==================== design 1
[config.mk]
export PLATFORM = sky130hd
export DESIGN_NAME = sata_tx_scheduler
export DESIGN_NICKNAME = d
export VERILOG_FILES = /design/src/rtl/sata_defines.sv /design/src/rtl/sata_tx_align_timer.sv /design/src/rtl/sata_tx_scheduler.sv
export SDC_FILE = /design/constraint.sdc
export NUM_CORES = 1
export LEC_CHECK = 0
export CAP_MARGIN = 10
export CORE_UTILIZATION = 37
export DETAILED_ROUTE_END_ITERATION = 8
export PLACE_DENSITY = 0.84
export REMOVE_ABC_BUFFERS = 1
export SYNTH_ARGS = -nofsm -noshare
export SYNTH_HDL_FRONTEND = slang
export SYNTH_SLANG_ARGS = --single-unit
export TNS_END_PERCENT = 100
[constraint.sdc]
create_clock -name clk -period 2.09 [get_ports clk]
set_input_delay 0.5225 -clock clk [delete_from_list [all_inputs] [get_ports clk]]
set_output_delay 0.5225 -clock clk [all_outputs]
set_load 0.05 [all_outputs]
[src/rtl/sata_defines.sv]
// ---------------------------------------------------------------------------
// sata_defines
// Shared constants for the SATA link-side transmit path.
//   PRIM_ALIGN / PRIM_SYNC / PRIM_CONT : primitive dwords, K28.x in byte 0
//   sched_state_t                      : scheduler FSM encoding
//   lfsr_next()                        : scrambler step for CONT junk dwords
// ---------------------------------------------------------------------------
package sata_defines;

    localparam logic [31:0] PRIM_ALIGN = 32'h7B4A_4ABC;
    localparam logic [31:0] PRIM_SYNC  = 32'hB5B5_957C;
    localparam logic [31:0] PRIM_CONT  = 32'h9999_AA7C;

    typedef enum logic [1:0] {
        SCHED_OFF   = 2'd0,
        SCHED_ALIGN = 2'd1,
        SCHED_RUN   = 2'd2
    } sched_state_t;

    // One step of the x^32+x^22+x^2+x+1 Fibonacci LFSR, shifting left and
    // feeding the new bit in at bit 0.
    function automatic logic [31:0] lfsr_next(input logic [31:0] s);
        return {s[30:0], s[31] ^ s[21] ^ s[1] ^ s[0]};
    endfunction

endpackage

[src/rtl/sata_tx_align_timer.sv]
// ---------------------------------------------------------------------------
// sata_tx_align_timer
// Dword slot counter that paces ALIGN-pair insertion.
//   clk, rst  : clock, synchronous active-high reset
//   enable    : count while high; counter is held at 0 while low
//   wrap      : current slot is the last of the interval (next slot is 0)
//   in_burst  : current slot is inside the ALIGN window and is not its
//               final slot, i.e. the burst continues into the next cycle
// ---------------------------------------------------------------------------
module sata_tx_align_timer #(
    parameter int ALIGN_INTERVAL = 256,
    parameter int ALIGN_BURST    = 2
) (
    input  logic clk,
    input  logic rst,
    input  logic enable,
    output logic wrap,
    output logic in_burst
);

    localparam int CW = $clog2(ALIGN_INTERVAL);
    localparam logic [CW-1:0] LAST_BURST_SLOT = CW'(ALIGN_BURST - 1);

    logic [CW-1:0] slot_cnt;

    // The interval is a power of two, so the natural rollover of the
    // counter is the wrap from ALIGN_INTERVAL-1 back to 0.
    always_ff @(posedge clk) begin
        if (rst || !enable) begin
            slot_cnt <= '0;
        end else begin
            slot_cnt <= slot_cnt + CW'(1);
        end
    end

    assign wrap     = enable && (slot_cnt == '1);
    assign in_burst = enable && (slot_cnt < LAST_BURST_SLOT);

endmodule

[src/rtl/sata_tx_scheduler.sv]
// ---------------------------------------------------------------------------
// sata_tx_scheduler
// Owns the PHY TX dword slot once the PHY is ready. Each cycle it chooses,
// in priority order: ALIGN burst, link primitive, frame data, SYNC filler.
//   clk, rst            : clock, synchronous active-high reset
//   phy_ready           : PHY ready; scheduler idles in OFF while low
//   prim_req/prim_din   : primitive requester; prim_ack accepts (comb)
//   data_valid/data_din : data requester; data_ready accepts (comb)
//   tx_dout/tx_isk      : registered dword to the PHY (one cycle latency)
//   align_active        : registered, ALIGN currently on tx_dout
//   sched_state         : debug view of the FSM state
// Build option: define SATA_TX_SCHED_CONT_EN to enable repeated-primitive
// suppression (CONT followed by LFSR junk dwords).
// ---------------------------------------------------------------------------
module sata_tx_scheduler
    import sata_defines::*;
#(
    parameter int ALIGN_INTERVAL = 256,
    parameter int ALIGN_BURST    = 2
) (
    input  logic        clk,
    input  logic        rst,
    input  logic        phy_ready,
    input  logic        prim_req,
    input  logic [31:0] prim_din,
    output logic        prim_ack,
    input  logic        data_valid,
    input  logic [31:0] data_din,
    output logic        data_ready,
    output logic [31:0] tx_dout,
    output logic        tx_isk,
    output logic        align_active,
    output logic [1:0]  sched_state
);

    sched_state_t state;
    logic         timer_en;
    logic         wrap;
    logic         in_burst;
    logic         grant_ok;
    logic [31:0]  prim_word;
    logic         prim_isk;

    assign timer_en = phy_ready && (state != SCHED_OFF);

    sata_tx_align_timer #(
        .ALIGN_INTERVAL(ALIGN_INTERVAL),
        .ALIGN_BURST   (ALIGN_BURST)
    ) u_align_timer (
        .clk     (clk),
        .rst     (rst),
        .enable  (timer_en),
        .wrap    (wrap),
        .in_burst(in_burst)
    );

    // Grants are gated by rst and phy_ready directly so that a reset or a
    // PHY drop kills the handshake in the very cycle it happens, before the
    // state register has had a chance to leave RUN.
    assign grant_ok    = !rst && phy_ready && (state == SCHED_RUN);
    assign prim_ack    = grant_ok && prim_req;
    assign data_ready  = grant_ok && !prim_req && data_valid;
    assign sched_state = state;

`ifdef SATA_TX_SCHED_CONT_EN
    logic [31:0] last_prim;
    logic [1:0]  rep_cnt;
    logic [31:0] lfsr;
    logic        same_prim;
    logic [1:0]  rep_next;

    // rep_cnt is the run length of identical accepted primitives so far,
    // saturating at 3. The third in a run becomes CONT; every later one is
    // replaced by a fresh scrambler dword sent as data.
    always_comb begin
        same_prim = (rep_cnt != 2'd0) && (prim_din == last_prim);
        rep_next  = 2'd1;
        prim_word = prim_din;
        prim_isk  = 1'b1;
        if (same_prim) begin
            rep_next = (rep_cnt == 2'd3) ? 2'd3 : rep_cnt + 2'd1;
            if (rep_cnt == 2'd2) begin
                prim_word = PRIM_CONT;
            end else if (rep_cnt == 2'd3) begin
                prim_word = lfsr_next(lfsr);
                prim_isk  = 1'b0;
            end
        end
    end

    // Any cycle that does not accept a primitive (data, filler, ALIGN, OFF)
    // breaks the run, so the next primitive always goes out literally.
    always_ff @(posedge clk) begin
        if (rst) begin
            last_prim <= '0;
            rep_cnt   <= 2'd0;
            lfsr      <= 32'hFFFF_FFFF;
        end else if (prim_ack) begin
            last_prim <= prim_din;
            rep_cnt   <= rep_next;
            if (same_prim && (rep_cnt == 2'd3)) begin
                lfsr <= lfsr_next(lfsr);
            end
        end else begin
            rep_cnt <= 2'd0;
        end
    end
`else
    assign prim_word = prim_din;
    assign prim_isk  = 1'b1;
`endif

    // FSM and registered TX outputs share one block so the dword on tx_dout
    // always reflects the decision made in the previous cycle.
    always_ff @(posedge clk) begin
        if (rst || !phy_ready) begin
            state        <= SCHED_OFF;
            tx_dout      <= PRIM_ALIGN;
            tx_isk       <= 1'b1;
            align_active <= 1'b1;
        end else begin
            case (state)
                SCHED_OFF: begin
                    state        <= SCHED_ALIGN;
                    tx_dout      <= PRIM_ALIGN;
                    tx_isk       <= 1'b1;
                    align_active <= 1'b1;
                end
                SCHED_ALIGN: begin
                    if (!in_burst) begin
                        state <= SCHED_RUN;
                    end
                    tx_dout      <= PRIM_ALIGN;
                    tx_isk       <= 1'b1;
                    align_active <= 1'b1;
                end
                SCHED_RUN: begin
                    if (wrap) begin
                        state <= SCHED_ALIGN;
                    end
                    align_active <= 1'b0;
                    if (prim_ack) begin
                        tx_dout <= prim_word;
                        tx_isk  <= prim_isk;
                    end else if (data_ready) begin
                        tx_dout <= data_din;
                        tx_isk  <= 1'b0;
                    end else begin
                        tx_dout <= PRIM_SYNC;
                        tx_isk  <= 1'b1;
                    end
                end
                default: begin
                    state        <= SCHED_OFF;
                    tx_dout      <= PRIM_ALIGN;
                    tx_isk       <= 1'b1;
                    align_active <= 1'b1;
                end
            endcase
        end
    end

endmodule

==> metrics.csv <==
metric;value;unit
outcome;finished, final reports clean;
fmax;499.3;MHz
synth_cell_types;27;
sh_comb_area;20.50;%
finalHoldViolCount;0;
wl_met1;1665;µm
crit_path_max_fanout;2;
pwr.group.combinational;198;µW
ys_sh_aoi;21.56;%
seq_power;846;µW
place_ws;-0.06804;ns
ys_sh_simple;12.77;%
nets;334;
cp.arrival;1.48;ns
clock_area_share;3.792;%
r2r_setup_slack;0.60;ns
met1_usage;22.83;%
worstPathRequired;1.57;ns
die_area;4338;µm²
fin_cells;312;
synth_area;1509;µm²
dominant_cells;buffers;
cp.depth;5;
cp-endpoint;data_ready;
clkbuf_count;6;
ys_seq_share;58.37;%
cts_num_sinks;44;
grt_max_degree;14;
**Design 1: a small window of the routed layout**

Region (18, 18) to (48, 48) µm. Cells in grey, sequential cells in the stronger grey; small squares are vias.
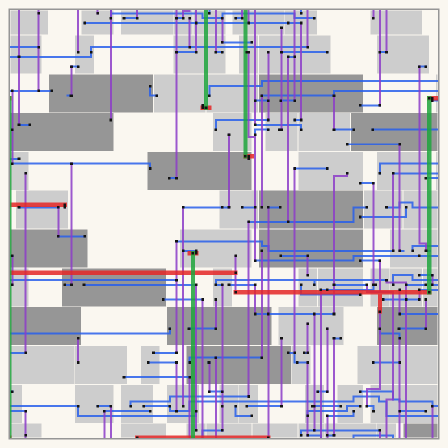
- red: met3
- blue: met1
- purple: met2
- green: met4
- sequential cells in the window: 13
- netlist names of flops here include: tx_dout (6), u_align_timer.slot_cnt (5)
- most frequent: dfxtp_1 (13), clkdlybuf4s50_1 (12), inv_1 (6)
- cells with their middle in the window: 61


==================== design 2
**Design 2: gate-type map**

Drawn at 4 px/µm.
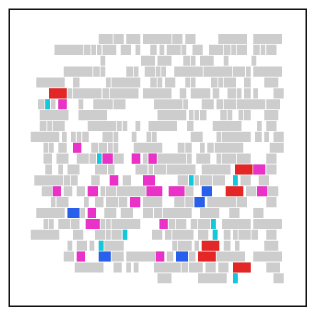
**Design 2: wiring heat map**

Drawn at 4 px/µm. 15 x 15 tiles, from dark purple (low) to yellow (high), scaled to the fullest tile. Values are wire area over tile area, all layers added.
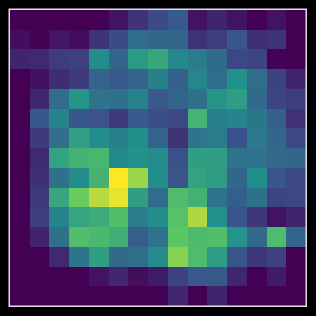
**Design 2: a small window of the routed layout**

Region (22, 22) to (52, 52) µm. Cells in grey, sequential cells in the stronger grey; small squares are vias.
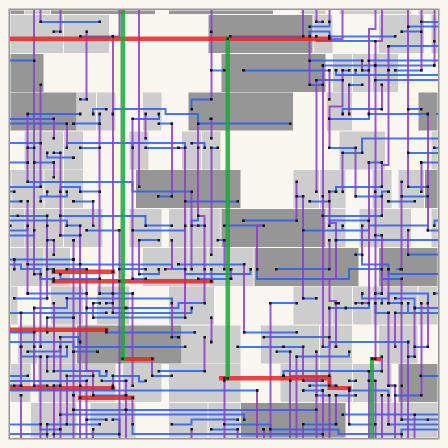
===== config.mk =====
export PLATFORM = sky130hd
export DESIGN_NAME = rx_sync_ctrl_flat
export DESIGN_NICKNAME = d
export VERILOG_FILES = /design/src/rtl/rx_sync_ctrl_if.sv /design/src/rtl/rx_sync_ctrl.sv /design/src/flat_wrapper.sv
export SDC_FILE = /design/constraint.sdc
export NUM_CORES = 1
export LEC_CHECK = 0
export CAP_MARGIN = 10
export CORE_MARGIN = 5
export CORE_UTILIZATION = 52
export CTS_BUF_LIST = sky130_fd_sc_hd__clkbuf_8 sky130_fd_sc_hd__clkbuf_16
export DETAILED_ROUTE_END_ITERATION = 7
export PLACE_DENSITY = 0.77
export SKIP_CTS_REPAIR_TIMING = 1
export SLEW_MARGIN = 20
export SYNTH_ARGS = -nofsm -noshare
export SYNTH_HDL_FRONTEND = slang
export SYNTH_SLANG_ARGS = --single-unit

===== constraint.sdc =====
create_clock -name logic_clk_in -period 3 [get_ports logic_clk_in]
set_clock_uncertainty 0.1 [all_clocks]
set_input_delay 0.6 -clock logic_clk_in [delete_from_list [all_inputs] [get_ports logic_clk_in]]
set_output_delay 0.6 -clock logic_clk_in [all_outputs]
set_load 0.1 [all_outputs]

===== src/rtl/rx_sync_ctrl_if.sv =====
// rtl/rx_sync_ctrl_if.sv - decision-stage and slot-timing handshake bundle for rx_sync_ctrl
interface rx_sync_ctrl_if;
  logic        sync_enable_in;
  logic [4:0]  coarse_position_in;
  logic        coarse_syn_success_in;
  logic [6:0]  tr_position_in;
  logic        tr_syn_success_in;
  logic        tr_syn_finish_in;
  logic        tr_syn_en_out;
  logic        sync_lock_out;
  logic        sync_valid_out;
  logic [11:0] slot_offset_out;
  logic [3:0]  miss_cnt_out;
  logic [1:0]  state_out;

  modport master (
    output sync_enable_in, coarse_position_in, coarse_syn_success_in,
           tr_position_in, tr_syn_success_in, tr_syn_finish_in,
    input  tr_syn_en_out, sync_lock_out, sync_valid_out,
           slot_offset_out, miss_cnt_out, state_out
  );

  modport slave (
    input  sync_enable_in, coarse_position_in, coarse_syn_success_in,
           tr_position_in, tr_syn_success_in, tr_syn_finish_in,
    output tr_syn_en_out, sync_lock_out, sync_valid_out,
           slot_offset_out, miss_cnt_out, state_out
  );
endinterface


===== src/rtl/rx_sync_ctrl.sv =====
// rtl/rx_sync_ctrl.sv - receive sync sequencer: coarse search, TR confirmation, lock keeping
module rx_sync_ctrl #(
  parameter logic [15:0] TR_TIMEOUT   = 16'd2000,
  parameter logic [15:0] LOCK_TIMEOUT = 16'd40000,
  parameter int          MISS_MAX     = 3
) (
  input  logic          logic_clk_in,
  input  logic          logic_rst_in,
  rx_sync_ctrl_if.slave bus
);

  typedef enum logic [1:0] {
    IDLE    = 2'd0,
    SEARCH  = 2'd1,
    TR_WAIT = 2'd2,
    LOCK    = 2'd3
  } state_t;

  localparam logic [15:0] LP_TR_LAST   = TR_TIMEOUT - 16'd1;
  localparam logic [15:0] LP_LOCK_LAST = LOCK_TIMEOUT - 16'd1;
  localparam logic [3:0]  LP_MISS_MAX  = 4'(MISS_MAX);

  state_t      r_state;
  logic [15:0] r_timer;
  logic [4:0]  r_cpos;
  logic [11:0] r_offset;
  logic [3:0]  r_miss;
  logic        r_tr_en;
  logic        r_lock;
  logic        r_valid;

  logic [3:0]  w_miss_next;
  logic        w_hit;

  assign w_miss_next = r_miss + 4'd1;
  assign w_hit       = bus.coarse_syn_success_in && (bus.coarse_position_in == r_cpos);

  always_ff @(posedge logic_clk_in) begin
    if (!logic_rst_in) begin
      r_state  <= IDLE;
      r_timer  <= '0;
      r_cpos   <= '0;
      r_offset <= '0;
      r_miss   <= '0;
      r_tr_en  <= 1'b0;
      r_lock   <= 1'b0;
      r_valid  <= 1'b0;
    end else begin
      r_valid <= 1'b0;
      if (!bus.sync_enable_in) begin
        r_state  <= IDLE;
        r_timer  <= '0;
        r_cpos   <= '0;
        r_offset <= '0;
        r_miss   <= '0;
        r_tr_en  <= 1'b0;
        r_lock   <= 1'b0;
      end else begin
        case (r_state)
          IDLE: begin
            r_timer <= '0;
            r_state <= SEARCH;
          end
          SEARCH: begin
            if (bus.coarse_syn_success_in) begin
              r_cpos  <= bus.coarse_position_in;
              r_timer <= '0;
              r_tr_en <= 1'b1;
              r_state <= TR_WAIT;
            end
          end
          TR_WAIT: begin
            // A finish on the terminal timer cycle is still honoured.
            if (bus.tr_syn_finish_in) begin
              r_tr_en <= 1'b0;
              r_timer <= '0;
              if (bus.tr_syn_success_in) begin
                r_offset <= {r_cpos, bus.tr_position_in};
                r_valid  <= 1'b1;
                r_lock   <= 1'b1;
                r_miss   <= '0;
                r_state  <= LOCK;
              end else begin
                r_state <= SEARCH;
              end
            end else if (r_timer == LP_TR_LAST) begin
              r_tr_en <= 1'b0;
              r_timer <= '0;
              r_state <= SEARCH;
            end else begin
              r_timer <= r_timer + 16'd1;
            end
          end
          LOCK: begin
            // A coarse pulse on the timeout cycle supersedes the timeout.
            if (w_hit) begin
              r_miss  <= '0;
              r_timer <= '0;
            end else if (bus.coarse_syn_success_in || (r_timer == LP_LOCK_LAST)) begin
              r_timer <= '0;
              if (w_miss_next >= LP_MISS_MAX) begin
                r_miss  <= LP_MISS_MAX;
                r_lock  <= 1'b0;
                r_state <= SEARCH;
              end else begin
                r_miss <= w_miss_next;
              end
            end else begin
              r_timer <= r_timer + 16'd1;
            end
          end
          default: r_state <= IDLE;
        endcase
      end
    end
  end

  assign bus.tr_syn_en_out   = r_tr_en;
  assign bus.sync_lock_out   = r_lock;
  assign bus.sync_valid_out  = r_valid;
  assign bus.slot_offset_out = r_offset;
  assign bus.miss_cnt_out    = r_miss;
  assign bus.state_out       = r_state;

endmodule


===== src/flat_wrapper.sv =====
// flat-port wrapper written by rule: the top's interface ports become plain ports
module rx_sync_ctrl_flat 
#(
  parameter logic [15:0] TR_TIMEOUT   = 16'd2000,
  parameter logic [15:0] LOCK_TIMEOUT = 16'd40000,
  parameter int          MISS_MAX     = 3
)
  (logic_clk_in, logic_rst_in, bus_sync_enable_in, bus_coarse_position_in, bus_coarse_syn_success_in, bus_tr_position_in, bus_tr_syn_success_in, bus_tr_syn_finish_in, bus_tr_syn_en_out, bus_sync_lock_out, bus_sync_valid_out, bus_slot_offset_out, bus_miss_cnt_out, bus_state_out);
  rx_sync_ctrl_if bus_i ();
  input  logic logic_clk_in;
  input  logic logic_rst_in;
  input wire logic [$bits(bus_i.sync_enable_in)-1:0] bus_sync_enable_in;
  input wire logic [$bits(bus_i.coarse_position_in)-1:0] bus_coarse_position_in;
  input wire logic [$bits(bus_i.coarse_syn_success_in)-1:0] bus_coarse_syn_success_in;
  input wire logic [$bits(bus_i.tr_position_in)-1:0] bus_tr_position_in;
  input wire logic [$bits(bus_i.tr_syn_success_in)-1:0] bus_tr_syn_success_in;
  input wire logic [$bits(bus_i.tr_syn_finish_in)-1:0] bus_tr_syn_finish_in;
  output wire logic [$bits(bus_i.tr_syn_en_out)-1:0] bus_tr_syn_en_out;
  output wire logic [$bits(bus_i.sync_lock_out)-1:0] bus_sync_lock_out;
  output wire logic [$bits(bus_i.sync_valid_out)-1:0] bus_sync_valid_out;
  output wire logic [$bits(bus_i.slot_offset_out)-1:0] bus_slot_offset_out;
  output wire logic [$bits(bus_i.miss_cnt_out)-1:0] bus_miss_cnt_out;
  output wire logic [$bits(bus_i.state_out)-1:0] bus_state_out;
  assign bus_i.sync_enable_in = bus_sync_enable_in;
  assign bus_i.coarse_position_in = bus_coarse_position_in;
  assign bus_i.coarse_syn_success_in = bus_coarse_syn_success_in;
  assign bus_i.tr_position_in = bus_tr_position_in;
  assign bus_i.tr_syn_success_in = bus_tr_syn_success_in;
  assign bus_i.tr_syn_finish_in = bus_tr_syn_finish_in;
  assign bus_tr_syn_en_out = bus_i.tr_syn_en_out;
  assign bus_sync_lock_out = bus_i.sync_lock_out;
  assign bus_sync_valid_out = bus_i.sync_valid_out;
  assign bus_slot_offset_out = bus_i.slot_offset_out;
  assign bus_miss_cnt_out = bus_i.miss_cnt_out;
  assign bus_state_out = bus_i.state_out;
  rx_sync_ctrl #(.TR_TIMEOUT(TR_TIMEOUT), .LOCK_TIMEOUT(LOCK_TIMEOUT), .MISS_MAX(MISS_MAX)) u_core (.logic_clk_in(logic_clk_in), .logic_rst_in(logic_rst_in), .bus(bus_i));
endmodule

==> metrics.csv <==
metric;value;unit
outcome;finished, final reports clean;
vdd_ir_drop_max;260.6;µV
intPower;752.8;µW
maxCapViolCount;0;
largest-register;u_core.r_timer;
setup_tns;0;ns
fin_cells;352;
synthArstFlopShare;0;%
power.leakage;0.0009618;µW
powerDensity;383.9;nW/µm²
worstPathRequired;3.13;ns
largest_reg_flops;16;
buffers_excl_clock;42;
seq_power;562;µW
clkPwrFrac;35.9;%
ys_cells;264;
## Picture notes: 'gate-type map' of design 2
- cyan: inverters (cells 9; most used inv_1)
- blue: AND-OR and OR-AND gates (cells 5; most used o31a_1)
- magenta: AND and OR gates (cells 19; most used or4_1)
- red: adder and majority cells (cells 6; most used ha_1)

## Picture notes: 'wiring heat map' of design 2
- tiles over half the peak: 19%
- emptiest ninth of the die: upper left
- fullest tile: 0.49
- nearly empty tiles: 19%
- densest ninth of the die: centre

## Picture notes: 'a small window of the routed layout' of design 2
- red: met3
- green: met4
- blue: met1
- purple: met2
- most frequent: nand2_1 (12), dfxtp_1 (10), nor2_1 (6)
- sequential cells in the window: 10
- cells with their middle in the window: 73
- netlist names of flops here include: u_core.r_timer (4), u_core.bus.slot_offset_out (2), u_core.r_cpos (2)


==================== design 3
**Design 3: a small window of the routed layout**

Region (14, 20) to (44, 50) µm. Cells in grey, sequential cells in the stronger grey; small squares are vias.
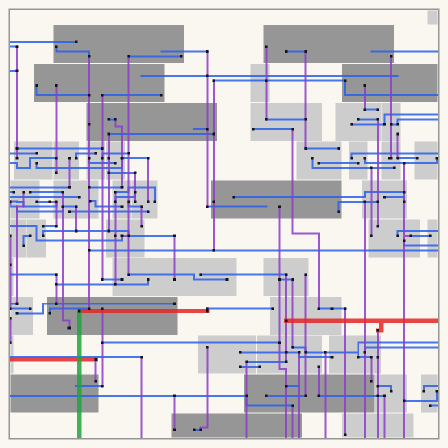
**Design 3: cell outlines without signal wires**

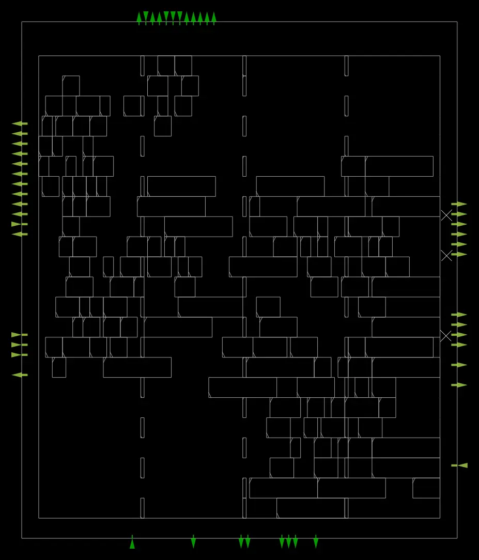
==> config.mk <==
export PLATFORM = sky130hd
export DESIGN_NAME = multicycle_control_unit
export DESIGN_NICKNAME = d
export VERILOG_FILES = /design/src/rtl/multicycle_control_unit.sv
export SDC_FILE = /design/constraint.sdc
export NUM_CORES = 1
export LEC_CHECK = 0
export ABC_CLOCK_PERIOD_IN_PS = 2900
export CORE_ASPECT_RATIO = 1.2
export CORE_MARGIN = 2
export CORE_UTILIZATION = 35
export CTS_CLUSTER_DIAMETER = 100
export CTS_CLUSTER_SIZE = 8
export DETAILED_ROUTE_END_ITERATION = 7
export DONT_BUFFER_PORTS = 1
export GPL_TIMING_DRIVEN = 1
export SYNTH_ARGS = -nofsm -noshare
export SYNTH_HDL_FRONTEND = slang
export SYNTH_SLANG_ARGS = --single-unit
==> constraint.sdc <==
create_clock -name CLK -period 2.9 [get_ports CLK]
set_clock_uncertainty 0.05 [all_clocks]
set_input_delay 0.58 -clock CLK [delete_from_list [all_inputs] [get_ports CLK]]
set_output_delay 0.58 -clock CLK [all_outputs]
set_load 0.01 [all_outputs]
==> src/rtl/multicycle_control_unit.sv <==
// rtl/multicycle_control_unit.sv - Moore FSM sequencing the multi-cycle datapath
module multicycle_control_unit #(
    parameter int MEM_LAT = 1,
    parameter int CNT_W   = 16
) (
    input  logic             CLK,
    input  logic             RST_N,
    input  logic             run,
    input  logic [6:0]       opcode,
    output logic             PCWrite,
    output logic             PCIsBranch,
    output logic [1:0]       BranchType,
    output logic             IRWrite,
    output logic             IorD,
    output logic             MemWrite,
    output logic             RegWrite,
    output logic             MemToReg,
    output logic             ALUSrcA,
    output logic [1:0]       ALUSrcB,
    output logic [3:0]       ALUOp,
    output logic             PCSource,
    output logic [3:0]       state,
    output logic             halted,
    output logic             illegal,
    output logic [CNT_W-1:0] instr_count
);

    localparam logic [3:0] S_FETCH1    = 4'd0;
    localparam logic [3:0] S_FETCH2    = 4'd1;
    localparam logic [3:0] S_DECODE    = 4'd2;
    localparam logic [3:0] S_EXEC_R    = 4'd3;
    localparam logic [3:0] S_EXEC_I    = 4'd4;
    localparam logic [3:0] S_ALU_WB    = 4'd5;
    localparam logic [3:0] S_MEM_ADDR  = 4'd6;
    localparam logic [3:0] S_MEM_READ  = 4'd7;
    localparam logic [3:0] S_MEM_WAIT  = 4'd8;
    localparam logic [3:0] S_MEM_WB    = 4'd9;
    localparam logic [3:0] S_MEM_WRITE = 4'd10;
    localparam logic [3:0] S_BRANCH    = 4'd11;
    localparam logic [3:0] S_JUMP      = 4'd12;
    localparam logic [3:0] S_HALT      = 4'd13;

    // The MEM_READ/MEM_WAIT pair is hard-wired for a single-cycle memory.
    generate
        if (MEM_LAT != 1) begin : g_bad_mem_lat
            $error("multicycle_control_unit: only MEM_LAT == 1 is supported");
        end
    endgenerate

    logic [2:0] op_class;
    logic [3:0] state_next;

    assign op_class = opcode[6:4];

    // Next-state selection; opcode is only consulted in opcode-dependent states.
    always_comb begin
        state_next = S_FETCH1;
        case (state)
            S_FETCH1:    state_next = run ? S_FETCH2 : S_FETCH1;
            S_FETCH2:    state_next = S_DECODE;
            S_DECODE: begin
                case (op_class)
                    3'b000:          state_next = S_EXEC_R;
                    3'b001:          state_next = S_EXEC_I;
                    3'b010, 3'b011:  state_next = S_MEM_ADDR;
                    3'b100:          state_next = S_BRANCH;
                    3'b101:          state_next = S_JUMP;
                    3'b111:          state_next = S_HALT;
                    default:         state_next = S_FETCH1;
                endcase
            end
            S_EXEC_R,
            S_EXEC_I:    state_next = S_ALU_WB;
            S_MEM_ADDR:  state_next = (op_class == 3'b011) ? S_MEM_WRITE : S_MEM_READ;
            S_MEM_READ:  state_next = S_MEM_WAIT;
            S_MEM_WAIT:  state_next = S_MEM_WB;
            S_HALT:      state_next = S_HALT;
            default:     state_next = S_FETCH1;
        endcase
    end

    // State register, fetch counter and sticky reserved-opcode flag.
    always_ff @(posedge CLK or negedge RST_N) begin
        if (!RST_N) begin
            state       <= S_FETCH1;
            illegal     <= 1'b0;
            instr_count <= '0;
        end else begin
            state <= state_next;
            if (state == S_FETCH2) begin
                instr_count <= instr_count + 1'b1;
            end
            if (state == S_DECODE && op_class == 3'b110) begin
                illegal <= 1'b1;
            end
        end
    end

    // Moore output decode: everything defaults low, each state raises its own controls.
    always_comb begin
        PCWrite    = 1'b0;
        PCIsBranch = 1'b0;
        BranchType = 2'b00;
        IRWrite    = 1'b0;
        IorD       = 1'b0;
        MemWrite   = 1'b0;
        RegWrite   = 1'b0;
        MemToReg   = 1'b0;
        ALUSrcA    = 1'b0;
        ALUSrcB    = 2'b00;
        ALUOp      = 4'b0000;
        PCSource   = 1'b0;
        halted     = 1'b0;
        case (state)
            S_FETCH2: begin
                IRWrite = 1'b1;
                PCWrite = 1'b1;
                ALUSrcB = 2'b01;
            end
            S_EXEC_R: begin
                ALUSrcA = 1'b1;
                ALUOp   = opcode[3:0];
            end
            S_EXEC_I: begin
                ALUSrcA = 1'b1;
                ALUSrcB = 2'b10;
                ALUOp   = opcode[3:0];
            end
            S_ALU_WB: RegWrite = 1'b1;
            S_MEM_ADDR: begin
                ALUSrcA = 1'b1;
                ALUSrcB = 2'b10;
            end
            S_MEM_READ,
            S_MEM_WAIT: IorD = 1'b1;
            S_MEM_WB: begin
                RegWrite = 1'b1;
                MemToReg = 1'b1;
            end
            S_MEM_WRITE: begin
                IorD     = 1'b1;
                MemWrite = 1'b1;
            end
            S_BRANCH: begin
                ALUSrcA    = 1'b1;
                ALUOp      = 4'b0001;
                PCIsBranch = 1'b1;
                BranchType = opcode[1:0];
                PCSource   = 1'b1;
            end
            S_JUMP: begin
                PCWrite  = 1'b1;
                PCSource = 1'b1;
            end
            S_HALT: halted = 1'b1;
            default: ;
        endcase
    end

endmodule

==> metrics.csv <==
metric;value;unit
outcome;complete, but fails checks;
violations;design-rule violations;
route.met2.wl;1269;µm
synth_cell_types;43;
synth_top_area_share;41.50;%
ys_cells;131;
drcViolationCount;3;
powerDensity;913.3;nW/µm²
logic_family;simple AND/OR/NAND/NOR gates;
period_needed;2.481;ns
grt_overflow_total;0;
top_layer_used;met4;
worst_pin_slew;0.9515;ns
fmax;403.1;MHz
crit_type;register to output pin;
cp-start-kind;register;
cp-endpoint;BranchType[1];
vdd_ir_drop_max;369.5;µV
grtUsageTotal;13.11;%
hold_ws;0.4423;ns
ys_seq_share;41.50;%
drt-total-wl;2541;µm
nets;143;
worstHoldStart;opcode[6];
grt_pass1_wl;4257;µm
Notes on 'a small window of the routed layout' of design 3 above:
- blue: met1
- green: met4
- purple: met2
- red: met3
- cells with their middle in the window: 39
- sequential cells in the window: 10
- netlist names of flops here include: instr_count (5), state (4)
- most frequent: dfrtp_1 (10), nand2_1 (5), clkbuf_8 (3)

Notes on 'cell outlines without signal wires' of design 3 above:
row cnt: 23
flop share of the area: 39.18%
Tapcells: 37
flop count: 21
Non-Filler Instances: 168


==================== design 4
[config.mk]
export PLATFORM = sky130hd
export DESIGN_NAME = riscv_mem_arbiter
export DESIGN_NICKNAME = d
export VERILOG_FILES = /design/src/rtl/riscv_mem_arbiter.sv
export SDC_FILE = /design/constraint.sdc
export NUM_CORES = 1
export LEC_CHECK = 0
export CAP_MARGIN = 20
export CORE_MARGIN = 2
export CORE_UTILIZATION = 43
export DETAILED_ROUTE_END_ITERATION = 12
export GPL_TIMING_DRIVEN = 1
export PLACE_DENSITY = 0.91
export SYNTH_ARGS = -nofsm -noshare
export SYNTH_HDL_FRONTEND = slang
export SYNTH_SLANG_ARGS = --single-unit
[constraint.sdc]
create_clock -name clk -period 4.85 [get_ports clk]
set_clock_uncertainty 0.15 [all_clocks]
set_input_delay 0.485 -clock clk [delete_from_list [all_inputs] [get_ports clk]]
set_output_delay 0.485 -clock clk [all_outputs]
set_load 0.05 [all_outputs]
[src/rtl/riscv_mem_arbiter.sv]
// riscv_mem_arbiter
// -----------------
// Serializes the hart's instruction-fetch and data-access request streams onto
// one single-ported memory device. One requester is granted at a time. When both
// requesters are pending, the one that did not win last time gets the grant.
// The device select is held for the whole transaction. Read data is returned
// from a register. An error response is produced if the device stays silent for
// TIMEOUT busy cycles.
//
// Parameters:
//   TIMEOUT           maximum BUSY cycles without mem_data_ready (1..255)
// Ports:
//   clk, rst_n        rising-edge clock, asynchronous active-low reset
//   ifetch_req_*      fetch request (valid held with address until response)
//   ifetch_resp_*     fetch response: one-cycle ready pulse, data, timeout error
//   dmem_req_*        data-access request, same protocol as fetch
//   dmem_resp_*       data-access response, same protocol as fetch
//   mem_select        device select, high throughout BUSY
//   mem_addr          granted address during BUSY, otherwise 0
//   mem_data_ready    device response strobe (only honoured in BUSY)
//   mem_data          device read data, sampled with mem_data_ready
//
// Every output is decoded from registers only, so no input reaches an output
// combinationally.

module riscv_mem_arbiter #(
    parameter int TIMEOUT = 64
) (
    input  logic        clk,
    input  logic        rst_n,
    input  logic        ifetch_req_valid,
    input  logic [31:0] ifetch_req_addr,
    output logic        ifetch_resp_ready,
    output logic [31:0] ifetch_resp_data,
    output logic        ifetch_resp_err,
    input  logic        dmem_req_valid,
    input  logic [31:0] dmem_req_addr,
    output logic        dmem_resp_ready,
    output logic [31:0] dmem_resp_data,
    output logic        dmem_resp_err,
    output logic        mem_select,
    output logic [31:0] mem_addr,
    input  logic        mem_data_ready,
    input  logic [31:0] mem_data
);

    localparam logic [7:0] TIMEOUT_CNT = TIMEOUT[7:0];

    typedef enum logic [1:0] {
        ST_IDLE = 2'd0,
        ST_BUSY = 2'd1,
        ST_RESP = 2'd2
    } state_t;

    state_t      state_reg;
    logic        grant_reg;       // 0 = fetch, 1 = dmem
    logic        last_grant_reg;
    logic [31:0] addr_reg;
    logic [31:0] rdata_reg;
    logic        err_reg;
    logic [7:0]  cnt_reg;

    // Arbitration: a lone requester wins outright. On a tie the requester that
    // did not win last time is chosen, which gives strict alternation under
    // sustained contention.
    logic        any_req;
    logic        winner;
    logic [31:0] winner_addr;

    always_comb begin
        any_req = ifetch_req_valid | dmem_req_valid;
        winner  = 1'b0;
        if (ifetch_req_valid && dmem_req_valid) begin
            winner = ~last_grant_reg;
        end else begin
            winner = dmem_req_valid;
        end
        winner_addr = winner ? dmem_req_addr : ifetch_req_addr;
    end

    always_ff @(posedge clk or negedge rst_n) begin
        if (!rst_n) begin
            state_reg      <= ST_IDLE;
            grant_reg      <= 1'b0;
            last_grant_reg <= 1'b0;
            addr_reg       <= 32'd0;
            rdata_reg      <= 32'd0;
            err_reg        <= 1'b0;
            cnt_reg        <= 8'd0;
        end else begin
            case (state_reg)
                ST_IDLE: begin
                    if (any_req) begin
                        grant_reg      <= winner;
                        last_grant_reg <= winner;
                        addr_reg       <= winner_addr;
                        cnt_reg        <= 8'd1;
                        state_reg      <= ST_BUSY;
                    end
                end
                ST_BUSY: begin
                    // A device answer in the final allowed cycle still counts
                    // as success, so the data check comes before the timeout.
                    if (mem_data_ready) begin
                        rdata_reg <= mem_data;
                        err_reg   <= 1'b0;
                        state_reg <= ST_RESP;
                    end else if (cnt_reg == TIMEOUT_CNT) begin
                        rdata_reg <= 32'd0;
                        err_reg   <= 1'b1;
                        state_reg <= ST_RESP;
                    end else begin
                        cnt_reg <= cnt_reg + 8'd1;
                    end
                end
                ST_RESP: begin
                    state_reg <= ST_IDLE;
                end
                default: begin
                    state_reg <= ST_IDLE;
                end
            endcase
        end
    end

    // Device side
    assign mem_select = (state_reg == ST_BUSY);
    assign mem_addr   = (state_reg == ST_BUSY) ? addr_reg : 32'd0;

    // Response side: index 0 is fetch, index 1 is dmem. Only the granted
    // port sees anything during RESP. The other port stays all-zero.
    logic [1:0]  resp_ready_vec;
    logic [1:0]  resp_err_vec;
    logic [31:0] resp_data_vec [2];

    for (genvar gi = 0; gi < 2; gi++) begin : g_resp
        assign resp_ready_vec[gi] = (state_reg == ST_RESP) && (grant_reg == 1'(gi));
        assign resp_err_vec[gi]   = resp_ready_vec[gi] & err_reg;
        assign resp_data_vec[gi]  = resp_ready_vec[gi] ? rdata_reg : 32'd0;
    end

    assign ifetch_resp_ready = resp_ready_vec[0];
    assign ifetch_resp_err   = resp_err_vec[0];
    assign ifetch_resp_data  = resp_data_vec[0];
    assign dmem_resp_ready   = resp_ready_vec[1];
    assign dmem_resp_err     = resp_err_vec[1];
    assign dmem_resp_data    = resp_data_vec[1];

endmodule

==> metrics.csv <==
metric;value;unit
drcViolationCount;0;
rsz0062_at_grt;no;
slew_viol_final;0;
vdd_ir_drop_max;377.8;µV
clock_latency;0.34;ns
regArea;1902;µm²
cts_num_sinks;76;
synth_area;3915;µm²
outcome;finished, final reports clean;
top_power_group;combinational cells;
dieWidth;99.42;µm
cts_hold_buf;0;
drtIter0Drc;99;
die_y;99.42;µm
seq_share;30.57;%
grt_overflow_total;0;
sh_comb_area;30.43;%
cts_max_level;3;
placed_area;6020;µm²
slew_headroom;32.21;%
ys_sh_simple;23.71;%
cpPeakStageDelay;0.82;ns
**Design 4: cell outlines without signal wires**

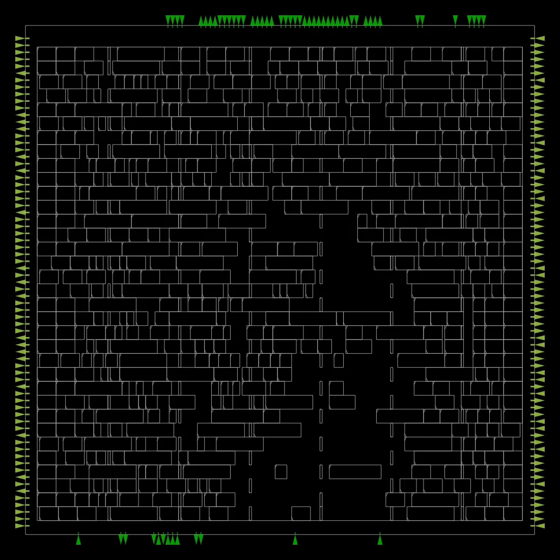
fin util: 70.99%
FILL cells: 650
Non-Filler Instances: 686
flop count: 76
Tapcells: 108

**Design 4: a small window of the routed layout**

Region (35, 35) to (65, 65) µm. Cells in grey, sequential cells in the stronger grey; small squares are vias.
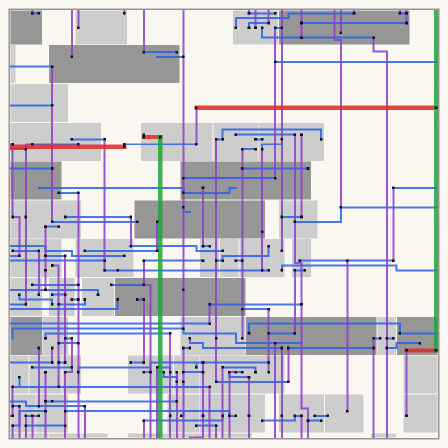
- blue: met1
- red: met3
- purple: met2
- green: met4
- netlist names of flops here include: state_reg (2)
- cells with their middle in the window: 38
- sequential cells in the window: 6
- most frequent: dfrtp_1 (6)


==================== design 5
**Design 5: wiring heat map**

Drawn at 1.5 px/µm. 37 x 37 tiles, from dark purple (low) to yellow (high), scaled to the fullest tile. Values are wire area over tile area, all layers added.
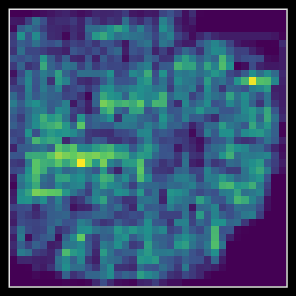
**Design 5: gate-type map**

Drawn at 2 px/µm.
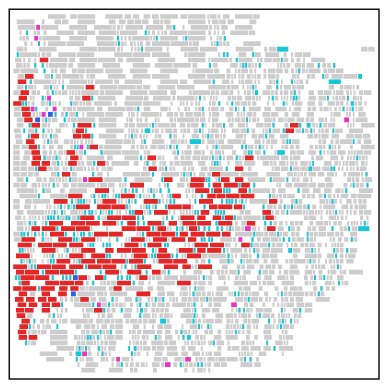
**Design 5: cell outlines without signal wires**

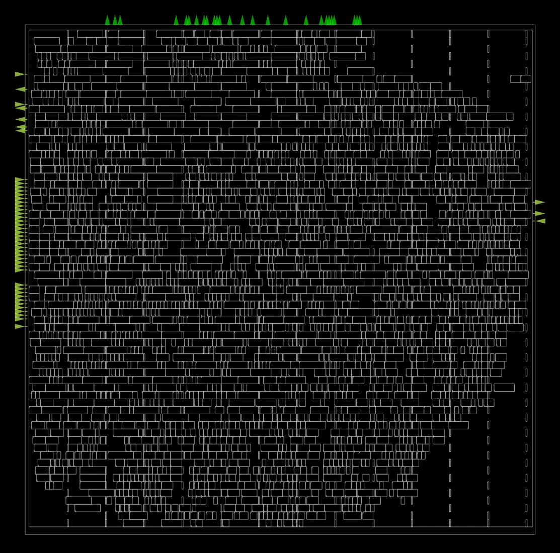
### config.mk
export PLATFORM = sky130hd
export DESIGN_NAME = intt_stage_flat
export DESIGN_NICKNAME = d
export VERILOG_FILES = /design/src/rtl/intt_stage_if.sv /design/src/rtl/intt_stage.sv /design/src/flat_wrapper.sv
export SDC_FILE = /design/constraint.sdc
export NUM_CORES = 1
export LEC_CHECK = 0
export ABC_AREA = 1
export CAP_MARGIN = 40
export CORE_UTILIZATION = 60
export CTS_BUF_LIST = sky130_fd_sc_hd__clkbuf_4
export DETAILED_ROUTE_END_ITERATION = 10
export GPL_TIMING_DRIVEN = 0
export PLACE_DENSITY = 0.78
export SLEW_MARGIN = 20
export SYNTH_ARGS = -nofsm -noshare
export SYNTH_HDL_FRONTEND = slang
export SYNTH_SLANG_ARGS = --single-unit
### constraint.sdc
create_clock -name clk -period 30 [get_ports clk]
set_clock_uncertainty 0.1 [all_clocks]
set_input_delay 9 -clock clk [delete_from_list [all_inputs] [get_ports clk]]
set_output_delay 9 -clock clk [all_outputs]
set_load 0.05 [all_outputs]
### src/rtl/intt_stage_if.sv
// intt_stage_if: coefficient stream, zeta ROM and status bundle for one
// inverse-NTT stage. The master side is the environment (it sources the
// input pairs and the ROM data); the slave side is the stage itself.
interface intt_stage_if #(
    parameter int DATA_WIDTH = 12,
    parameter int LOG_N      = 8
);
    logic                  in_en;
    logic [DATA_WIDTH-1:0] in0;
    logic [DATA_WIDTH-1:0] in1;
    logic [LOG_N-2:0]      rom_addr;
    logic [DATA_WIDTH-1:0] rom_data;
    logic                  out_en;
    logic [DATA_WIDTH-1:0] out0;
    logic [DATA_WIDTH-1:0] out1;
    logic                  frame_err;

    modport master (
        output in_en, in0, in1, rom_data,
        input  rom_addr, out_en, out0, out1, frame_err
    );

    modport slave (
        input  in_en, in0, in1, rom_data,
        output rom_addr, out_en, out0, out1, frame_err
    );
endinterface

### src/rtl/intt_stage.sv
// intt_stage: one pipelined inverse-NTT stage.
//   Gentleman-Sande butterfly u = a+b, v = (a-b)*zeta mod Q, followed by a
//   delay-switch-delay commutator of span D = 2^SWITCH_INDEX.
//   Latency from input pair k to output pair k is 1 + MUL_LAT + D cycles.
// Optional build macro: INTT_HALVE_EN -- when defined, u and v are halved
//   mod Q ahead of the commutator so the N^-1 scaling is spread over stages.
module intt_stage #(
    parameter int DATA_WIDTH   = 12,
    parameter int Q            = 3329,
    parameter int LOG_N        = 8,
    parameter int SWITCH_INDEX = 0,
    parameter int MUL_LAT      = 3
) (
    input  logic       clk,
    input  logic       rst,
    intt_stage_if.slave bus_io
);
    localparam int W  = DATA_WIDTH;
    localparam int KW = LOG_N - 1;
    localparam int D  = 1 << SWITCH_INDEX;

    localparam logic [W:0]    Q_X   = (W+1)'(Q);
    localparam logic [KW-1:0] K_ONE = KW'(1);

    // Exact reduction of a double-width product: restoring shift-subtract
    // over every product bit keeps the remainder below Q at each step.
    function automatic logic [W-1:0] mod_q(input logic [2*W-1:0] p);
        logic [W:0] r;
        r = '0;
        for (int i = 2*W-1; i >= 0; i--) begin
            r = {r[W-1:0], p[i]};
            if (r >= Q_X) begin
                r = r - Q_X;
            end
        end
        return r[W-1:0];
    endfunction

`ifdef INTT_HALVE_EN
    // x/2 mod Q: even values shift, odd values become even by adding Q.
    function automatic logic [W-1:0] halve_mod(input logic [W-1:0] x);
        return x[0] ? W'(({1'b0, x} + Q_X) >> 1) : (x >> 1);
    endfunction
`endif

    // ------------------------------------------------------------------
    // Pair counter and frame error detection
    // ------------------------------------------------------------------
    logic [KW-1:0] k_q, k_d;
    logic          frame_err_q, frame_err_d;

    // Next pair index; any idle cycle restarts the frame, a nonzero count
    // at that moment means the frame was cut short.
    always_comb begin
        k_d         = bus_io.in_en ? (k_q + K_ONE) : '0;
        frame_err_d = !bus_io.in_en && (k_q != '0);
    end

    // Counter and error pulse registers.
    always_ff @(posedge clk or posedge rst) begin
        if (rst) begin
            k_q         <= '0;
            frame_err_q <= 1'b0;
        end else begin
            k_q         <= k_d;
            frame_err_q <= frame_err_d;
        end
    end

    assign bus_io.rom_addr  = k_q;
    assign bus_io.frame_err = frame_err_q;

    // ------------------------------------------------------------------
    // Butterfly add/subtract (first pipeline stage)
    // ------------------------------------------------------------------
    logic [W:0]   sum_w, diff_w;
    logic [W-1:0] s1_u_d, s1_d_d;

    // Modular sum and difference of the incoming pair; inputs are < Q so a
    // single correction step suffices for each.
    always_comb begin
        sum_w = {1'b0, bus_io.in0} + {1'b0, bus_io.in1};
        if (sum_w >= Q_X) begin
            sum_w = sum_w - Q_X;
        end
        diff_w = {1'b0, bus_io.in0} - {1'b0, bus_io.in1};
        if (bus_io.in0 < bus_io.in1) begin
            diff_w = diff_w + Q_X;
        end
        s1_u_d = sum_w[W-1:0];
        s1_d_d = diff_w[W-1:0];
    end

    logic         s1_vld_q;
    logic [W-1:0] s1_u_q, s1_d_q;
    logic         s1_sw_q;

    // Stage-1 registers; zeta for this pair arrives from the ROM now.
    always_ff @(posedge clk or posedge rst) begin
        if (rst) begin
            s1_vld_q <= 1'b0;
            s1_u_q   <= '0;
            s1_d_q   <= '0;
            s1_sw_q  <= 1'b0;
        end else begin
            s1_vld_q <= bus_io.in_en;
            s1_u_q   <= s1_u_d;
            s1_d_q   <= s1_d_d;
            s1_sw_q  <= k_q[SWITCH_INDEX];
        end
    end

    // ------------------------------------------------------------------
    // Modular multiplier: exactly MUL_LAT register stages
    // ------------------------------------------------------------------
    logic [2*W-1:0] prod_w;
    logic [W-1:0]   v_mul;

    assign prod_w = {{W{1'b0}}, s1_d_q} * {{W{1'b0}}, bus_io.rom_data};

    generate
        if (MUL_LAT == 1) begin : g_mul_single
            logic [W-1:0] v_q;

            // Multiply and reduce within one stage.
            always_ff @(posedge clk or posedge rst) begin
                if (rst) begin
                    v_q <= '0;
                end else begin
                    v_q <= mod_q(prod_w);
                end
            end

            assign v_mul = v_q;
        end else begin : g_mul_multi
            logic [2*W-1:0] prod_q;
            logic [W-1:0]   red_q [MUL_LAT-1];

            // Raw product register, then reduction, then balance delay.
            always_ff @(posedge clk or posedge rst) begin
                if (rst) begin
                    prod_q <= '0;
                    for (int i = 0; i < MUL_LAT-1; i++) begin
                        red_q[i] <= '0;
                    end
                end else begin
                    prod_q   <= prod_w;
                    red_q[0] <= mod_q(prod_q);
                    for (int i = 1; i < MUL_LAT-1; i++) begin
                        red_q[i] <= red_q[i-1];
                    end
                end
            end

            assign v_mul = red_q[MUL_LAT-2];
        end
    endgenerate

    // ------------------------------------------------------------------
    // u, valid and switch-bit delay matching the multiplier
    // ------------------------------------------------------------------
    logic [W-1:0] u_pipe_q   [MUL_LAT];
    logic         vld_pipe_q [MUL_LAT];
    logic         sw_pipe_q  [MUL_LAT];

    // Keep u, valid and the pair-index switch bit aligned with v.
    always_ff @(posedge clk or posedge rst) begin
        if (rst) begin
            for (int i = 0; i < MUL_LAT; i++) begin
                u_pipe_q[i]   <= '0;
                vld_pipe_q[i] <= 1'b0;
                sw_pipe_q[i]  <= 1'b0;
            end
        end else begin
            u_pipe_q[0]   <= s1_u_q;
            vld_pipe_q[0] <= s1_vld_q;
            sw_pipe_q[0]  <= s1_sw_q;
            for (int i = 1; i < MUL_LAT; i++) begin
                u_pipe_q[i]   <= u_pipe_q[i-1];
                vld_pipe_q[i] <= vld_pipe_q[i-1];
                sw_pipe_q[i]  <= sw_pipe_q[i-1];
            end
        end
    end

    logic [W-1:0] u_h, v_h;

`ifdef INTT_HALVE_EN
    assign u_h = halve_mod(u_pipe_q[MUL_LAT-1]);
    assign v_h = halve_mod(v_mul);
`else
    assign u_h = u_pipe_q[MUL_LAT-1];
    assign v_h = v_mul;
`endif

    // ------------------------------------------------------------------
    // Delay-switch-delay commutator
    // ------------------------------------------------------------------
    logic [W-1:0] v_dly_q   [D];
    logic [W-1:0] top_dly_q [D];
    logic         vld_c_q   [D];
    logic [W-1:0] lane0_sw, lane1_sw;

    // Exchange lanes when the aligned pair index has its span bit set, so
    // each 2D group leaves as all u pairs followed by all v pairs.
    always_comb begin
        lane0_sw = u_h;
        lane1_sw = v_dly_q[D-1];
        if (sw_pipe_q[MUL_LAT-1]) begin
            lane0_sw = v_dly_q[D-1];
            lane1_sw = u_h;
        end
    end

    // Free-running D-deep delays: lane 1 before the switch, lane 0 after
    // it, plus the matching valid delay.
    always_ff @(posedge clk or posedge rst) begin
        if (rst) begin
            for (int i = 0; i < D; i++) begin
                v_dly_q[i]   <= '0;
                top_dly_q[i] <= '0;
                vld_c_q[i]   <= 1'b0;
            end
        end else begin
            v_dly_q[0]   <= v_h;
            top_dly_q[0] <= lane0_sw;
            vld_c_q[0]   <= vld_pipe_q[MUL_LAT-1];
            for (int i = 1; i < D; i++) begin
                v_dly_q[i]   <= v_dly_q[i-1];
                top_dly_q[i] <= top_dly_q[i-1];
                vld_c_q[i]   <= vld_c_q[i-1];
            end
        end
    end

    // Lane 1 leaves straight from the switch; its sources are all reset
    // registers, so it reads 0 while rst is asserted.
    assign bus_io.out_en = vld_c_q[D-1];
    assign bus_io.out0   = top_dly_q[D-1];
    assign bus_io.out1   = lane1_sw;

endmodule

### src/flat_wrapper.sv
// flat-port wrapper written by rule: the top's interface ports become plain ports
module intt_stage_flat 
#(
    parameter int DATA_WIDTH   = 12,
    parameter int Q            = 3329,
    parameter int LOG_N        = 8,
    parameter int SWITCH_INDEX = 0,
    parameter int MUL_LAT      = 3
)
  (clk, rst, bus_io_in_en, bus_io_in0, bus_io_in1, bus_io_rom_data, bus_io_rom_addr, bus_io_out_en, bus_io_out0, bus_io_out1, bus_io_frame_err);
  intt_stage_if #(.DATA_WIDTH(DATA_WIDTH), .LOG_N(LOG_N)) bus_io_i ();
  input  logic clk;
  input  logic rst;
  input wire logic [$bits(bus_io_i.in_en)-1:0] bus_io_in_en;
  input wire logic [$bits(bus_io_i.in0)-1:0] bus_io_in0;
  input wire logic [$bits(bus_io_i.in1)-1:0] bus_io_in1;
  input wire logic [$bits(bus_io_i.rom_data)-1:0] bus_io_rom_data;
  output wire logic [$bits(bus_io_i.rom_addr)-1:0] bus_io_rom_addr;
  output wire logic [$bits(bus_io_i.out_en)-1:0] bus_io_out_en;
  output wire logic [$bits(bus_io_i.out0)-1:0] bus_io_out0;
  output wire logic [$bits(bus_io_i.out1)-1:0] bus_io_out1;
  output wire logic [$bits(bus_io_i.frame_err)-1:0] bus_io_frame_err;
  assign bus_io_i.in_en = bus_io_in_en;
  assign bus_io_i.in0 = bus_io_in0;
  assign bus_io_i.in1 = bus_io_in1;
  assign bus_io_i.rom_data = bus_io_rom_data;
  assign bus_io_rom_addr = bus_io_i.rom_addr;
  assign bus_io_out_en = bus_io_i.out_en;
  assign bus_io_out0 = bus_io_i.out0;
  assign bus_io_out1 = bus_io_i.out1;
  assign bus_io_frame_err = bus_io_i.frame_err;
  intt_stage #(.DATA_WIDTH(DATA_WIDTH), .Q(Q), .LOG_N(LOG_N), .SWITCH_INDEX(SWITCH_INDEX), .MUL_LAT(MUL_LAT)) u_core (.clk(clk), .rst(rst), .bus_io(bus_io_i));
endmodule
==> metrics.csv <==
metric;value;unit
ctsRootBufferMaster;clkbuf_4;
xor_share;5.017;%
outcome;finished, final reports clean;
cp.arrival;15.73;ns
largestRegisters;u_core.g_mul_multi.prod_q x24, u_core.u_pipe_q x24;
rows;66;
most-common-layout-cells;nand2_1 (535), inv_1 (415), nand2_4 (159);
grt_overflow_total;0;
ys_seq_share;18.74;%
sh_comb_area;64.10;%
synthArstFlopShare;100.0;%
clk_transition_reported_paths;0.16;ns
About 'wiring heat map' of design 5:
- fullest tile: 0.65
- densest ninth of the die: middle left
- emptiest ninth of the die: lower right
- mean over tiles: 0.19

About 'gate-type map' of design 5:
- red: adder and majority cells (cells 207; most used ha_1)
- magenta: AND and OR gates (cells 17; most used or2_2)
- blue: AND-OR and OR-AND gates (cells 4; most used a21o_1)
- cyan: inverters (cells 462; most used inv_1)

About 'cell outlines without signal wires' of design 5:
flop share of the area: 17.38%
Non-Filler Instances: 3,079
fin util: 65.78%
flop count: 149
FILL cells: 2,743


==================== design 6
$ cat src/rtl/thermo_pkg.sv
// Shared thermostat front-panel definitions: clock rate, debounce timing defaults and
// the debouncer state encoding.
package thermo_pkg;

    localparam int unsigned CLK_FREQ_HZ = 100_000_000;

    // Cycle count for a duration in milliseconds at the default clock rate.
    function automatic int unsigned cycles_for_ms(input int unsigned ms);
        return (CLK_FREQ_HZ / 1000) * ms;
    endfunction

    localparam int unsigned DEF_DEBOUNCE_CYCLES = cycles_for_ms(10);
    localparam int unsigned DEF_LONG_CYCLES     = cycles_for_ms(2000);

    typedef enum logic [1:0] {
        STABLE_LOW  = 2'd0,
        WAIT_HIGH   = 2'd1,
        STABLE_HIGH = 2'd2,
        WAIT_LOW    = 2'd3
    } db_state_e;

endpackage

$ cat src/rtl/sync_chain.sv
// Multi-flop synchronizer for asynchronous front-panel inputs, synchronous active-low reset.
module sync_chain #(
    parameter int unsigned SYNC_STAGES = 2
) (
    input  logic clk,
    input  logic rst,
    input  logic d_i,
    output logic q_o
);

    logic [SYNC_STAGES-1:0] sync_q;

    always_ff @(posedge clk) begin
        if (!rst) begin
            sync_q <= '0;
        end else begin
            sync_q <= {sync_q[SYNC_STAGES-2:0], d_i};
        end
    end

    assign q_o = sync_q[SYNC_STAGES-1];

endmodule

$ cat src/rtl/button_debouncer.sv
// Debounces a raw button into a clean level with one-cycle rise/fall pulses.
// Define DB_LONG_PRESS_EN to add a one-shot long-press pulse on C_LONG.
module button_debouncer
    import thermo_pkg::*;
#(
    parameter int unsigned SYNC_STAGES     = 2,
    parameter int unsigned DEBOUNCE_CYCLES = DEF_DEBOUNCE_CYCLES,
    parameter int unsigned CNT_W           = 20,
    parameter int unsigned LONG_CYCLES     = DEF_LONG_CYCLES,
    parameter int unsigned LONG_W          = 28
) (
    input  logic clk,
    input  logic rst,
    input  logic BTN_RAW,
    output logic C_DB,
    output logic C_RISE,
    output logic C_FALL,
    output logic C_LONG
);

    if (SYNC_STAGES < 2) begin : g_bad_sync
        $error("SYNC_STAGES must be at least 2");
    end
    if (DEBOUNCE_CYCLES < 1) begin : g_bad_deb
        $error("DEBOUNCE_CYCLES must be at least 1");
    end
    if ((64'd1 << CNT_W) <= 64'(DEBOUNCE_CYCLES)) begin : g_bad_cnt_w
        $error("CNT_W too narrow for DEBOUNCE_CYCLES");
    end
    if ((64'd1 << LONG_W) <= 64'(LONG_CYCLES)) begin : g_bad_long_w
        $error("LONG_W too narrow for LONG_CYCLES");
    end

    localparam logic [CNT_W-1:0] CNT_LAST = CNT_W'(DEBOUNCE_CYCLES - 1);

    logic             btn_s;
    db_state_e        state_q, state_d;
    logic [CNT_W-1:0] cnt_q, cnt_d;
    logic             db_q, db_d;
    logic             rise_q, rise_d;
    logic             fall_q, fall_d;

    sync_chain #(
        .SYNC_STAGES (SYNC_STAGES)
    ) u_sync (
        .clk (clk),
        .rst (rst),
        .d_i (BTN_RAW),
        .q_o (btn_s)
    );

    always_ff @(posedge clk) begin
        if (!rst) begin
            state_q <= STABLE_LOW;
            cnt_q   <= '0;
            db_q    <= 1'b0;
            rise_q  <= 1'b0;
            fall_q  <= 1'b0;
        end else begin
            state_q <= state_d;
            cnt_q   <= cnt_d;
            db_q    <= db_d;
            rise_q  <= rise_d;
            fall_q  <= fall_d;
        end
    end

    // cnt counts consecutive samples at the new level; a single opposing sample restarts it.
    always_comb begin
        state_d = state_q;
        cnt_d   = cnt_q;
        db_d    = db_q;
        rise_d  = 1'b0;
        fall_d  = 1'b0;
        unique case (state_q)
            STABLE_LOW: begin
                if (btn_s) begin
                    if (DEBOUNCE_CYCLES == 1) begin
                        state_d = STABLE_HIGH;
                        db_d    = 1'b1;
                        rise_d  = 1'b1;
                    end else begin
                        state_d = WAIT_HIGH;
                        cnt_d   = CNT_W'(1);
                    end
                end
            end
            WAIT_HIGH: begin
                if (!btn_s) begin
                    state_d = STABLE_LOW;
                    cnt_d   = '0;
                end else if (cnt_q == CNT_LAST) begin
                    state_d = STABLE_HIGH;
                    db_d    = 1'b1;
                    rise_d  = 1'b1;
                    cnt_d   = '0;
                end else begin
                    cnt_d = cnt_q + CNT_W'(1);
                end
            end
            STABLE_HIGH: begin
                if (!btn_s) begin
                    if (DEBOUNCE_CYCLES == 1) begin
                        state_d = STABLE_LOW;
                        db_d    = 1'b0;
                        fall_d  = 1'b1;
                    end else begin
                        state_d = WAIT_LOW;
                        cnt_d   = CNT_W'(1);
                    end
                end
            end
            WAIT_LOW: begin
                if (btn_s) begin
                    state_d = STABLE_HIGH;
                    cnt_d   = '0;
                end else if (cnt_q == CNT_LAST) begin
                    state_d = STABLE_LOW;
                    db_d    = 1'b0;
                    fall_d  = 1'b1;
                    cnt_d   = '0;
                end else begin
                    cnt_d = cnt_q + CNT_W'(1);
                end
            end
        endcase
    end

    assign C_DB   = db_q;
    assign C_RISE = rise_q;
    assign C_FALL = fall_q;

`ifdef DB_LONG_PRESS_EN
    localparam logic [LONG_W-1:0] LONG_LAST = LONG_W'(LONG_CYCLES - 1);
    // Parking one past LONG_LAST marks the pulse as already sent for this press.
    localparam logic [LONG_W-1:0] LONG_SAT  = LONG_W'(LONG_CYCLES);

    logic [LONG_W-1:0] long_q, long_d;
    logic              long_pulse_q, long_pulse_d;

    always_comb begin
        long_d       = long_q;
        long_pulse_d = 1'b0;
        if (state_q == STABLE_HIGH || state_q == WAIT_LOW) begin
            if (long_q == LONG_LAST) begin
                long_d       = LONG_SAT;
                long_pulse_d = 1'b1;
            end else if (long_q < LONG_LAST) begin
                long_d = long_q + LONG_W'(1);
            end
        end
        if (rise_d || fall_d) begin
            long_d = '0;
        end
    end

    always_ff @(posedge clk) begin
        if (!rst) begin
            long_q       <= '0;
            long_pulse_q <= 1'b0;
        end else begin
            long_q       <= long_d;
            long_pulse_q <= long_pulse_d;
        end
    end

    assign C_LONG = long_pulse_q;
`else
    assign C_LONG = 1'b0;
`endif

endmodule

$ cat config.mk
export PLATFORM = sky130hd
export DESIGN_NAME = button_debouncer
export DESIGN_NICKNAME = d
export VERILOG_FILES = /design/src/rtl/thermo_pkg.sv /design/src/rtl/sync_chain.sv /design/src/rtl/button_debouncer.sv
export SDC_FILE = /design/constraint.sdc
export NUM_CORES = 1
export LEC_CHECK = 0
export CAP_MARGIN = 5
export CORE_ASPECT_RATIO = 1.75
export CORE_MARGIN = 2
export CORE_UTILIZATION = 45
export CTS_CLUSTER_SIZE = 24
export DETAILED_ROUTE_END_ITERATION = 8
export PLACE_DENSITY_LB_ADDON = 0.25
export SLEW_MARGIN = 30
export SYNTH_ARGS = -nofsm -noshare
export SYNTH_HDL_FRONTEND = slang
export SYNTH_SLANG_ARGS = --single-unit
$ cat constraint.sdc
create_clock -name clk -period 1.9 [get_ports clk]
set_input_delay 0.38 -clock clk [delete_from_list [all_inputs] [get_ports clk]]
set_output_delay 0.38 -clock clk [all_outputs]
set_load 0.005 [all_outputs]
**Design 6: a small window of the routed layout**

Region (8, 24) to (38, 54) µm. Cells in grey, sequential cells in the stronger grey; small squares are vias.
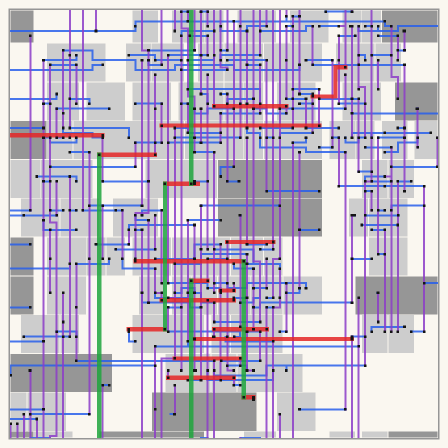
- red: met3
- purple: met2
- blue: met1
- green: met4
- sequential cells in the window: 6
- cells with their middle in the window: 75
- most frequent: buf_4 (12), nand2_1 (8), nand3_1 (7)
- netlist names of flops here include: cnt_q (6)

==> metrics.csv <==
metric;value;unit
flops;27;
seq_power;576;µW
n_all_inverters;5;
die_area;3663;µm²
buffers_excl_clock;29;
grt_max_degree;18;
setup.worst_path.start;cnt_q[12];
outcome;finished, final reports clean;
vias;1350;
fin_area;1713;µm²
ios;7;
clock_path_buffers;2;
fin_util;55.72;%
holdPathEnd;u_sync.sync_q[1];
core;3074;µm²
hold_ws;0.4774;ns
critPathSlowestCell;or4b_4;
dieWidth;46.62;µm
synth_cell_types;50;
cp-start-kind;register;

==================== design 7
[src/rtl/hazard_ctrl.sv]
// Issue/hazard controller: register scoreboard, branch flush, and HALT drain
// sequencing in front of the execute stage.
module hazard_ctrl (
    input  logic        clk,
    input  logic        rst,
    input  logic        dec_valid,
    input  logic [6:0]  dec_opcode,
    input  logic [3:0]  dec_rn,
    input  logic [3:0]  dec_rm,
    input  logic [3:0]  dec_rs,
    input  logic [3:0]  dec_rd,
    input  logic        ex_branch_taken,
    input  logic        wb_valid,
    input  logic [3:0]  wb_rd,
    input  logic        resume,
    output logic        dec_ready,
    output logic        issue_valid,
    output logic        flush,
    output logic        halted,
    output logic [15:0] busy_mask,
    output logic [15:0] stall_cnt
);

    localparam logic [1:0] S_RUN    = 2'd0;
    localparam logic [1:0] S_FLUSH  = 2'd1;
    localparam logic [1:0] S_DRAIN  = 2'd2;
    localparam logic [1:0] S_HALTED = 2'd3;

    localparam logic [6:0] OP_HALT = 7'b0000001;

    logic [1:0]  state, state_nxt;
    logic        rd_rn, rd_rm, rd_rs, rd_rd, wr_rd, wr_r14;
    logic        hazard, is_halt;
    logic        issue, stall;
    logic        ready_c, issue_c, flush_c;
    logic [15:0] set_mask, clr_mask;

    function automatic logic [15:0] sat_inc16(input logic [15:0] v);
        return (v == 16'hFFFF) ? v : v + 16'd1;
    endfunction

    always_comb begin
        rd_rn  = 1'b0;
        rd_rm  = 1'b0;
        rd_rs  = 1'b0;
        rd_rd  = 1'b0;
        wr_rd  = 1'b0;
        wr_r14 = 1'b0;
        case (dec_opcode)
            7'b0000000, 7'b1000000: wr_rd = 1'b1;
            7'b0000100, 7'b0001001, 7'b0001011, 7'b0001100, 7'b0001101,
            7'b1100000: begin
                rd_rn = 1'b1;
                wr_rd = 1'b1;
            end
            7'b0001010: rd_rn = 1'b1;
            7'b0010000: begin
                rd_rm = 1'b1;
                wr_rd = 1'b1;
            end
            7'b0011000, 7'b0011001, 7'b0011011, 7'b0011100, 7'b0011101,
            7'b1101000: begin
                rd_rn = 1'b1;
                rd_rm = 1'b1;
                wr_rd = 1'b1;
            end
            7'b0011010: begin
                rd_rn = 1'b1;
                rd_rm = 1'b1;
            end
            7'b0110000: begin
                rd_rm = 1'b1;
                rd_rs = 1'b1;
                wr_rd = 1'b1;
            end
            7'b0111000, 7'b0111001, 7'b0111011, 7'b0111100, 7'b0111101: begin
                rd_rn = 1'b1;
                rd_rm = 1'b1;
                rd_rs = 1'b1;
                wr_rd = 1'b1;
            end
            7'b0111010: begin
                rd_rn = 1'b1;
                rd_rm = 1'b1;
                rd_rs = 1'b1;
            end
            7'b1110000: begin
                rd_rn = 1'b1;
                rd_rd = 1'b1;
            end
            7'b1111000: begin
                rd_rn = 1'b1;
                rd_rm = 1'b1;
                rd_rd = 1'b1;
            end
            7'b1001100: wr_r14 = 1'b1;
            7'b1001001: rd_rm = 1'b1;
            7'b1001101: begin
                rd_rm  = 1'b1;
                wr_r14 = 1'b1;
            end
            default: ;
        endcase
    end

    // Scoreboard lookup is on the registered mask only; a same-cycle write-back
    // does not release a waiting instruction until the following cycle.
    assign hazard = (rd_rn  & busy_mask[dec_rn])
                  | (rd_rm  & busy_mask[dec_rm])
                  | (rd_rs  & busy_mask[dec_rs])
                  | ((rd_rd | wr_rd) & busy_mask[dec_rd])
                  | (wr_r14 & busy_mask[14]);

    assign is_halt = (dec_opcode == OP_HALT);

    always_comb begin
        state_nxt = state;
        ready_c   = 1'b0;
        issue_c   = 1'b0;
        flush_c   = 1'b0;
        stall     = 1'b0;
        case (state)
            S_RUN: begin
                if (ex_branch_taken) begin
                    flush_c   = 1'b1;
                    state_nxt = S_FLUSH;
                end else if (dec_valid) begin
                    if (is_halt) begin
                        ready_c   = 1'b1;
                        state_nxt = S_DRAIN;
                    end else if (hazard) begin
                        stall = 1'b1;
                    end else begin
                        ready_c = 1'b1;
                        issue_c = 1'b1;
                    end
                end
            end
            S_DRAIN: begin
                if (ex_branch_taken) begin
                    flush_c   = 1'b1;
                    state_nxt = S_FLUSH;
                end else if (busy_mask == 16'h0000) begin
                    state_nxt = S_HALTED;
                end
            end
            S_FLUSH: begin
                flush_c   = 1'b1;
                state_nxt = S_RUN;
            end
            S_HALTED: begin
                if (resume) state_nxt = S_RUN;
            end
            default: state_nxt = S_RUN;
        endcase
    end

    assign issue       = issue_c;
    assign dec_ready   = ready_c & ~rst;
    assign issue_valid = issue_c & ~rst;
    assign flush       = flush_c & ~rst;

    assign set_mask = issue ? (({16{wr_rd}}  & (16'h0001 << dec_rd))
                             | ({16{wr_r14}} & 16'h4000))
                            : 16'h0000;
    assign clr_mask = wb_valid ? (16'h0001 << wb_rd) : 16'h0000;

    always_ff @(posedge clk or posedge rst) begin
        if (rst) begin
            state     <= S_RUN;
            busy_mask <= 16'h0000;
            stall_cnt <= 16'h0000;
            halted    <= 1'b0;
        end else begin
            state     <= state_nxt;
            busy_mask <= (busy_mask & ~clr_mask) | set_mask;
            if (stall) stall_cnt <= sat_inc16(stall_cnt);
            halted    <= (state_nxt == S_HALTED);
        end
    end

endmodule

[config.mk]
export PLATFORM = sky130hd
export DESIGN_NAME = hazard_ctrl
export DESIGN_NICKNAME = d
export VERILOG_FILES = /design/src/rtl/hazard_ctrl.sv
export SDC_FILE = /design/constraint.sdc
export NUM_CORES = 1
export LEC_CHECK = 0
export ABC_AREA = 1
export CAP_MARGIN = 20
export CORE_ASPECT_RATIO = 0.7
export CORE_UTILIZATION = 50
export DETAILED_ROUTE_END_ITERATION = 8
export PLACE_DENSITY_LB_ADDON = 0.12
export SYNTH_ARGS = -nofsm -noshare
export SYNTH_HDL_FRONTEND = slang
export SYNTH_SLANG_ARGS = --single-unit
[constraint.sdc]
create_clock -name clk -period 2.95 [get_ports clk]
set_clock_uncertainty 0.1 [all_clocks]
set_input_delay 0.295 -clock clk [delete_from_list [all_inputs] [get_ports clk]]
set_output_delay 0.295 -clock clk [all_outputs]
set_load 0.03 [all_outputs]
**Design 7: gate-type map**

Drawn at 4 px/µm.
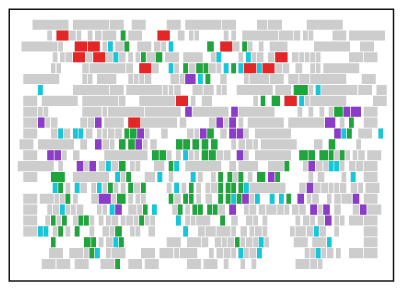
- red: XOR/XNOR gates (cells 14)
- cyan: inverters (cells 51; most used inv_1; where widely spread)
- purple: inverting AOI/OAI gates (cells 35; most used o21ai_0)
- green: NOR gates (cells 87; most used nor2_1)

**Design 7: a small window of the routed layout**

Region (33, 19) to (63, 49) µm. Cells in grey, sequential cells in the stronger grey; small squares are vias.
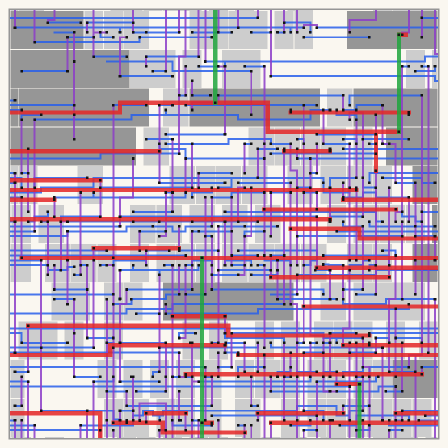
- red: met3
- green: met4
- purple: met2
- blue: met1
- most frequent: nand2_1 (31), nor2_1 (16), nand3_1 (14)
- netlist names of flops here include: busy_mask (5), stall_cnt (3)
- sequential cells in the window: 8
- cells with their middle in the window: 105

==> metrics.csv <==
metric;value;unit
crit_path_max_fanout;7;
seq_share;22.17;%
ys_seq_share;28.50;%
taps;75;
clock_path_buffers;2;
outcome;finished, final reports clean;
cp.arrival;2.37;ns
placed_area;3830;µm²
pwr.group.combinational;458;µW
path_common_cell;nor2_1;
logic_gate_count;420;
mux_share;0;%
use_met2;44.82;%
grtUsageTotal;31.35;%
clk_transition_reported_paths;0.08;ns
clock_latency;0.29;ns
yosys-top-cells-count;nand2_1 (173), nand3_1 (99), nor2_1 (58);
wl_per_cell;14.81;µm
finalHoldViolCount;0;
n_all_inverters;51;
vdd_ir_drop_max;303.3;µV
ios;69;
tritoncts;yes;
antenna_found_initial;0;
lay_top_count;nand2_1;
cts_max_level;2;
route.met2.wl;3925;µm
rsz0062_at_grt;no;
power;1494;µW
flops;35;

==================== design 8
[config.mk]
export PLATFORM = sky130hd
export DESIGN_NAME = cfe_wait_feedback_mc
export DESIGN_NICKNAME = d
export VERILOG_FILES = /design/src/rtl/cfe_wfb_pkg.sv /design/src/rtl/cfe_wfb_sat_step.sv /design/src/rtl/cfe_wait_feedback_mc.sv
export SDC_FILE = /design/constraint.sdc
export NUM_CORES = 1
export LEC_CHECK = 0
export ABC_CLOCK_PERIOD_IN_PS = 20100
export CAP_MARGIN = 20
export CORE_MARGIN = 1
export CORE_UTILIZATION = 44
export DETAILED_ROUTE_END_ITERATION = 6
export PLACE_DENSITY = 0.67
export SLEW_MARGIN = 20
export SYNTH_ARGS = -nofsm -noshare
export SYNTH_HDL_FRONTEND = slang
export SYNTH_HIERARCHICAL = 1
export SYNTH_SLANG_ARGS = --single-unit
[constraint.sdc]
create_clock -name clk -period 20.1 [get_ports clk]
set_input_delay 3.015 -clock clk [delete_from_list [all_inputs] [get_ports clk]]
set_output_delay 3.015 -clock clk [all_outputs]
set_load 0.01 [all_outputs]
[src/rtl/cfe_wfb_pkg.sv]
// CFE wait-feedback shared types.
// Channel FSM states, step direction and per-channel record.
package cfe_wfb_pkg;

   localparam int WFB_NBW_HOLD = 4;

   typedef enum logic [1:0] {
      WFB_START = 2'd0,
      WFB_TRACK = 2'd1,
      WFB_HOLD  = 2'd2
   } wfb_state_e;

   typedef enum logic {
      WFB_DIR_DEC = 1'b0,
      WFB_DIR_INC = 1'b1
   } wfb_dir_e;

   typedef struct packed {
      wfb_state_e                state;
      logic [WFB_NBW_HOLD-1:0]   hold;
   } wfb_chan_t;

endpackage

[src/rtl/cfe_wfb_sat_step.sv]
// CFE wait-feedback saturating step.
// w +/- step, wrap goes to the clamp, then clamp to max and to min.
module cfe_wfb_sat_step
   import cfe_wfb_pkg::*;
#(
   parameter int W = 32
) (
   input  logic [W-1:0] i_wait,
   input  logic [W-1:0] i_step,
   input  logic [W-1:0] i_min,
   input  logic [W-1:0] i_max,
   input  wfb_dir_e     i_dir,
   output logic [W-1:0] o_wait
);

   logic [W:0]   full;
   logic [W-1:0] raw;
   logic [W-1:0] clmp;

   // step in W+1 bits; max clamp first so min wins when min > max
   always_comb begin
      full = '0;
      raw  = i_wait;
      unique case (i_dir)
         WFB_DIR_DEC: begin
            full = {1'b0, i_wait} - {1'b0, i_step};
            raw  = full[W] ? i_min : full[W-1:0];
         end
         WFB_DIR_INC: begin
            full = {1'b0, i_wait} + {1'b0, i_step};
            raw  = full[W] ? i_max : full[W-1:0];
         end
         default: raw = i_wait;
      endcase
      clmp   = (raw > i_max) ? i_max : raw;
      o_wait = (clmp < i_min) ? i_min : clmp;
   end

endmodule

[src/rtl/cfe_wait_feedback_mc.sv]
// Multi-channel CFE feedback-wait controller (2-stage pipe).
// CFE_WFB_STATS_EN adds per-channel saturating decrease counters.
module cfe_wait_feedback_mc
   import cfe_wfb_pkg::*;
#(
   parameter int NUM_CH       = 4,
   parameter int CFE_NBW_FO   = 13,
   parameter int CFE_NBW_LAT  = 32,
   parameter int CFE_NBW_CH   = (NUM_CH > 1) ? $clog2(NUM_CH) : 1,
   localparam int CFE_NBW_HOLD = WFB_NBW_HOLD
) (
   input  logic                          clk,
   input  logic                          rst_async_n,
   input  logic                          i_valid,
   input  logic [CFE_NBW_CH-1:0]         i_ch,
   input  logic [CFE_NBW_FO-1:0]         i_fo_value,
   input  logic                          i_clear,
   input  logic                          i_enable,
   input  logic [CFE_NBW_FO-1:0]         i_dec_thr,
   input  logic [CFE_NBW_FO-1:0]         i_inc_thr,
   input  logic [CFE_NBW_LAT-1:0]        i_dec_step,
   input  logic [CFE_NBW_LAT-1:0]        i_inc_step,
   input  logic [CFE_NBW_LAT-1:0]        i_default_wait,
   input  logic [CFE_NBW_LAT-1:0]        i_min_wait,
   input  logic [CFE_NBW_LAT-1:0]        i_max_wait,
   input  logic [CFE_NBW_HOLD-1:0]       i_hold_len,
   output logic [NUM_CH*CFE_NBW_LAT-1:0] o_wait,
   output logic                          o_upd_valid,
`ifdef CFE_WFB_STATS_EN
   output logic [NUM_CH*16-1:0]          o_dec_cnt,
`endif
   output logic [CFE_NBW_CH-1:0]         o_upd_ch
);

   localparam int DW = CFE_NBW_FO + 1;
   localparam logic [CFE_NBW_CH:0] CH_LIM = NUM_CH[CFE_NBW_CH:0];

   logic                   s1_vld_q, s1_vld_d;
   logic [CFE_NBW_CH-1:0]  s1_ch_q, s1_ch_d;
   logic [DW-1:0]          s1_delta_q, s1_delta_d;
   logic [CFE_NBW_FO-1:0]  last_fo_q [NUM_CH];
   logic [CFE_NBW_FO-1:0]  last_fo_d [NUM_CH];
   logic [CFE_NBW_LAT-1:0] wait_q [NUM_CH];
   logic [CFE_NBW_LAT-1:0] wait_d [NUM_CH];
   wfb_chan_t              chan_q [NUM_CH];
   wfb_chan_t              chan_d [NUM_CH];
   logic                   init_q, init_d;
   logic                   upd_valid_q, upd_valid_d;
   logic [CFE_NBW_CH-1:0]  upd_ch_q, upd_ch_d;

   logic                   accept;
   logic [CFE_NBW_FO-1:0]  lf;
   logic [DW-1:0]          diff;
   logic [DW-1:0]          delta_abs;
   wfb_chan_t              cur, nxt;
   logic [CFE_NBW_LAT-1:0] cur_wait, nxt_wait, step_wait, step;
   logic                   is_dec, is_inc, dec_evt;
   wfb_dir_e               step_dir;

   assign accept   = i_valid && ({1'b0, i_ch} < CH_LIM) && !i_clear;
   assign lf       = last_fo_q[i_ch];
   assign cur      = chan_q[s1_ch_q];
   assign cur_wait = wait_q[s1_ch_q];
   assign is_dec   = s1_delta_q > {1'b0, i_dec_thr};
   assign is_inc   = s1_delta_q < {1'b0, i_inc_thr};
   assign step_dir = is_dec ? WFB_DIR_DEC : WFB_DIR_INC;
   assign step     = is_dec ? i_dec_step : i_inc_step;

   cfe_wfb_sat_step #(
      .W      (CFE_NBW_LAT)
   ) u_step (
      .i_wait (cur_wait),
      .i_step (step),
      .i_min  (i_min_wait),
      .i_max  (i_max_wait),
      .i_dir  (step_dir),
      .o_wait (step_wait)
   );

   // S1: |delta| against stored estimate, store new estimate
   always_comb begin
      s1_vld_d   = 1'b0;
      s1_ch_d    = s1_ch_q;
      s1_delta_d = s1_delta_q;
      last_fo_d  = last_fo_q;
      diff       = {i_fo_value[CFE_NBW_FO-1], i_fo_value}
                 - {lf[CFE_NBW_FO-1], lf};
      delta_abs  = diff[DW-1] ? (~diff + 1'b1) : diff;
      if (accept) begin
         s1_vld_d          = 1'b1;
         s1_ch_d           = i_ch;
         s1_delta_d        = delta_abs;
         last_fo_d[i_ch]   = i_fo_value;
      end
      if (i_clear) begin
         for (int c = 0; c < NUM_CH; c++) last_fo_d[c] = '0;
      end
   end

   // S2: per-channel FSM, read-modify-write of live state
   always_comb begin
      wait_d      = wait_q;
      chan_d      = chan_q;
      init_d      = 1'b1;
      upd_valid_d = 1'b0;
      upd_ch_d    = upd_ch_q;
      nxt         = cur;
      nxt_wait    = cur_wait;
      dec_evt     = 1'b0;
      unique case (cur.state)
         WFB_START: nxt.state = WFB_TRACK;
         WFB_TRACK: begin
            if (is_dec) begin
               nxt_wait = step_wait;
               dec_evt  = 1'b1;
               if (i_hold_len != '0) begin
                  nxt.state = WFB_HOLD;
                  nxt.hold  = i_hold_len;
               end
            end else if (is_inc) begin
               nxt_wait = step_wait;
            end
         end
         WFB_HOLD: begin
            if (is_dec) begin
               nxt_wait = step_wait;
               dec_evt  = 1'b1;
               nxt.hold = i_hold_len;
               if (i_hold_len == '0) nxt.state = WFB_TRACK;
            end else if (is_inc) begin
               if (cur.hold[CFE_NBW_HOLD-1:1] == '0) begin
                  nxt.state = WFB_TRACK;
                  nxt.hold  = '0;
               end else begin
                  nxt.hold  = cur.hold - 1'b1;
               end
            end
         end
         default: nxt.state = WFB_START;
      endcase
      if (!init_q) begin
         for (int c = 0; c < NUM_CH; c++) wait_d[c] = i_default_wait;
      end
      if (s1_vld_q) begin
         wait_d[s1_ch_q] = nxt_wait;
         chan_d[s1_ch_q] = nxt;
         upd_valid_d     = 1'b1;
         upd_ch_d        = s1_ch_q;
      end
      if (i_clear) begin
         upd_valid_d = 1'b0;
         for (int c = 0; c < NUM_CH; c++) begin
            wait_d[c] = i_default_wait;
            chan_d[c] = '{state: WFB_START, hold: '0};
         end
      end
   end

   // pipeline and per-channel state registers
   always_ff @(posedge clk or negedge rst_async_n) begin
      if (!rst_async_n) begin
         s1_vld_q    <= 1'b0;
         s1_ch_q     <= '0;
         s1_delta_q  <= '0;
         init_q      <= 1'b0;
         upd_valid_q <= 1'b0;
         upd_ch_q    <= '0;
         for (int c = 0; c < NUM_CH; c++) begin
            last_fo_q[c] <= '0;
            wait_q[c]    <= '0;
            chan_q[c]    <= '{state: WFB_START, hold: '0};
         end
      end else begin
         s1_vld_q    <= s1_vld_d;
         s1_ch_q     <= s1_ch_d;
         s1_delta_q  <= s1_delta_d;
         init_q      <= init_d;
         upd_valid_q <= upd_valid_d;
         upd_ch_q    <= upd_ch_d;
         last_fo_q   <= last_fo_d;
         wait_q      <= wait_d;
         chan_q      <= chan_d;
      end
   end

   // before the first edge the register copy is not loaded yet
   for (genvar g = 0; g < NUM_CH; g++) begin : g_out
      assign o_wait[g*CFE_NBW_LAT +: CFE_NBW_LAT] =
         (!i_enable || !init_q) ? i_default_wait : wait_q[g];
   end

   assign o_upd_valid = upd_valid_q;
   assign o_upd_ch    = upd_ch_q;

`ifdef CFE_WFB_STATS_EN
   logic [15:0] dec_cnt_q [NUM_CH];
   logic [15:0] dec_cnt_d [NUM_CH];

   // saturating count of decrease events per channel
   always_comb begin
      dec_cnt_d = dec_cnt_q;
      if (s1_vld_q && dec_evt && (dec_cnt_q[s1_ch_q] != 16'hFFFF))
         dec_cnt_d[s1_ch_q] = dec_cnt_q[s1_ch_q] + 16'd1;
      if (i_clear) begin
         for (int c = 0; c < NUM_CH; c++) dec_cnt_d[c] = '0;
      end
   end

   // decrease counter registers
   always_ff @(posedge clk or negedge rst_async_n) begin
      if (!rst_async_n) begin
         for (int c = 0; c < NUM_CH; c++) dec_cnt_q[c] <= '0;
      end else begin
         dec_cnt_q <= dec_cnt_d;
      end
   end

   for (genvar g = 0; g < NUM_CH; g++) begin : g_cnt
      assign o_dec_cnt[g*16 +: 16] = dec_cnt_q[g];
   end
`endif

endmodule

**Design 8: a small window of the routed layout**

Region (97, 97) to (127, 127) µm. Cells in grey, sequential cells in the stronger grey; small squares are vias.
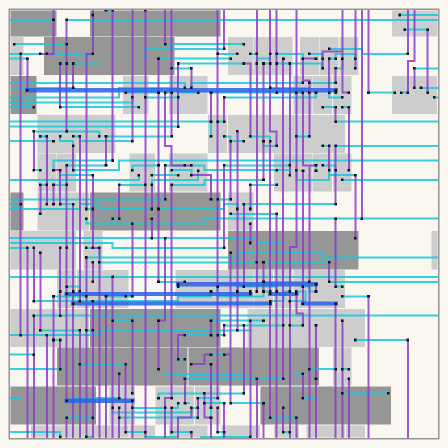
- purple: met2
- cyan: met1
- blue: met3
- cells with their middle in the window: 47
- netlist names of flops here include: wait_q (9)
- sequential cells in the window: 9
- most frequent: nand2_1 (16), dfrtp_1 (9), o21ai_0 (6)

==> metrics.csv <==
metric;value;unit
grt_max_degree;86;
synthArstFlopShare;100.0;%
fmax;64.65;MHz
cp-endpoint;wait_q[92];
outcome;finished, final reports clean;
switching_power;1558;µW
ys_area;21830;µm²
largest_reg_flops;128;
slew_viol_final;0;
grt_pass1_wl;128800;µm
yosys-top-cells-count;nand2_1 (460), o21ai_0 (233), dfrtp_1 (225);
flop_cell;dfrtp_1;
logic_gate_count;2062;
drtPass1Iterations;7;
viasPerCell;6.324;
ys_cells;2639;
cpLargestDelayFamily;AND-OR/OR-AND gates;
r2r_setup_slack;7.17;ns
syn2layout_area_growth;21.45;%
fp_util;44.60;%
ys_seq_share;25.79;%
antenna_found_initial;4;
dp.cells;3506;
fp_nets;3023;
drcViolationCount;0;
**Design 8: wiring heat map**

Drawn at 1 px/µm. 22 x 22 tiles, from dark purple (low) to yellow (high), scaled to the fullest tile. Values are wire area over tile area, all layers added.
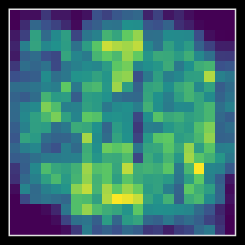
- tiles over half the peak: 41%
- mean over tiles: 0.28
- densest ninth of the die: bottom centre


==================== design 9
==> src/rtl/zoom_out_controlador_pkg.sv <==
// Shared definitions for the block-average zoom-out sequencer: zoom codes and FSM encoding.
package zoom_out_controlador_pkg;

  localparam logic [1:0] FATOR_2X = 2'b01;
  localparam logic [1:0] FATOR_4X = 2'b10;

  typedef enum logic [2:0] {
    OCIOSO,
    LER,
    ESPERA,
    ESCREVE,
    FIM
  } estado_t;

  function automatic logic fator_valido(input logic [1:0] fator);
    return (fator == FATOR_2X) || (fator == FATOR_4X);
  endfunction

endpackage

==> src/rtl/zoom_out_media_blocos.sv <==
// Source-pixel coordinates of every position of a 4x4 window anchored at the current output pixel.
module zoom_out_media_blocos
  import zoom_out_controlador_pkg::*;
#(
  parameter int unsigned XW = 9,
  parameter int unsigned YW = 8
) (
  input  logic [XW-1:0] x_out,
  input  logic [YW-1:0] y_out,
  input  logic [1:0]    fator,
  output logic [XW-1:0] x_bloco [16],
  output logic [YW-1:0] y_bloco [16]
);

  logic [XW-1:0] base_x;
  logic [YW-1:0] base_y;

  // Index i maps to (i%4, i/4); in 2x mode only {0,1,4,5} are ever selected.
  always_comb begin
    base_x = (fator == FATOR_4X) ? (x_out << 2) : (x_out << 1);
    base_y = (fator == FATOR_4X) ? (y_out << 2) : (y_out << 1);
    for (int i = 0; i < 16; i++) begin
      x_bloco[i] = base_x + XW'(i % 4);
      y_bloco[i] = base_y + YW'(i / 4);
    end
  end

endmodule

==> src/rtl/zoom_out_controlador.sv <==
// Block-average zoom-out sequencer: reads each 2x2/4x4 source block, writes its mean to the output RAM.
module zoom_out_controlador
  import zoom_out_controlador_pkg::*;
#(
  parameter int unsigned LARG_IN = 320,
  parameter int unsigned ALT_IN  = 240,
  parameter int unsigned DATA_W  = 8,
  parameter int unsigned ADDR_W  = 17,
  parameter int unsigned RD_LAT  = 2
) (
  input  logic              clk,
  input  logic              reset_n,
  input  logic              start,
  input  logic [1:0]        fator_zoom,
  output logic              busy,
  output logic              done,
  output logic              erro,
  output logic              rd_en,
  output logic [ADDR_W-1:0] rd_addr,
  input  logic [DATA_W-1:0] rd_data,
  output logic              wr_en,
  output logic [ADDR_W-1:0] wr_addr,
  output logic [DATA_W-1:0] wr_data
);

  localparam int unsigned XW = $clog2(LARG_IN);
  localparam int unsigned YW = $clog2(ALT_IN);
  localparam int unsigned EW = $clog2(RD_LAT) + 1;
  localparam int unsigned SW = DATA_W + 4;

  localparam logic [XW-1:0] XMAX_2X = XW'(LARG_IN / 2 - 1);
  localparam logic [XW-1:0] XMAX_4X = XW'(LARG_IN / 4 - 1);
  localparam logic [YW-1:0] YMAX_2X = YW'(ALT_IN / 2 - 1);
  localparam logic [YW-1:0] YMAX_4X = YW'(ALT_IN / 4 - 1);

  estado_t           estado_q, estado_d;
  logic [1:0]        fator_q, fator_d;
  logic [3:0]        k_q, k_d;
  logic [EW-1:0]     espera_q, espera_d;
  logic [XW-1:0]     x_out_q, x_out_d;
  logic [YW-1:0]     y_out_q, y_out_d;
  logic [ADDR_W-1:0] wr_addr_q, wr_addr_d;
  logic [SW-1:0]     soma_q, soma_d;
  logic [RD_LAT-1:0] strobe_q;

  logic          fator_4x;
  logic [3:0]    k_ultimo;
  logic [XW-1:0] x_max;
  logic [YW-1:0] y_max;
  logic [3:0]    idx;
  logic [XW-1:0] x_bloco [16];
  logic [YW-1:0] y_bloco [16];
  logic [XW-1:0] x_sel;
  logic [YW-1:0] y_sel;

  assign fator_4x = (fator_q == FATOR_4X);
  assign k_ultimo = fator_4x ? 4'd15 : 4'd3;
  assign x_max    = fator_4x ? XMAX_4X : XMAX_2X;
  assign y_max    = fator_4x ? YMAX_4X : YMAX_2X;

  zoom_out_media_blocos #(
    .XW (XW),
    .YW (YW)
  ) u_media_blocos (
    .x_out   (x_out_q),
    .y_out   (y_out_q),
    .fator   (fator_q),
    .x_bloco (x_bloco),
    .y_bloco (y_bloco)
  );

  // 2x walks window indices 0,1,4,5 so it shares the 4x coordinate table.
  assign idx   = fator_4x ? k_q : {1'b0, k_q[1], 1'b0, k_q[0]};
  assign x_sel = x_bloco[idx];
  assign y_sel = y_bloco[idx];

  always_comb begin
    estado_d  = estado_q;
    fator_d   = fator_q;
    k_d       = k_q;
    espera_d  = espera_q;
    x_out_d   = x_out_q;
    y_out_d   = y_out_q;
    wr_addr_d = wr_addr_q;
    soma_d    = soma_q;

    if (strobe_q[RD_LAT-1]) begin
      soma_d = soma_q + SW'(rd_data);
    end

    unique case (estado_q)
      OCIOSO: begin
        if (start) begin
          fator_d = fator_zoom;
          if (fator_valido(fator_zoom)) begin
            estado_d  = LER;
            k_d       = '0;
            x_out_d   = '0;
            y_out_d   = '0;
            wr_addr_d = '0;
            soma_d    = '0;
          end else begin
            estado_d = FIM;
          end
        end
      end
      LER: begin
        if (k_q == k_ultimo) begin
          k_d      = '0;
          espera_d = '0;
          estado_d = ESPERA;
        end else begin
          k_d = k_q + 4'd1;
        end
      end
      ESPERA: begin
        espera_d = espera_q + EW'(1);
        if (espera_q == EW'(RD_LAT - 1)) begin
          estado_d = ESCREVE;
        end
      end
      ESCREVE: begin
        wr_addr_d = wr_addr_q + ADDR_W'(1);
        soma_d    = '0;
        estado_d  = LER;
        if (x_out_q == x_max) begin
          x_out_d = '0;
          if (y_out_q == y_max) begin
            y_out_d   = '0;
            wr_addr_d = '0;
            estado_d  = FIM;
          end else begin
            y_out_d = y_out_q + YW'(1);
          end
        end else begin
          x_out_d = x_out_q + XW'(1);
        end
      end
      FIM: begin
        estado_d = OCIOSO;
      end
      default: begin
        estado_d = OCIOSO;
      end
    endcase
  end

  always_ff @(posedge clk or negedge reset_n) begin
    if (!reset_n) begin
      estado_q  <= OCIOSO;
      fator_q   <= '0;
      k_q       <= '0;
      espera_q  <= '0;
      x_out_q   <= '0;
      y_out_q   <= '0;
      wr_addr_q <= '0;
      soma_q    <= '0;
    end else begin
      estado_q  <= estado_d;
      fator_q   <= fator_d;
      k_q       <= k_d;
      espera_q  <= espera_d;
      x_out_q   <= x_out_d;
      y_out_q   <= y_out_d;
      wr_addr_q <= wr_addr_d;
      soma_q    <= soma_d;
    end
  end

  // Read-strobe delay line; clearing it on reset drops any returns still in flight.
  always_ff @(posedge clk or negedge reset_n) begin
    if (!reset_n) begin
      strobe_q <= '0;
    end else begin
      strobe_q[0] <= rd_en;
      for (int i = 1; i < RD_LAT; i++) begin
        strobe_q[i] <= strobe_q[i-1];
      end
    end
  end

  assign busy  = (estado_q == LER) || (estado_q == ESPERA) || (estado_q == ESCREVE);
  assign done  = (estado_q == FIM);
  assign erro  = (estado_q == FIM) && !fator_valido(fator_q);
  assign rd_en = (estado_q == LER);
  assign wr_en = (estado_q == ESCREVE);

  // Constant multiply by LARG_IN; synthesis reduces it to shift-add.
  assign rd_addr = rd_en ? (ADDR_W'(y_sel) * ADDR_W'(LARG_IN) + ADDR_W'(x_sel)) : '0;
  assign wr_addr = wr_addr_q;
  assign wr_data = fator_4x ? DATA_W'(soma_q >> 4) : DATA_W'(soma_q >> 2);

endmodule

==> config.mk <==
export PLATFORM = sky130hd
export DESIGN_NAME = zoom_out_controlador
export DESIGN_NICKNAME = d
export VERILOG_FILES = /design/src/rtl/zoom_out_controlador_pkg.sv /design/src/rtl/zoom_out_media_blocos.sv /design/src/rtl/zoom_out_controlador.sv
export SDC_FILE = /design/constraint.sdc
export NUM_CORES = 1
export LEC_CHECK = 0
export CAP_MARGIN = 5
export CELL_PAD_IN_SITES_DETAIL_PLACEMENT = 1
export CELL_PAD_IN_SITES_GLOBAL_PLACEMENT = 2
export CORE_MARGIN = 8
export CORE_UTILIZATION = 34
export CTS_CLUSTER_SIZE = 20
export DETAILED_ROUTE_END_ITERATION = 10
export PLACE_DENSITY = 0.88
export SLEW_MARGIN = 10
export SYNTH_ARGS = -nofsm -noshare
export SYNTH_HDL_FRONTEND = slang
export SYNTH_SLANG_ARGS = --single-unit
export TNS_END_PERCENT = 5
==> constraint.sdc <==
create_clock -name clk -period 6 [get_ports clk]
set_input_delay 1.2 -clock clk [delete_from_list [all_inputs] [get_ports clk]]
set_output_delay 1.2 -clock clk [all_outputs]
set_load 0.01 [all_outputs]
**Design 9: a small window of the routed layout**

Region (52, 52) to (82, 82) µm. Cells in grey, sequential cells in the stronger grey; small squares are vias.
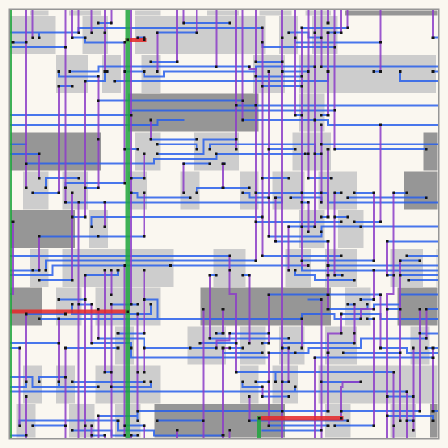
- purple: met2
- blue: met1
- green: met4
- red: met3
- sequential cells in the window: 4
- netlist names of flops here include: x_out_q (2), y_out_q (2)
- most frequent: o21ai_0 (12), nand2_1 (7)
- cells with their middle in the window: 54

**Design 9: gate-type map**

Drawn at 3 px/µm.
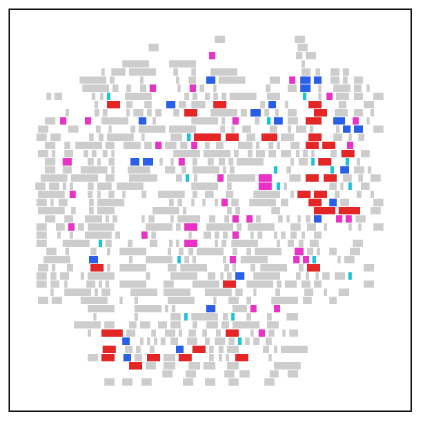
- cyan: inverters (cells 18; most used inv_1)
- magenta: AND and OR gates (cells 35; most used and3_1)
- blue: AND-OR and OR-AND gates (cells 23; most used a21o_1)
- red: adder and majority cells (cells 33; most used ha_1)

**Design 9: wiring heat map**

Drawn at 2 px/µm. 27 x 27 tiles, from dark purple (low) to yellow (high), scaled to the fullest tile. Values are wire area over tile area, all layers added.
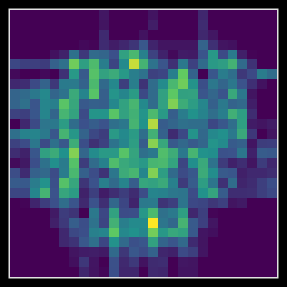
- mean over tiles: 0.11
- nearly empty tiles: 28%
- fullest tile: 0.47

==> metrics.csv <==
metric;value;unit
cts_max_level;3;
clock_path_buffers;2;
outcome;finished, final reports clean;
route.met2.wl;6254;µm
synth_area;4697;µm²
filler_cell_count;1629;
hp-class;register to register;
cp.depth;15;
drtPass1Iterations;4;
worst_r2r_endpoint;wr_addr[8];
intPower;1493;µW
maxCapViolCount;0;
dr_wl_met3;438;µm
cpPeakStageDelay;0.53;ns
hpwl;9803;µm

==================== design 10
**Design 10: a small window of the routed layout**

Region (13, 13) to (43, 43) µm. Cells in grey, sequential cells in the stronger grey; small squares are vias.
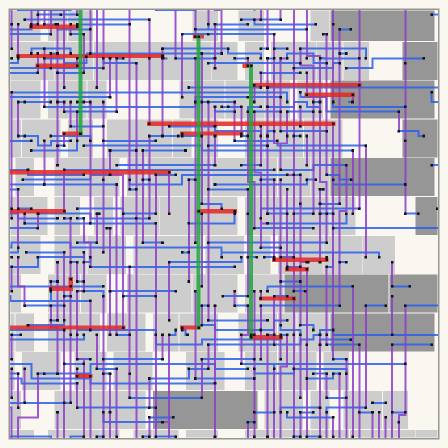
File: src/rtl/fft_iter_pkg.sv
// Shared definitions for the iterative FFT address path: widths, state
// encoding and the bit-reversal helper.
package fft_iter_pkg;

  localparam int LAYERS_DEF  = 5;
  localparam int BUTT_WL_DEF = LAYERS_DEF - 1;
  localparam int MAX_ADDR_WL = 16;

  typedef enum logic {
    ST_IDLE = 1'b0,
    ST_RUN  = 1'b1
  } state_t;

  // Data-memory address width for a given butterfly-counter width.
  function automatic int addr_wl(input int butt_wl);
    return butt_wl + 1;
  endfunction

  // Reverse the low 'width' bits of x; bits above 'width' return as 0.
  function automatic logic [MAX_ADDR_WL-1:0] bitrev(input logic [MAX_ADDR_WL-1:0] x,
                                                    input int unsigned width);
    logic [MAX_ADDR_WL-1:0] r;
    r = '0;
    for (int i = 0; i < MAX_ADDR_WL; i++) begin
      if (i < int'(width)) begin
        r[i] = x[int'(width) - 1 - i];
      end
    end
    return r;
  endfunction

endpackage

File: src/rtl/addr_gen_fft_iter_if.sv
// Control-unit handshake and memory-address bundle of the FFT address generator.
interface addr_gen_fft_iter_if #(
  parameter int LayWL  = 3,
  parameter int ButtWL = 4
) ();

  logic              start;
  logic              addr_en;
  logic [ButtWL:0]   addr_a;
  logic [ButtWL:0]   addr_b;
  logic [ButtWL-1:0] tw_idx;
  logic [LayWL-1:0]  lay;
  logic [ButtWL-1:0] but;
  logic              first;
  logic              last_lay;
  logic              busy;
  logic              done;

  modport master (
    output start, addr_en,
    input  addr_a, addr_b, tw_idx, lay, but, first, last_lay, busy, done
  );

  modport slave (
    input  start, addr_en,
    output addr_a, addr_b, tw_idx, lay, but, first, last_lay, busy, done
  );

endinterface

File: src/rtl/fft_bfly_addr_decode.sv
// Combinational decode of (layer, butterfly) into the two in-place data
// addresses and the twiddle ROM index.
module fft_bfly_addr_decode
  import fft_iter_pkg::*;
#(
  parameter int LAYERS       = 5,
  parameter int LayWL        = 3,
  parameter int ButtWL       = 4,
  parameter int BITREV_FIRST = 1,
  localparam int AW          = ButtWL + 1
) (
  input  logic [LayWL-1:0]  lay,
  input  logic [ButtWL-1:0] but,
  output logic [AW-1:0]     addr_a,
  output logic [AW-1:0]     addr_b,
  output logic [ButtWL-1:0] tw_idx
);

  logic [ButtWL-1:0] mask;
  logic [ButtWL-1:0] j;
  logic [AW-1:0]     a_nat;
  logic [AW-1:0]     b_nat;

  always_comb begin
    // On the last layer 1<<lay wraps to 0 and the mask becomes all ones.
    mask  = (ButtWL'(1) << lay) - ButtWL'(1);
    j     = but & mask;
    // Insert a zero at bit 'lay': upper bits move up one place, j stays put.
    a_nat = ({1'b0, but & ~mask} << 1) | {1'b0, j};
    b_nat = a_nat | (AW'(1) << lay);
    tw_idx = j << (LayWL'(LAYERS - 1) - lay);

    addr_a = a_nat;
    addr_b = b_nat;
    if ((BITREV_FIRST != 0) && (lay == '0)) begin
      addr_a = AW'(bitrev(MAX_ADDR_WL'(a_nat), AW));
      addr_b = AW'(bitrev(MAX_ADDR_WL'(b_nat), AW));
    end
  end

endmodule

File: src/rtl/addr_gen_fft_iter.sv
// Butterfly address generator for the iterative radix-2 in-place FFT:
// walks layer/butterfly counters on ADDR_EN and registers the decoded addresses.
module addr_gen_fft_iter
  import fft_iter_pkg::*;
#(
  parameter int LAYERS       = 5,
  parameter int LayWL        = 3,
  parameter int ButtWL       = 4,
  parameter int BITREV_FIRST = 1
) (
  input  logic               CLK,
  input  logic               RST,
  input  logic               EN,
  addr_gen_fft_iter_if.slave bus
);

  localparam int AW = ButtWL + 1;
  localparam logic [ButtWL-1:0] BUT_MAX = '1;
  localparam logic [LayWL-1:0]  LAY_MAX = LayWL'(LAYERS - 1);

  state_t            state_reg, state_next;
  logic [LayWL-1:0]  lay_reg, lay_next;
  logic [ButtWL-1:0] but_reg, but_next;
  logic              done_reg, done_next;

  logic [AW-1:0]     addr_a_reg, addr_b_reg;
  logic [ButtWL-1:0] tw_idx_reg;
  logic              first_reg, last_lay_reg, busy_reg;

  logic [AW-1:0]     dec_a, dec_b;
  logic [ButtWL-1:0] dec_tw;

  always_comb begin
    state_next = state_reg;
    lay_next   = lay_reg;
    but_next   = but_reg;
    done_next  = done_reg;
    // With EN low everything, including a pending DONE, is held.
    if (EN) begin
      done_next = 1'b0;
      if (bus.start) begin
        state_next = ST_RUN;
        lay_next   = '0;
        but_next   = '0;
      end else if ((state_reg == ST_RUN) && bus.addr_en) begin
        if (but_reg == BUT_MAX) begin
          but_next = '0;
          if (lay_reg == LAY_MAX) begin
            state_next = ST_IDLE;
            lay_next   = '0;
            done_next  = 1'b1;
          end else begin
            lay_next = lay_reg + LayWL'(1);
          end
        end else begin
          but_next = but_reg + ButtWL'(1);
        end
      end
    end
  end

  // Decode runs on next-counter values so addresses land with the counters.
  fft_bfly_addr_decode #(
    .LAYERS       (LAYERS),
    .LayWL        (LayWL),
    .ButtWL       (ButtWL),
    .BITREV_FIRST (BITREV_FIRST)
  ) u_decode (
    .lay    (lay_next),
    .but    (but_next),
    .addr_a (dec_a),
    .addr_b (dec_b),
    .tw_idx (dec_tw)
  );

  always_ff @(posedge CLK) begin
    if (RST) begin
      state_reg    <= ST_IDLE;
      lay_reg      <= '0;
      but_reg      <= '0;
      done_reg     <= 1'b0;
      addr_a_reg   <= '0;
      addr_b_reg   <= '0;
      tw_idx_reg   <= '0;
      first_reg    <= 1'b0;
      last_lay_reg <= 1'b0;
      busy_reg     <= 1'b0;
    end else begin
      state_reg    <= state_next;
      lay_reg      <= lay_next;
      but_reg      <= but_next;
      done_reg     <= done_next;
      busy_reg     <= (state_next == ST_RUN);
      first_reg    <= (state_next == ST_RUN) && (lay_next == '0);
      last_lay_reg <= (state_next == ST_RUN) && (lay_next == LAY_MAX);
      if (state_next == ST_RUN) begin
        addr_a_reg <= dec_a;
        addr_b_reg <= dec_b;
        tw_idx_reg <= dec_tw;
      end else begin
        addr_a_reg <= '0;
        addr_b_reg <= '0;
        tw_idx_reg <= '0;
      end
    end
  end

  assign bus.addr_a   = addr_a_reg;
  assign bus.addr_b   = addr_b_reg;
  assign bus.tw_idx   = tw_idx_reg;
  assign bus.lay      = lay_reg;
  assign bus.but      = but_reg;
  assign bus.first    = first_reg;
  assign bus.last_lay = last_lay_reg;
  assign bus.busy     = busy_reg;
  assign bus.done     = done_reg;

endmodule

File: src/flat_wrapper.sv
// flat-port wrapper written by rule: the top's interface ports become plain ports
module addr_gen_fft_iter_flat import fft_iter_pkg::*;
#(
  parameter int LAYERS       = 5,
  parameter int LayWL        = 3,
  parameter int ButtWL       = 4,
  parameter int BITREV_FIRST = 1
)
  (CLK, RST, EN, bus_start, bus_addr_en, bus_addr_a, bus_addr_b, bus_tw_idx, bus_lay, bus_but, bus_first, bus_last_lay, bus_busy, bus_done);
  addr_gen_fft_iter_if #(.LayWL(LayWL), .ButtWL(ButtWL)) bus_i ();
  input  logic CLK;
  input  logic RST;
  input  logic EN;
  input wire logic [$bits(bus_i.start)-1:0] bus_start;
  input wire logic [$bits(bus_i.addr_en)-1:0] bus_addr_en;
  output wire logic [$bits(bus_i.addr_a)-1:0] bus_addr_a;
  output wire logic [$bits(bus_i.addr_b)-1:0] bus_addr_b;
  output wire logic [$bits(bus_i.tw_idx)-1:0] bus_tw_idx;
  output wire logic [$bits(bus_i.lay)-1:0] bus_lay;
  output wire logic [$bits(bus_i.but)-1:0] bus_but;
  output wire logic [$bits(bus_i.first)-1:0] bus_first;
  output wire logic [$bits(bus_i.last_lay)-1:0] bus_last_lay;
  output wire logic [$bits(bus_i.busy)-1:0] bus_busy;
  output wire logic [$bits(bus_i.done)-1:0] bus_done;
  assign bus_i.start = bus_start;
  assign bus_i.addr_en = bus_addr_en;
  assign bus_addr_a = bus_i.addr_a;
  assign bus_addr_b = bus_i.addr_b;
  assign bus_tw_idx = bus_i.tw_idx;
  assign bus_lay = bus_i.lay;
  assign bus_but = bus_i.but;
  assign bus_first = bus_i.first;
  assign bus_last_lay = bus_i.last_lay;
  assign bus_busy = bus_i.busy;
  assign bus_done = bus_i.done;
  addr_gen_fft_iter #(.LAYERS(LAYERS), .LayWL(LayWL), .ButtWL(ButtWL), .BITREV_FIRST(BITREV_FIRST)) u_core (.CLK(CLK), .RST(RST), .EN(EN), .bus(bus_i));
endmodule
File: config.mk
export PLATFORM = sky130hd
export DESIGN_NAME = addr_gen_fft_iter_flat
export DESIGN_NICKNAME = d
export VERILOG_FILES = /design/src/rtl/fft_iter_pkg.sv /design/src/rtl/addr_gen_fft_iter_if.sv /design/src/rtl/fft_bfly_addr_decode.sv /design/src/rtl/addr_gen_fft_iter.sv /design/src/flat_wrapper.sv
export SDC_FILE = /design/constraint.sdc
export NUM_CORES = 1
export LEC_CHECK = 0
export CORE_MARGIN = 1
export CORE_UTILIZATION = 44
export DETAILED_ROUTE_END_ITERATION = 8
export PLACE_DENSITY = 0.82
export SLEW_MARGIN = 0
export SYNTH_ARGS = -nofsm -noshare
export SYNTH_HDL_FRONTEND = slang
export SYNTH_SLANG_ARGS = --single-unit
export TNS_END_PERCENT = 30
File: constraint.sdc
create_clock -name CLK -period 3.4 [get_ports CLK]
set_input_delay 0.51 -clock CLK [delete_from_list [all_inputs] [get_ports CLK]]
set_output_delay 0.51 -clock CLK [all_outputs]
set_load 0.02 [all_outputs]
==> metrics.csv <==
metric;value;unit
drive_above_1_share;13.02;%
synth_cells;151;
hpwl;2584;µm
place_ws;-0.04228;ns
met1_usage;27.97;%
ctsResizeCount;0;
r2r_setup_slack;0.21;ns
setup.worst_path.start;u_core.bus.lay[0];
hold_path_depth;2;
synth_area;1309;µm²
antenna_found_initial;0;
cpPeakStageDelay;0.50;ns
ys_cells;151;
placed_area;1717;µm²
cts_max_level;1;
most_common_cell;dfxtp_1;
switching_power;114.9;µW
vdd_ir_drop_max;246.1;µV
outcome;finished, final reports clean;
clkbuf_count;3;
setup_viol;0;
grt_overflow_total;0;
About 'a small window of the routed layout' of design 10:
- purple: met2
- green: met4
- red: met3
- blue: met1
- cells with their middle in the window: 85
- most frequent: buf_4 (10), inv_1 (8)
- sequential cells in the window: 6
- netlist names of flops here include: u_core.bus.addr_b (2), u_core.bus.but (2)


==================== design 11
**Design 11: routed metal, one colour a layer**

Drawn at 8 px/µm. Two of the layers only.
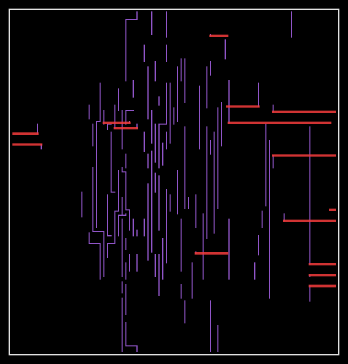
**Design 11: sizing map**

Drawn at 8 px/µm.
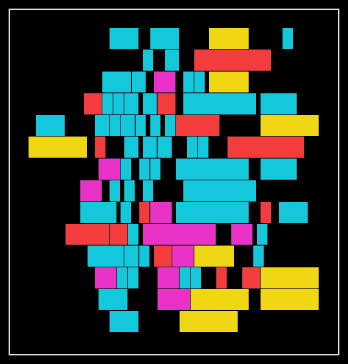
<file path="src/rtl/mem_req_arbiter.sv">
// Round-robin owner of the shared AXI read/write master: grant + start pulse one cycle after a request is sampled in IDLE,
// ownership held to r_last/b_resp, then a one-cycle o_done; requests are level-held. Optional watchdog: MEM_ARB_TIMEOUT_EN.
module mem_req_arbiter #(
  parameter int N_CH      = 2,
  parameter int CH_W      = $clog2(N_CH),
  parameter int TIMEOUT_W = 8
) (
  input  logic            clk,
  input  logic            arstn,
  input  logic [N_CH-1:0] i_rd_req,
  input  logic [N_CH-1:0] i_wr_req,
  input  logic            i_r_last,
  input  logic            i_b_resp,
  output logic            o_start_read,
  output logic            o_start_write,
  output logic [N_CH-1:0] o_grant,
  output logic [CH_W-1:0] o_grant_id,
  output logic            o_busy,
  output logic [N_CH-1:0] o_done,
  output logic            o_timeout
);

  localparam int CW1 = CH_W + 1;

  typedef enum logic [1:0] {IDLE, READ, WRITE, DONE} state_e;

  if (N_CH < 2 || TIMEOUT_W < 1) begin : g_bad_params
    $error("mem_req_arbiter: N_CH must be >= 2 and TIMEOUT_W >= 1");
  end

  state_e          state_q, state_d;
  logic [CH_W-1:0] ptr_q, ptr_d;
  logic [CH_W-1:0] owner_q, owner_d;
  logic            start_rd_q, start_rd_d;
  logic            start_wr_q, start_wr_d;
  logic [N_CH-1:0] eligible;
  logic            win_found;
  logic [CH_W-1:0] win_idx;
  logic [CW1-1:0]  cand;

`ifdef MEM_ARB_TIMEOUT_EN
  logic [TIMEOUT_W-1:0] wdog_q, wdog_d;
  logic                 timeout_q, timeout_d;
`endif

  assign eligible = i_rd_req | i_wr_req;

  // Rotating priority: search starts one past the last owner and wraps at N_CH,
  // so indices >= N_CH are never produced even when N_CH is not a power of two.
  always_comb begin
    win_found = 1'b0;
    win_idx   = '0;
    cand      = '0;
    for (int i = 1; i <= N_CH; i++) begin
      cand = {1'b0, ptr_q} + CW1'(i);
      if (cand >= CW1'(N_CH)) cand = cand - CW1'(N_CH);
      if (!win_found && eligible[cand[CH_W-1:0]]) begin
        win_found = 1'b1;
        win_idx   = cand[CH_W-1:0];
      end
    end
  end

  always_comb begin
    state_d    = state_q;
    ptr_d      = ptr_q;
    owner_d    = owner_q;
    start_rd_d = 1'b0;
    start_wr_d = 1'b0;
`ifdef MEM_ARB_TIMEOUT_EN
    wdog_d     = wdog_q;
    timeout_d  = timeout_q;
`endif
    case (state_q)
      IDLE: begin
        if (win_found) begin
          owner_d = win_idx;
          ptr_d   = win_idx;
          // Dirty eviction goes out before the refill; the read stays pending.
          if (i_wr_req[win_idx]) begin
            state_d    = WRITE;
            start_wr_d = 1'b1;
          end else begin
            state_d    = READ;
            start_rd_d = 1'b1;
          end
`ifdef MEM_ARB_TIMEOUT_EN
          wdog_d = '0;
`endif
        end
      end
      READ, WRITE: begin
        if ((state_q == READ && i_r_last) || (state_q == WRITE && i_b_resp)) begin
          state_d = DONE;
        end
`ifdef MEM_ARB_TIMEOUT_EN
        else if (wdog_q == '1) begin
          state_d   = DONE;
          timeout_d = 1'b1;
        end else begin
          wdog_d = wdog_q + TIMEOUT_W'(1);
        end
`endif
      end
      DONE:    state_d = IDLE;
      default: state_d = IDLE;
    endcase
  end

  always_comb begin
    o_grant = '0;
    o_done  = '0;
    if (state_q == READ || state_q == WRITE) o_grant[owner_q] = 1'b1;
    if (state_q == DONE) o_done[owner_q] = 1'b1;
  end

  assign o_start_read  = start_rd_q;
  assign o_start_write = start_wr_q;
  assign o_grant_id    = owner_q;
  assign o_busy        = (state_q != IDLE);

  always_ff @(posedge clk or negedge arstn) begin
    if (!arstn) begin
      state_q    <= IDLE;
      ptr_q      <= CH_W'(N_CH - 1);
      owner_q    <= '0;
      start_rd_q <= 1'b0;
      start_wr_q <= 1'b0;
    end else begin
      state_q    <= state_d;
      ptr_q      <= ptr_d;
      owner_q    <= owner_d;
      start_rd_q <= start_rd_d;
      start_wr_q <= start_wr_d;
    end
  end

`ifdef MEM_ARB_TIMEOUT_EN
  always_ff @(posedge clk or negedge arstn) begin
    if (!arstn) begin
      wdog_q    <= '0;
      timeout_q <= 1'b0;
    end else begin
      wdog_q    <= wdog_d;
      timeout_q <= timeout_d;
    end
  end

  assign o_timeout = timeout_q;
`else
  assign o_timeout = 1'b0;
`endif

endmodule

</file>
<file path="config.mk">
export PLATFORM = sky130hd
export DESIGN_NAME = mem_req_arbiter
export DESIGN_NICKNAME = d
export VERILOG_FILES = /design/src/rtl/mem_req_arbiter.sv
export SDC_FILE = /design/constraint.sdc
export NUM_CORES = 1
export LEC_CHECK = 0
export ABC_AREA = 1
export CAP_MARGIN = 20
export CORE_AREA = 2 2 39 41
export CTS_BUF_LIST = sky130_fd_sc_hd__clkbuf_8
export CTS_CLUSTER_SIZE = 10
export DETAILED_ROUTE_END_ITERATION = 6
export DIE_AREA = 0 0 41 43
export RECOVER_POWER = 100
export SLEW_MARGIN = 40
export SYNTH_ARGS = -nofsm -noshare
export SYNTH_HDL_FRONTEND = slang
export SYNTH_SLANG_ARGS = --single-unit
</file>
<file path="constraint.sdc">
create_clock -name clk -period 1.6 [get_ports clk]
set_input_delay 0.48 -clock clk [delete_from_list [all_inputs] [get_ports clk]]
set_output_delay 0.48 -clock clk [all_outputs]
set_load 0.05 [all_outputs]
</file>
==> metrics.csv <==
metric;value;unit
outcome;complete, but fails checks;
violations;negative setup slack;
placed_area;719.4;µm²
largest-register;state_q;
hp-class;register to register;
dp.cells;94;
setup_viol;5;
finalWorstSetupSlack;-0.1134;ns
synth_area;421.7;µm²
antenna_found_initial;0;
drtPass1Iterations;4;
setup_tns;-0.4867;ns
logic_gate_count;41;
fin_util;56.24;%
taps;16;
comb_area;247.7;µm²
synth-seq-cells;6;
ys_sh_simple;31.16;%
crit_type;register to output pin;
Notes on 'routed metal, one colour a layer' of design 11 above:
- red: met3 (wire length 66.6 µm)
- purple: met2 (wire length 481 µm)

Notes on 'sizing map' of design 11 above:
- red: drive 2 (cells 13; most used inv_2)
- yellow: drive 6 and up (cells 9; most used buf_12)
- magenta: drive 3 to 4 (cells 10; most used buf_4)
- cyan: drive 1 or less (cells 52; most used nand2_1)


==================== design 12
**Design 12: sizing map**

Drawn at 8 px/µm.
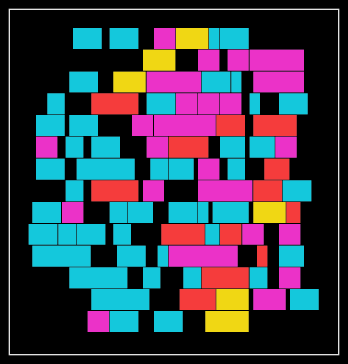
**src/rtl/cond_pkg.sv**
```systemverilog
`default_nettype none
// ============================================================================
// Module   : cond_pkg
// Purpose  : Shared definitions for the conditional-execution stage:
//            condition-field encodings and NZCV flag bit positions.
// Ports    : none (package)
// Revision : 1.0 - initial release
// ============================================================================
package cond_pkg;

  // Bit positions inside a 4-bit NZCV vector (registered Flags and ALUFlags).
  localparam int FLAG_N = 3;
  localparam int FLAG_Z = 2;
  localparam int FLAG_C = 1;
  localparam int FLAG_V = 0;

  // The ALU drives its flag bus in the same order as the flag register.
  localparam int ALU_FLAG_N = FLAG_N;
  localparam int ALU_FLAG_Z = FLAG_Z;
  localparam int ALU_FLAG_C = FLAG_C;
  localparam int ALU_FLAG_V = FLAG_V;

  // Instruction condition field, Instr[31:28].
  typedef enum logic [3:0] {
    COND_EQ = 4'b0000,
    COND_NE = 4'b0001,
    COND_CS = 4'b0010,
    COND_CC = 4'b0011,
    COND_MI = 4'b0100,
    COND_PL = 4'b0101,
    COND_VS = 4'b0110,
    COND_VC = 4'b0111,
    COND_HI = 4'b1000,
    COND_LS = 4'b1001,
    COND_GE = 4'b1010,
    COND_LT = 4'b1011,
    COND_GT = 4'b1100,
    COND_LE = 4'b1101,
    COND_AL = 4'b1110,
    COND_NV = 4'b1111
  } cond_e;

endpackage : cond_pkg
`default_nettype wire

```
**src/rtl/cond_check.sv**
```systemverilog
`default_nettype none
// ============================================================================
// Module   : cond_check
// Purpose  : Purely combinational evaluation of a 4-bit condition field
//            against the registered NZCV flags.
// Ports    : cond_i   [3:0] in  condition field
//            flags_i  [3:0] in  registered NZCV flags
//            condex_o       out 1 = instruction executes
// Revision : 1.0 - initial release
// ============================================================================
module cond_check
  import cond_pkg::*;
(
  input  logic [3:0] cond_i,
  input  logic [3:0] flags_i,
  output logic       condex_o
);

  logic n_w, z_w, c_w, v_w;

  assign n_w = flags_i[FLAG_N];
  assign z_w = flags_i[FLAG_Z];
  assign c_w = flags_i[FLAG_C];
  assign v_w = flags_i[FLAG_V];

  always_comb begin
    condex_o = 1'b0;
    case (cond_e'(cond_i))
      COND_EQ: condex_o = z_w;
      COND_NE: condex_o = ~z_w;
      COND_CS: condex_o = c_w;
      COND_CC: condex_o = ~c_w;
      COND_MI: condex_o = n_w;
      COND_PL: condex_o = ~n_w;
      COND_VS: condex_o = v_w;
      COND_VC: condex_o = ~v_w;
      COND_HI: condex_o = c_w & ~z_w;
      COND_LS: condex_o = ~c_w | z_w;
      COND_GE: condex_o = ~(n_w ^ v_w);
      COND_LT: condex_o = n_w ^ v_w;
      COND_GT: condex_o = ~z_w & ~(n_w ^ v_w);
      COND_LE: condex_o = z_w | (n_w ^ v_w);
      COND_AL: condex_o = 1'b1;
      // Reserved encoding squashes the instruction.
      default: condex_o = 1'b0;
    endcase
  end

endmodule : cond_check
`default_nettype wire

```
**src/rtl/cond_logic.sv**
```systemverilog
`default_nettype none
// ============================================================================
// Module   : cond_logic
// Purpose  : Conditional-execution stage. Holds the NZCV flag register as two
//            independently written halves (NZ, CV), evaluates the condition
//            field against the stored flags and gates the PC, register-file
//            and memory write enables.
// Ports    : clk           in   clock, rising-edge
//            reset         in   synchronous active-high reset
//            Cond     [3:0] in  condition field
//            ALUFlags [3:0] in  ALU flags this cycle (N,Z,C,V)
//            FlagW    [1:0] in  [1] writes NZ, [0] writes CV
//            PCS, RegW, MemW, NoWrite in  decoder write intents
//            PCSrc, RegWrite, MemWrite out gated enables
//            Flags    [3:0] out registered NZCV
// Revision : 1.0 - initial release
// ============================================================================
module cond_logic
  import cond_pkg::*;
(
  input  logic       clk,
  input  logic       reset,
  input  logic [3:0] Cond,
  input  logic [3:0] ALUFlags,
  input  logic [1:0] FlagW,
  input  logic       PCS,
  input  logic       RegW,
  input  logic       MemW,
  input  logic       NoWrite,
  output logic       PCSrc,
  output logic       RegWrite,
  output logic       MemWrite,
  output logic [3:0] Flags
);

  logic [1:0] nz_q, nz_d;
  logic [1:0] cv_q, cv_d;
  logic       condex_w;

  assign Flags = {nz_q, cv_q};

  // Condition is judged on the stored flags only, so ALUFlags never reach
  // an output combinationally.
  cond_check u_cond_check (
    .cond_i   (Cond),
    .flags_i  (Flags),
    .condex_o (condex_w)
  );

  always_comb begin
    nz_d = nz_q;
    cv_d = cv_q;
    if (FlagW[1] && condex_w) nz_d = ALUFlags[FLAG_N:FLAG_Z];
    if (FlagW[0] && condex_w) cv_d = ALUFlags[FLAG_C:FLAG_V];
  end

  always_ff @(posedge clk) begin
    if (reset) begin
      nz_q <= 2'b00;
      cv_q <= 2'b00;
    end else begin
      nz_q <= nz_d;
      cv_q <= cv_d;
    end
  end

  // Enables are held low throughout reset regardless of decoder inputs.
  assign PCSrc    = ~reset & PCS  & condex_w;
  assign RegWrite = ~reset & RegW & condex_w & ~NoWrite;
  assign MemWrite = ~reset & MemW & condex_w;

endmodule : cond_logic
`default_nettype wire

```
**config.mk**
```make
export PLATFORM = sky130hd
export DESIGN_NAME = cond_logic
export DESIGN_NICKNAME = d
export VERILOG_FILES = /design/src/rtl/cond_pkg.sv /design/src/rtl/cond_check.sv /design/src/rtl/cond_logic.sv
export SDC_FILE = /design/constraint.sdc
export NUM_CORES = 1
export LEC_CHECK = 0
export ABC_CLOCK_PERIOD_IN_PS = 2880
export CORE_AREA = 2 2 39 41
export CTS_CLUSTER_DIAMETER = 50
export DETAILED_ROUTE_END_ITERATION = 8
export DIE_AREA = 0 0 41 43
export HOLD_SLACK_MARGIN = 0.05
export PLACE_DENSITY = 0.79
export SYNTH_ARGS = -nofsm -noshare
export SYNTH_HDL_FRONTEND = slang
export SYNTH_SLANG_ARGS = --single-unit
```
**constraint.sdc**
```tcl
create_clock -name clk -period 2.88 [get_ports clk]
set_input_delay 0.72 -clock clk [delete_from_list [all_inputs] [get_ports clk]]
set_output_delay 0.72 -clock clk [all_outputs]
set_load 0.05 [all_outputs]
```
==> metrics.csv <==
metric;value;unit
antenna_found_initial;0;
top_power_group;combinational cells;
ctsRootBufferMaster;clkbuf_4;
cts_hold_buf;0;
core;1384;µm²
p_clk;68.0;µW
setup_viol;3;
filler_cell_count;120;
fp_util;33.63;%
violations;negative setup slack;
outcome;complete, but fails checks;
grt_max_degree;12;
seq_share;8.625;%
wl_per_cell;15.21;µm
cpLargestDelayFamily;simple AND/OR/NAND/NOR gates;
finalWorstSetupSlack;-0.1437;ns
About 'sizing map' of design 12:
- red: drive 2 (cells 13; most used o41ai_2)
- magenta: drive 3 to 4 (cells 24; most used buf_4)
- yellow: drive 6 and up (cells 6; most used buf_6)
- cyan: drive 1 or less (cells 47; most used clkdlybuf4s50_1)



==> notes/layouts.md <==
Pictures saved along the way, in no particular order.

Cell outlines without signal wires.
picture 1
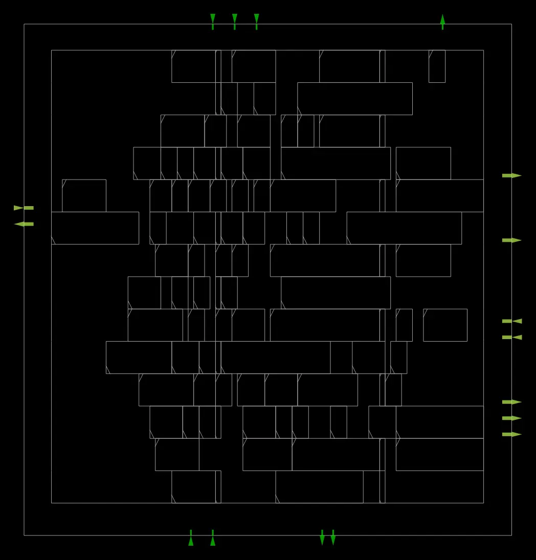
picture 2
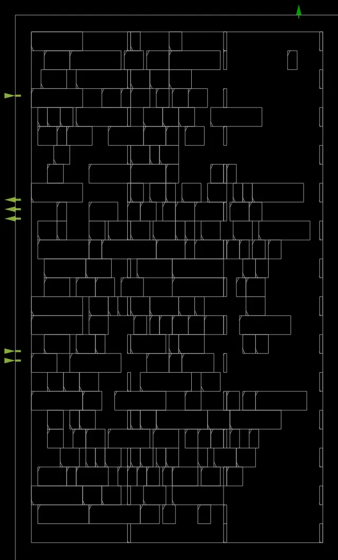
picture 3
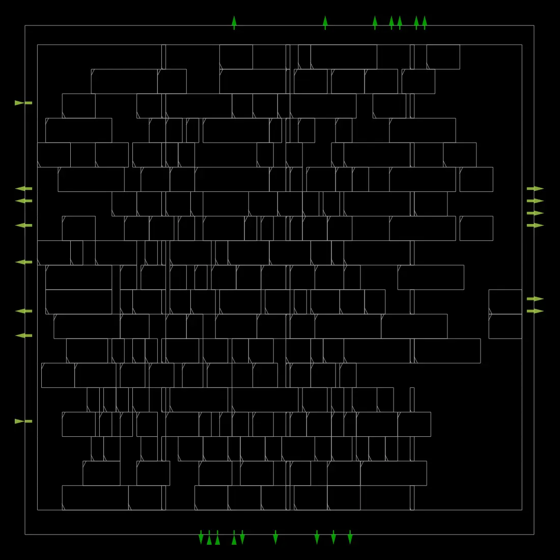
picture 4
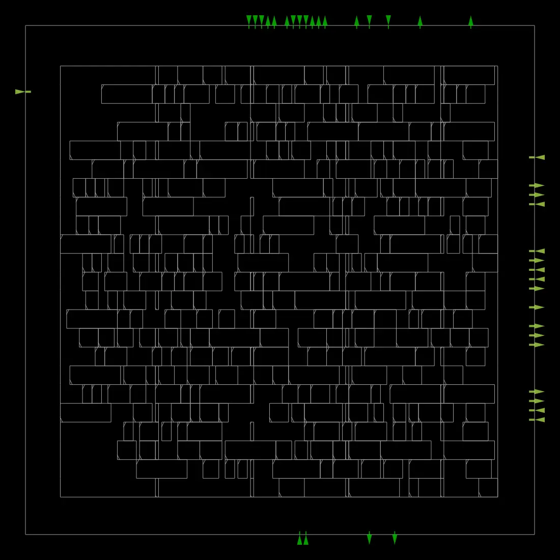
picture 5
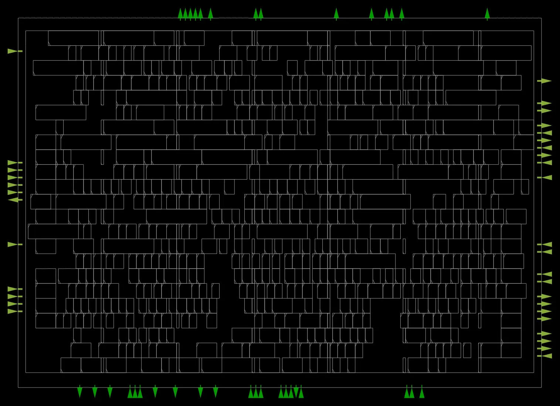
picture 6
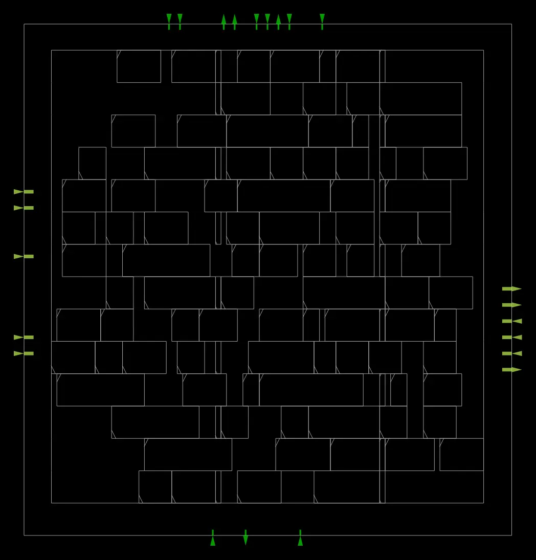
The one with the most cells is picture 5.
design 10: picture 3
design 6: picture 2
design 2: picture 4
design 7: picture 5
design 11: picture 1
design 12: picture 6


==> layout pictures side by side <==
Wiring heat map.
Plate I
Drawn at 4 px/µm. 11 x 11 tiles, from dark purple (low) to yellow (high), scaled to the fullest tile. Values are wire area over tile area, all layers added.
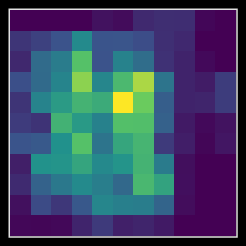
Plate II
Drawn at 3 px/µm. 19 x 14 tiles, from dark purple (low) to yellow (high), scaled to the fullest tile. Values are wire area over tile area, all layers added.
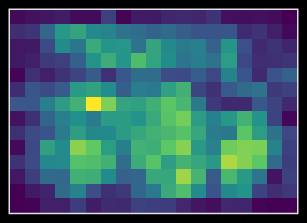
Plate III
Drawn at 4 px/µm. 12 x 14 tiles, from dark purple (low) to yellow (high), scaled to the fullest tile. Values are wire area over tile area, all layers added.
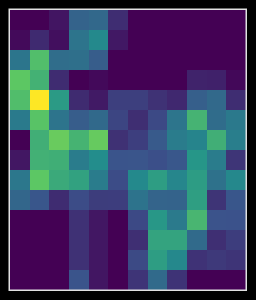
Plate IV
Drawn at 3 px/µm. 20 x 20 tiles, from dark purple (low) to yellow (high), scaled to the fullest tile. Values are wire area over tile area, all layers added.
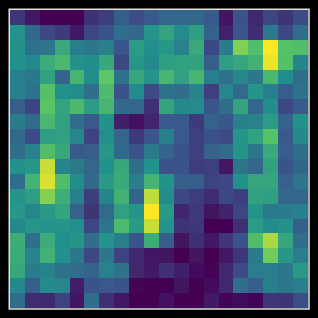
Plate V
Drawn at 6 px/µm. 8 x 9 tiles, from dark purple (low) to yellow (high), scaled to the fullest tile. Values are wire area over tile area, all layers added.
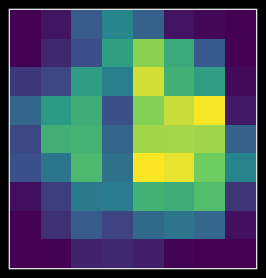
Plate VI
Drawn at 4 px/µm. 13 x 13 tiles, from dark purple (low) to yellow (high), scaled to the fullest tile. Values are wire area over tile area, all layers added.
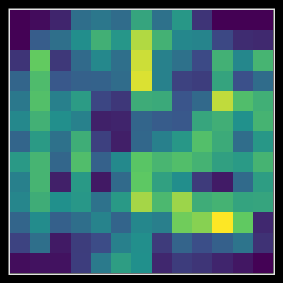
Plate II is design 7.
Plate III is design 3.
Plate I is design 10.
Plate VI is design 1.
Plate IV is design 4.
Plate V is design 12.
- smallest die: Plate V

Key to Plate II:
- fullest tile: 0.75
- nearly empty tiles: 3.8%
- tiles over half the peak: 30%
- emptiest ninth of the die: upper right

Power figures rest on the tool's default switching activity, not on a simulated workload.
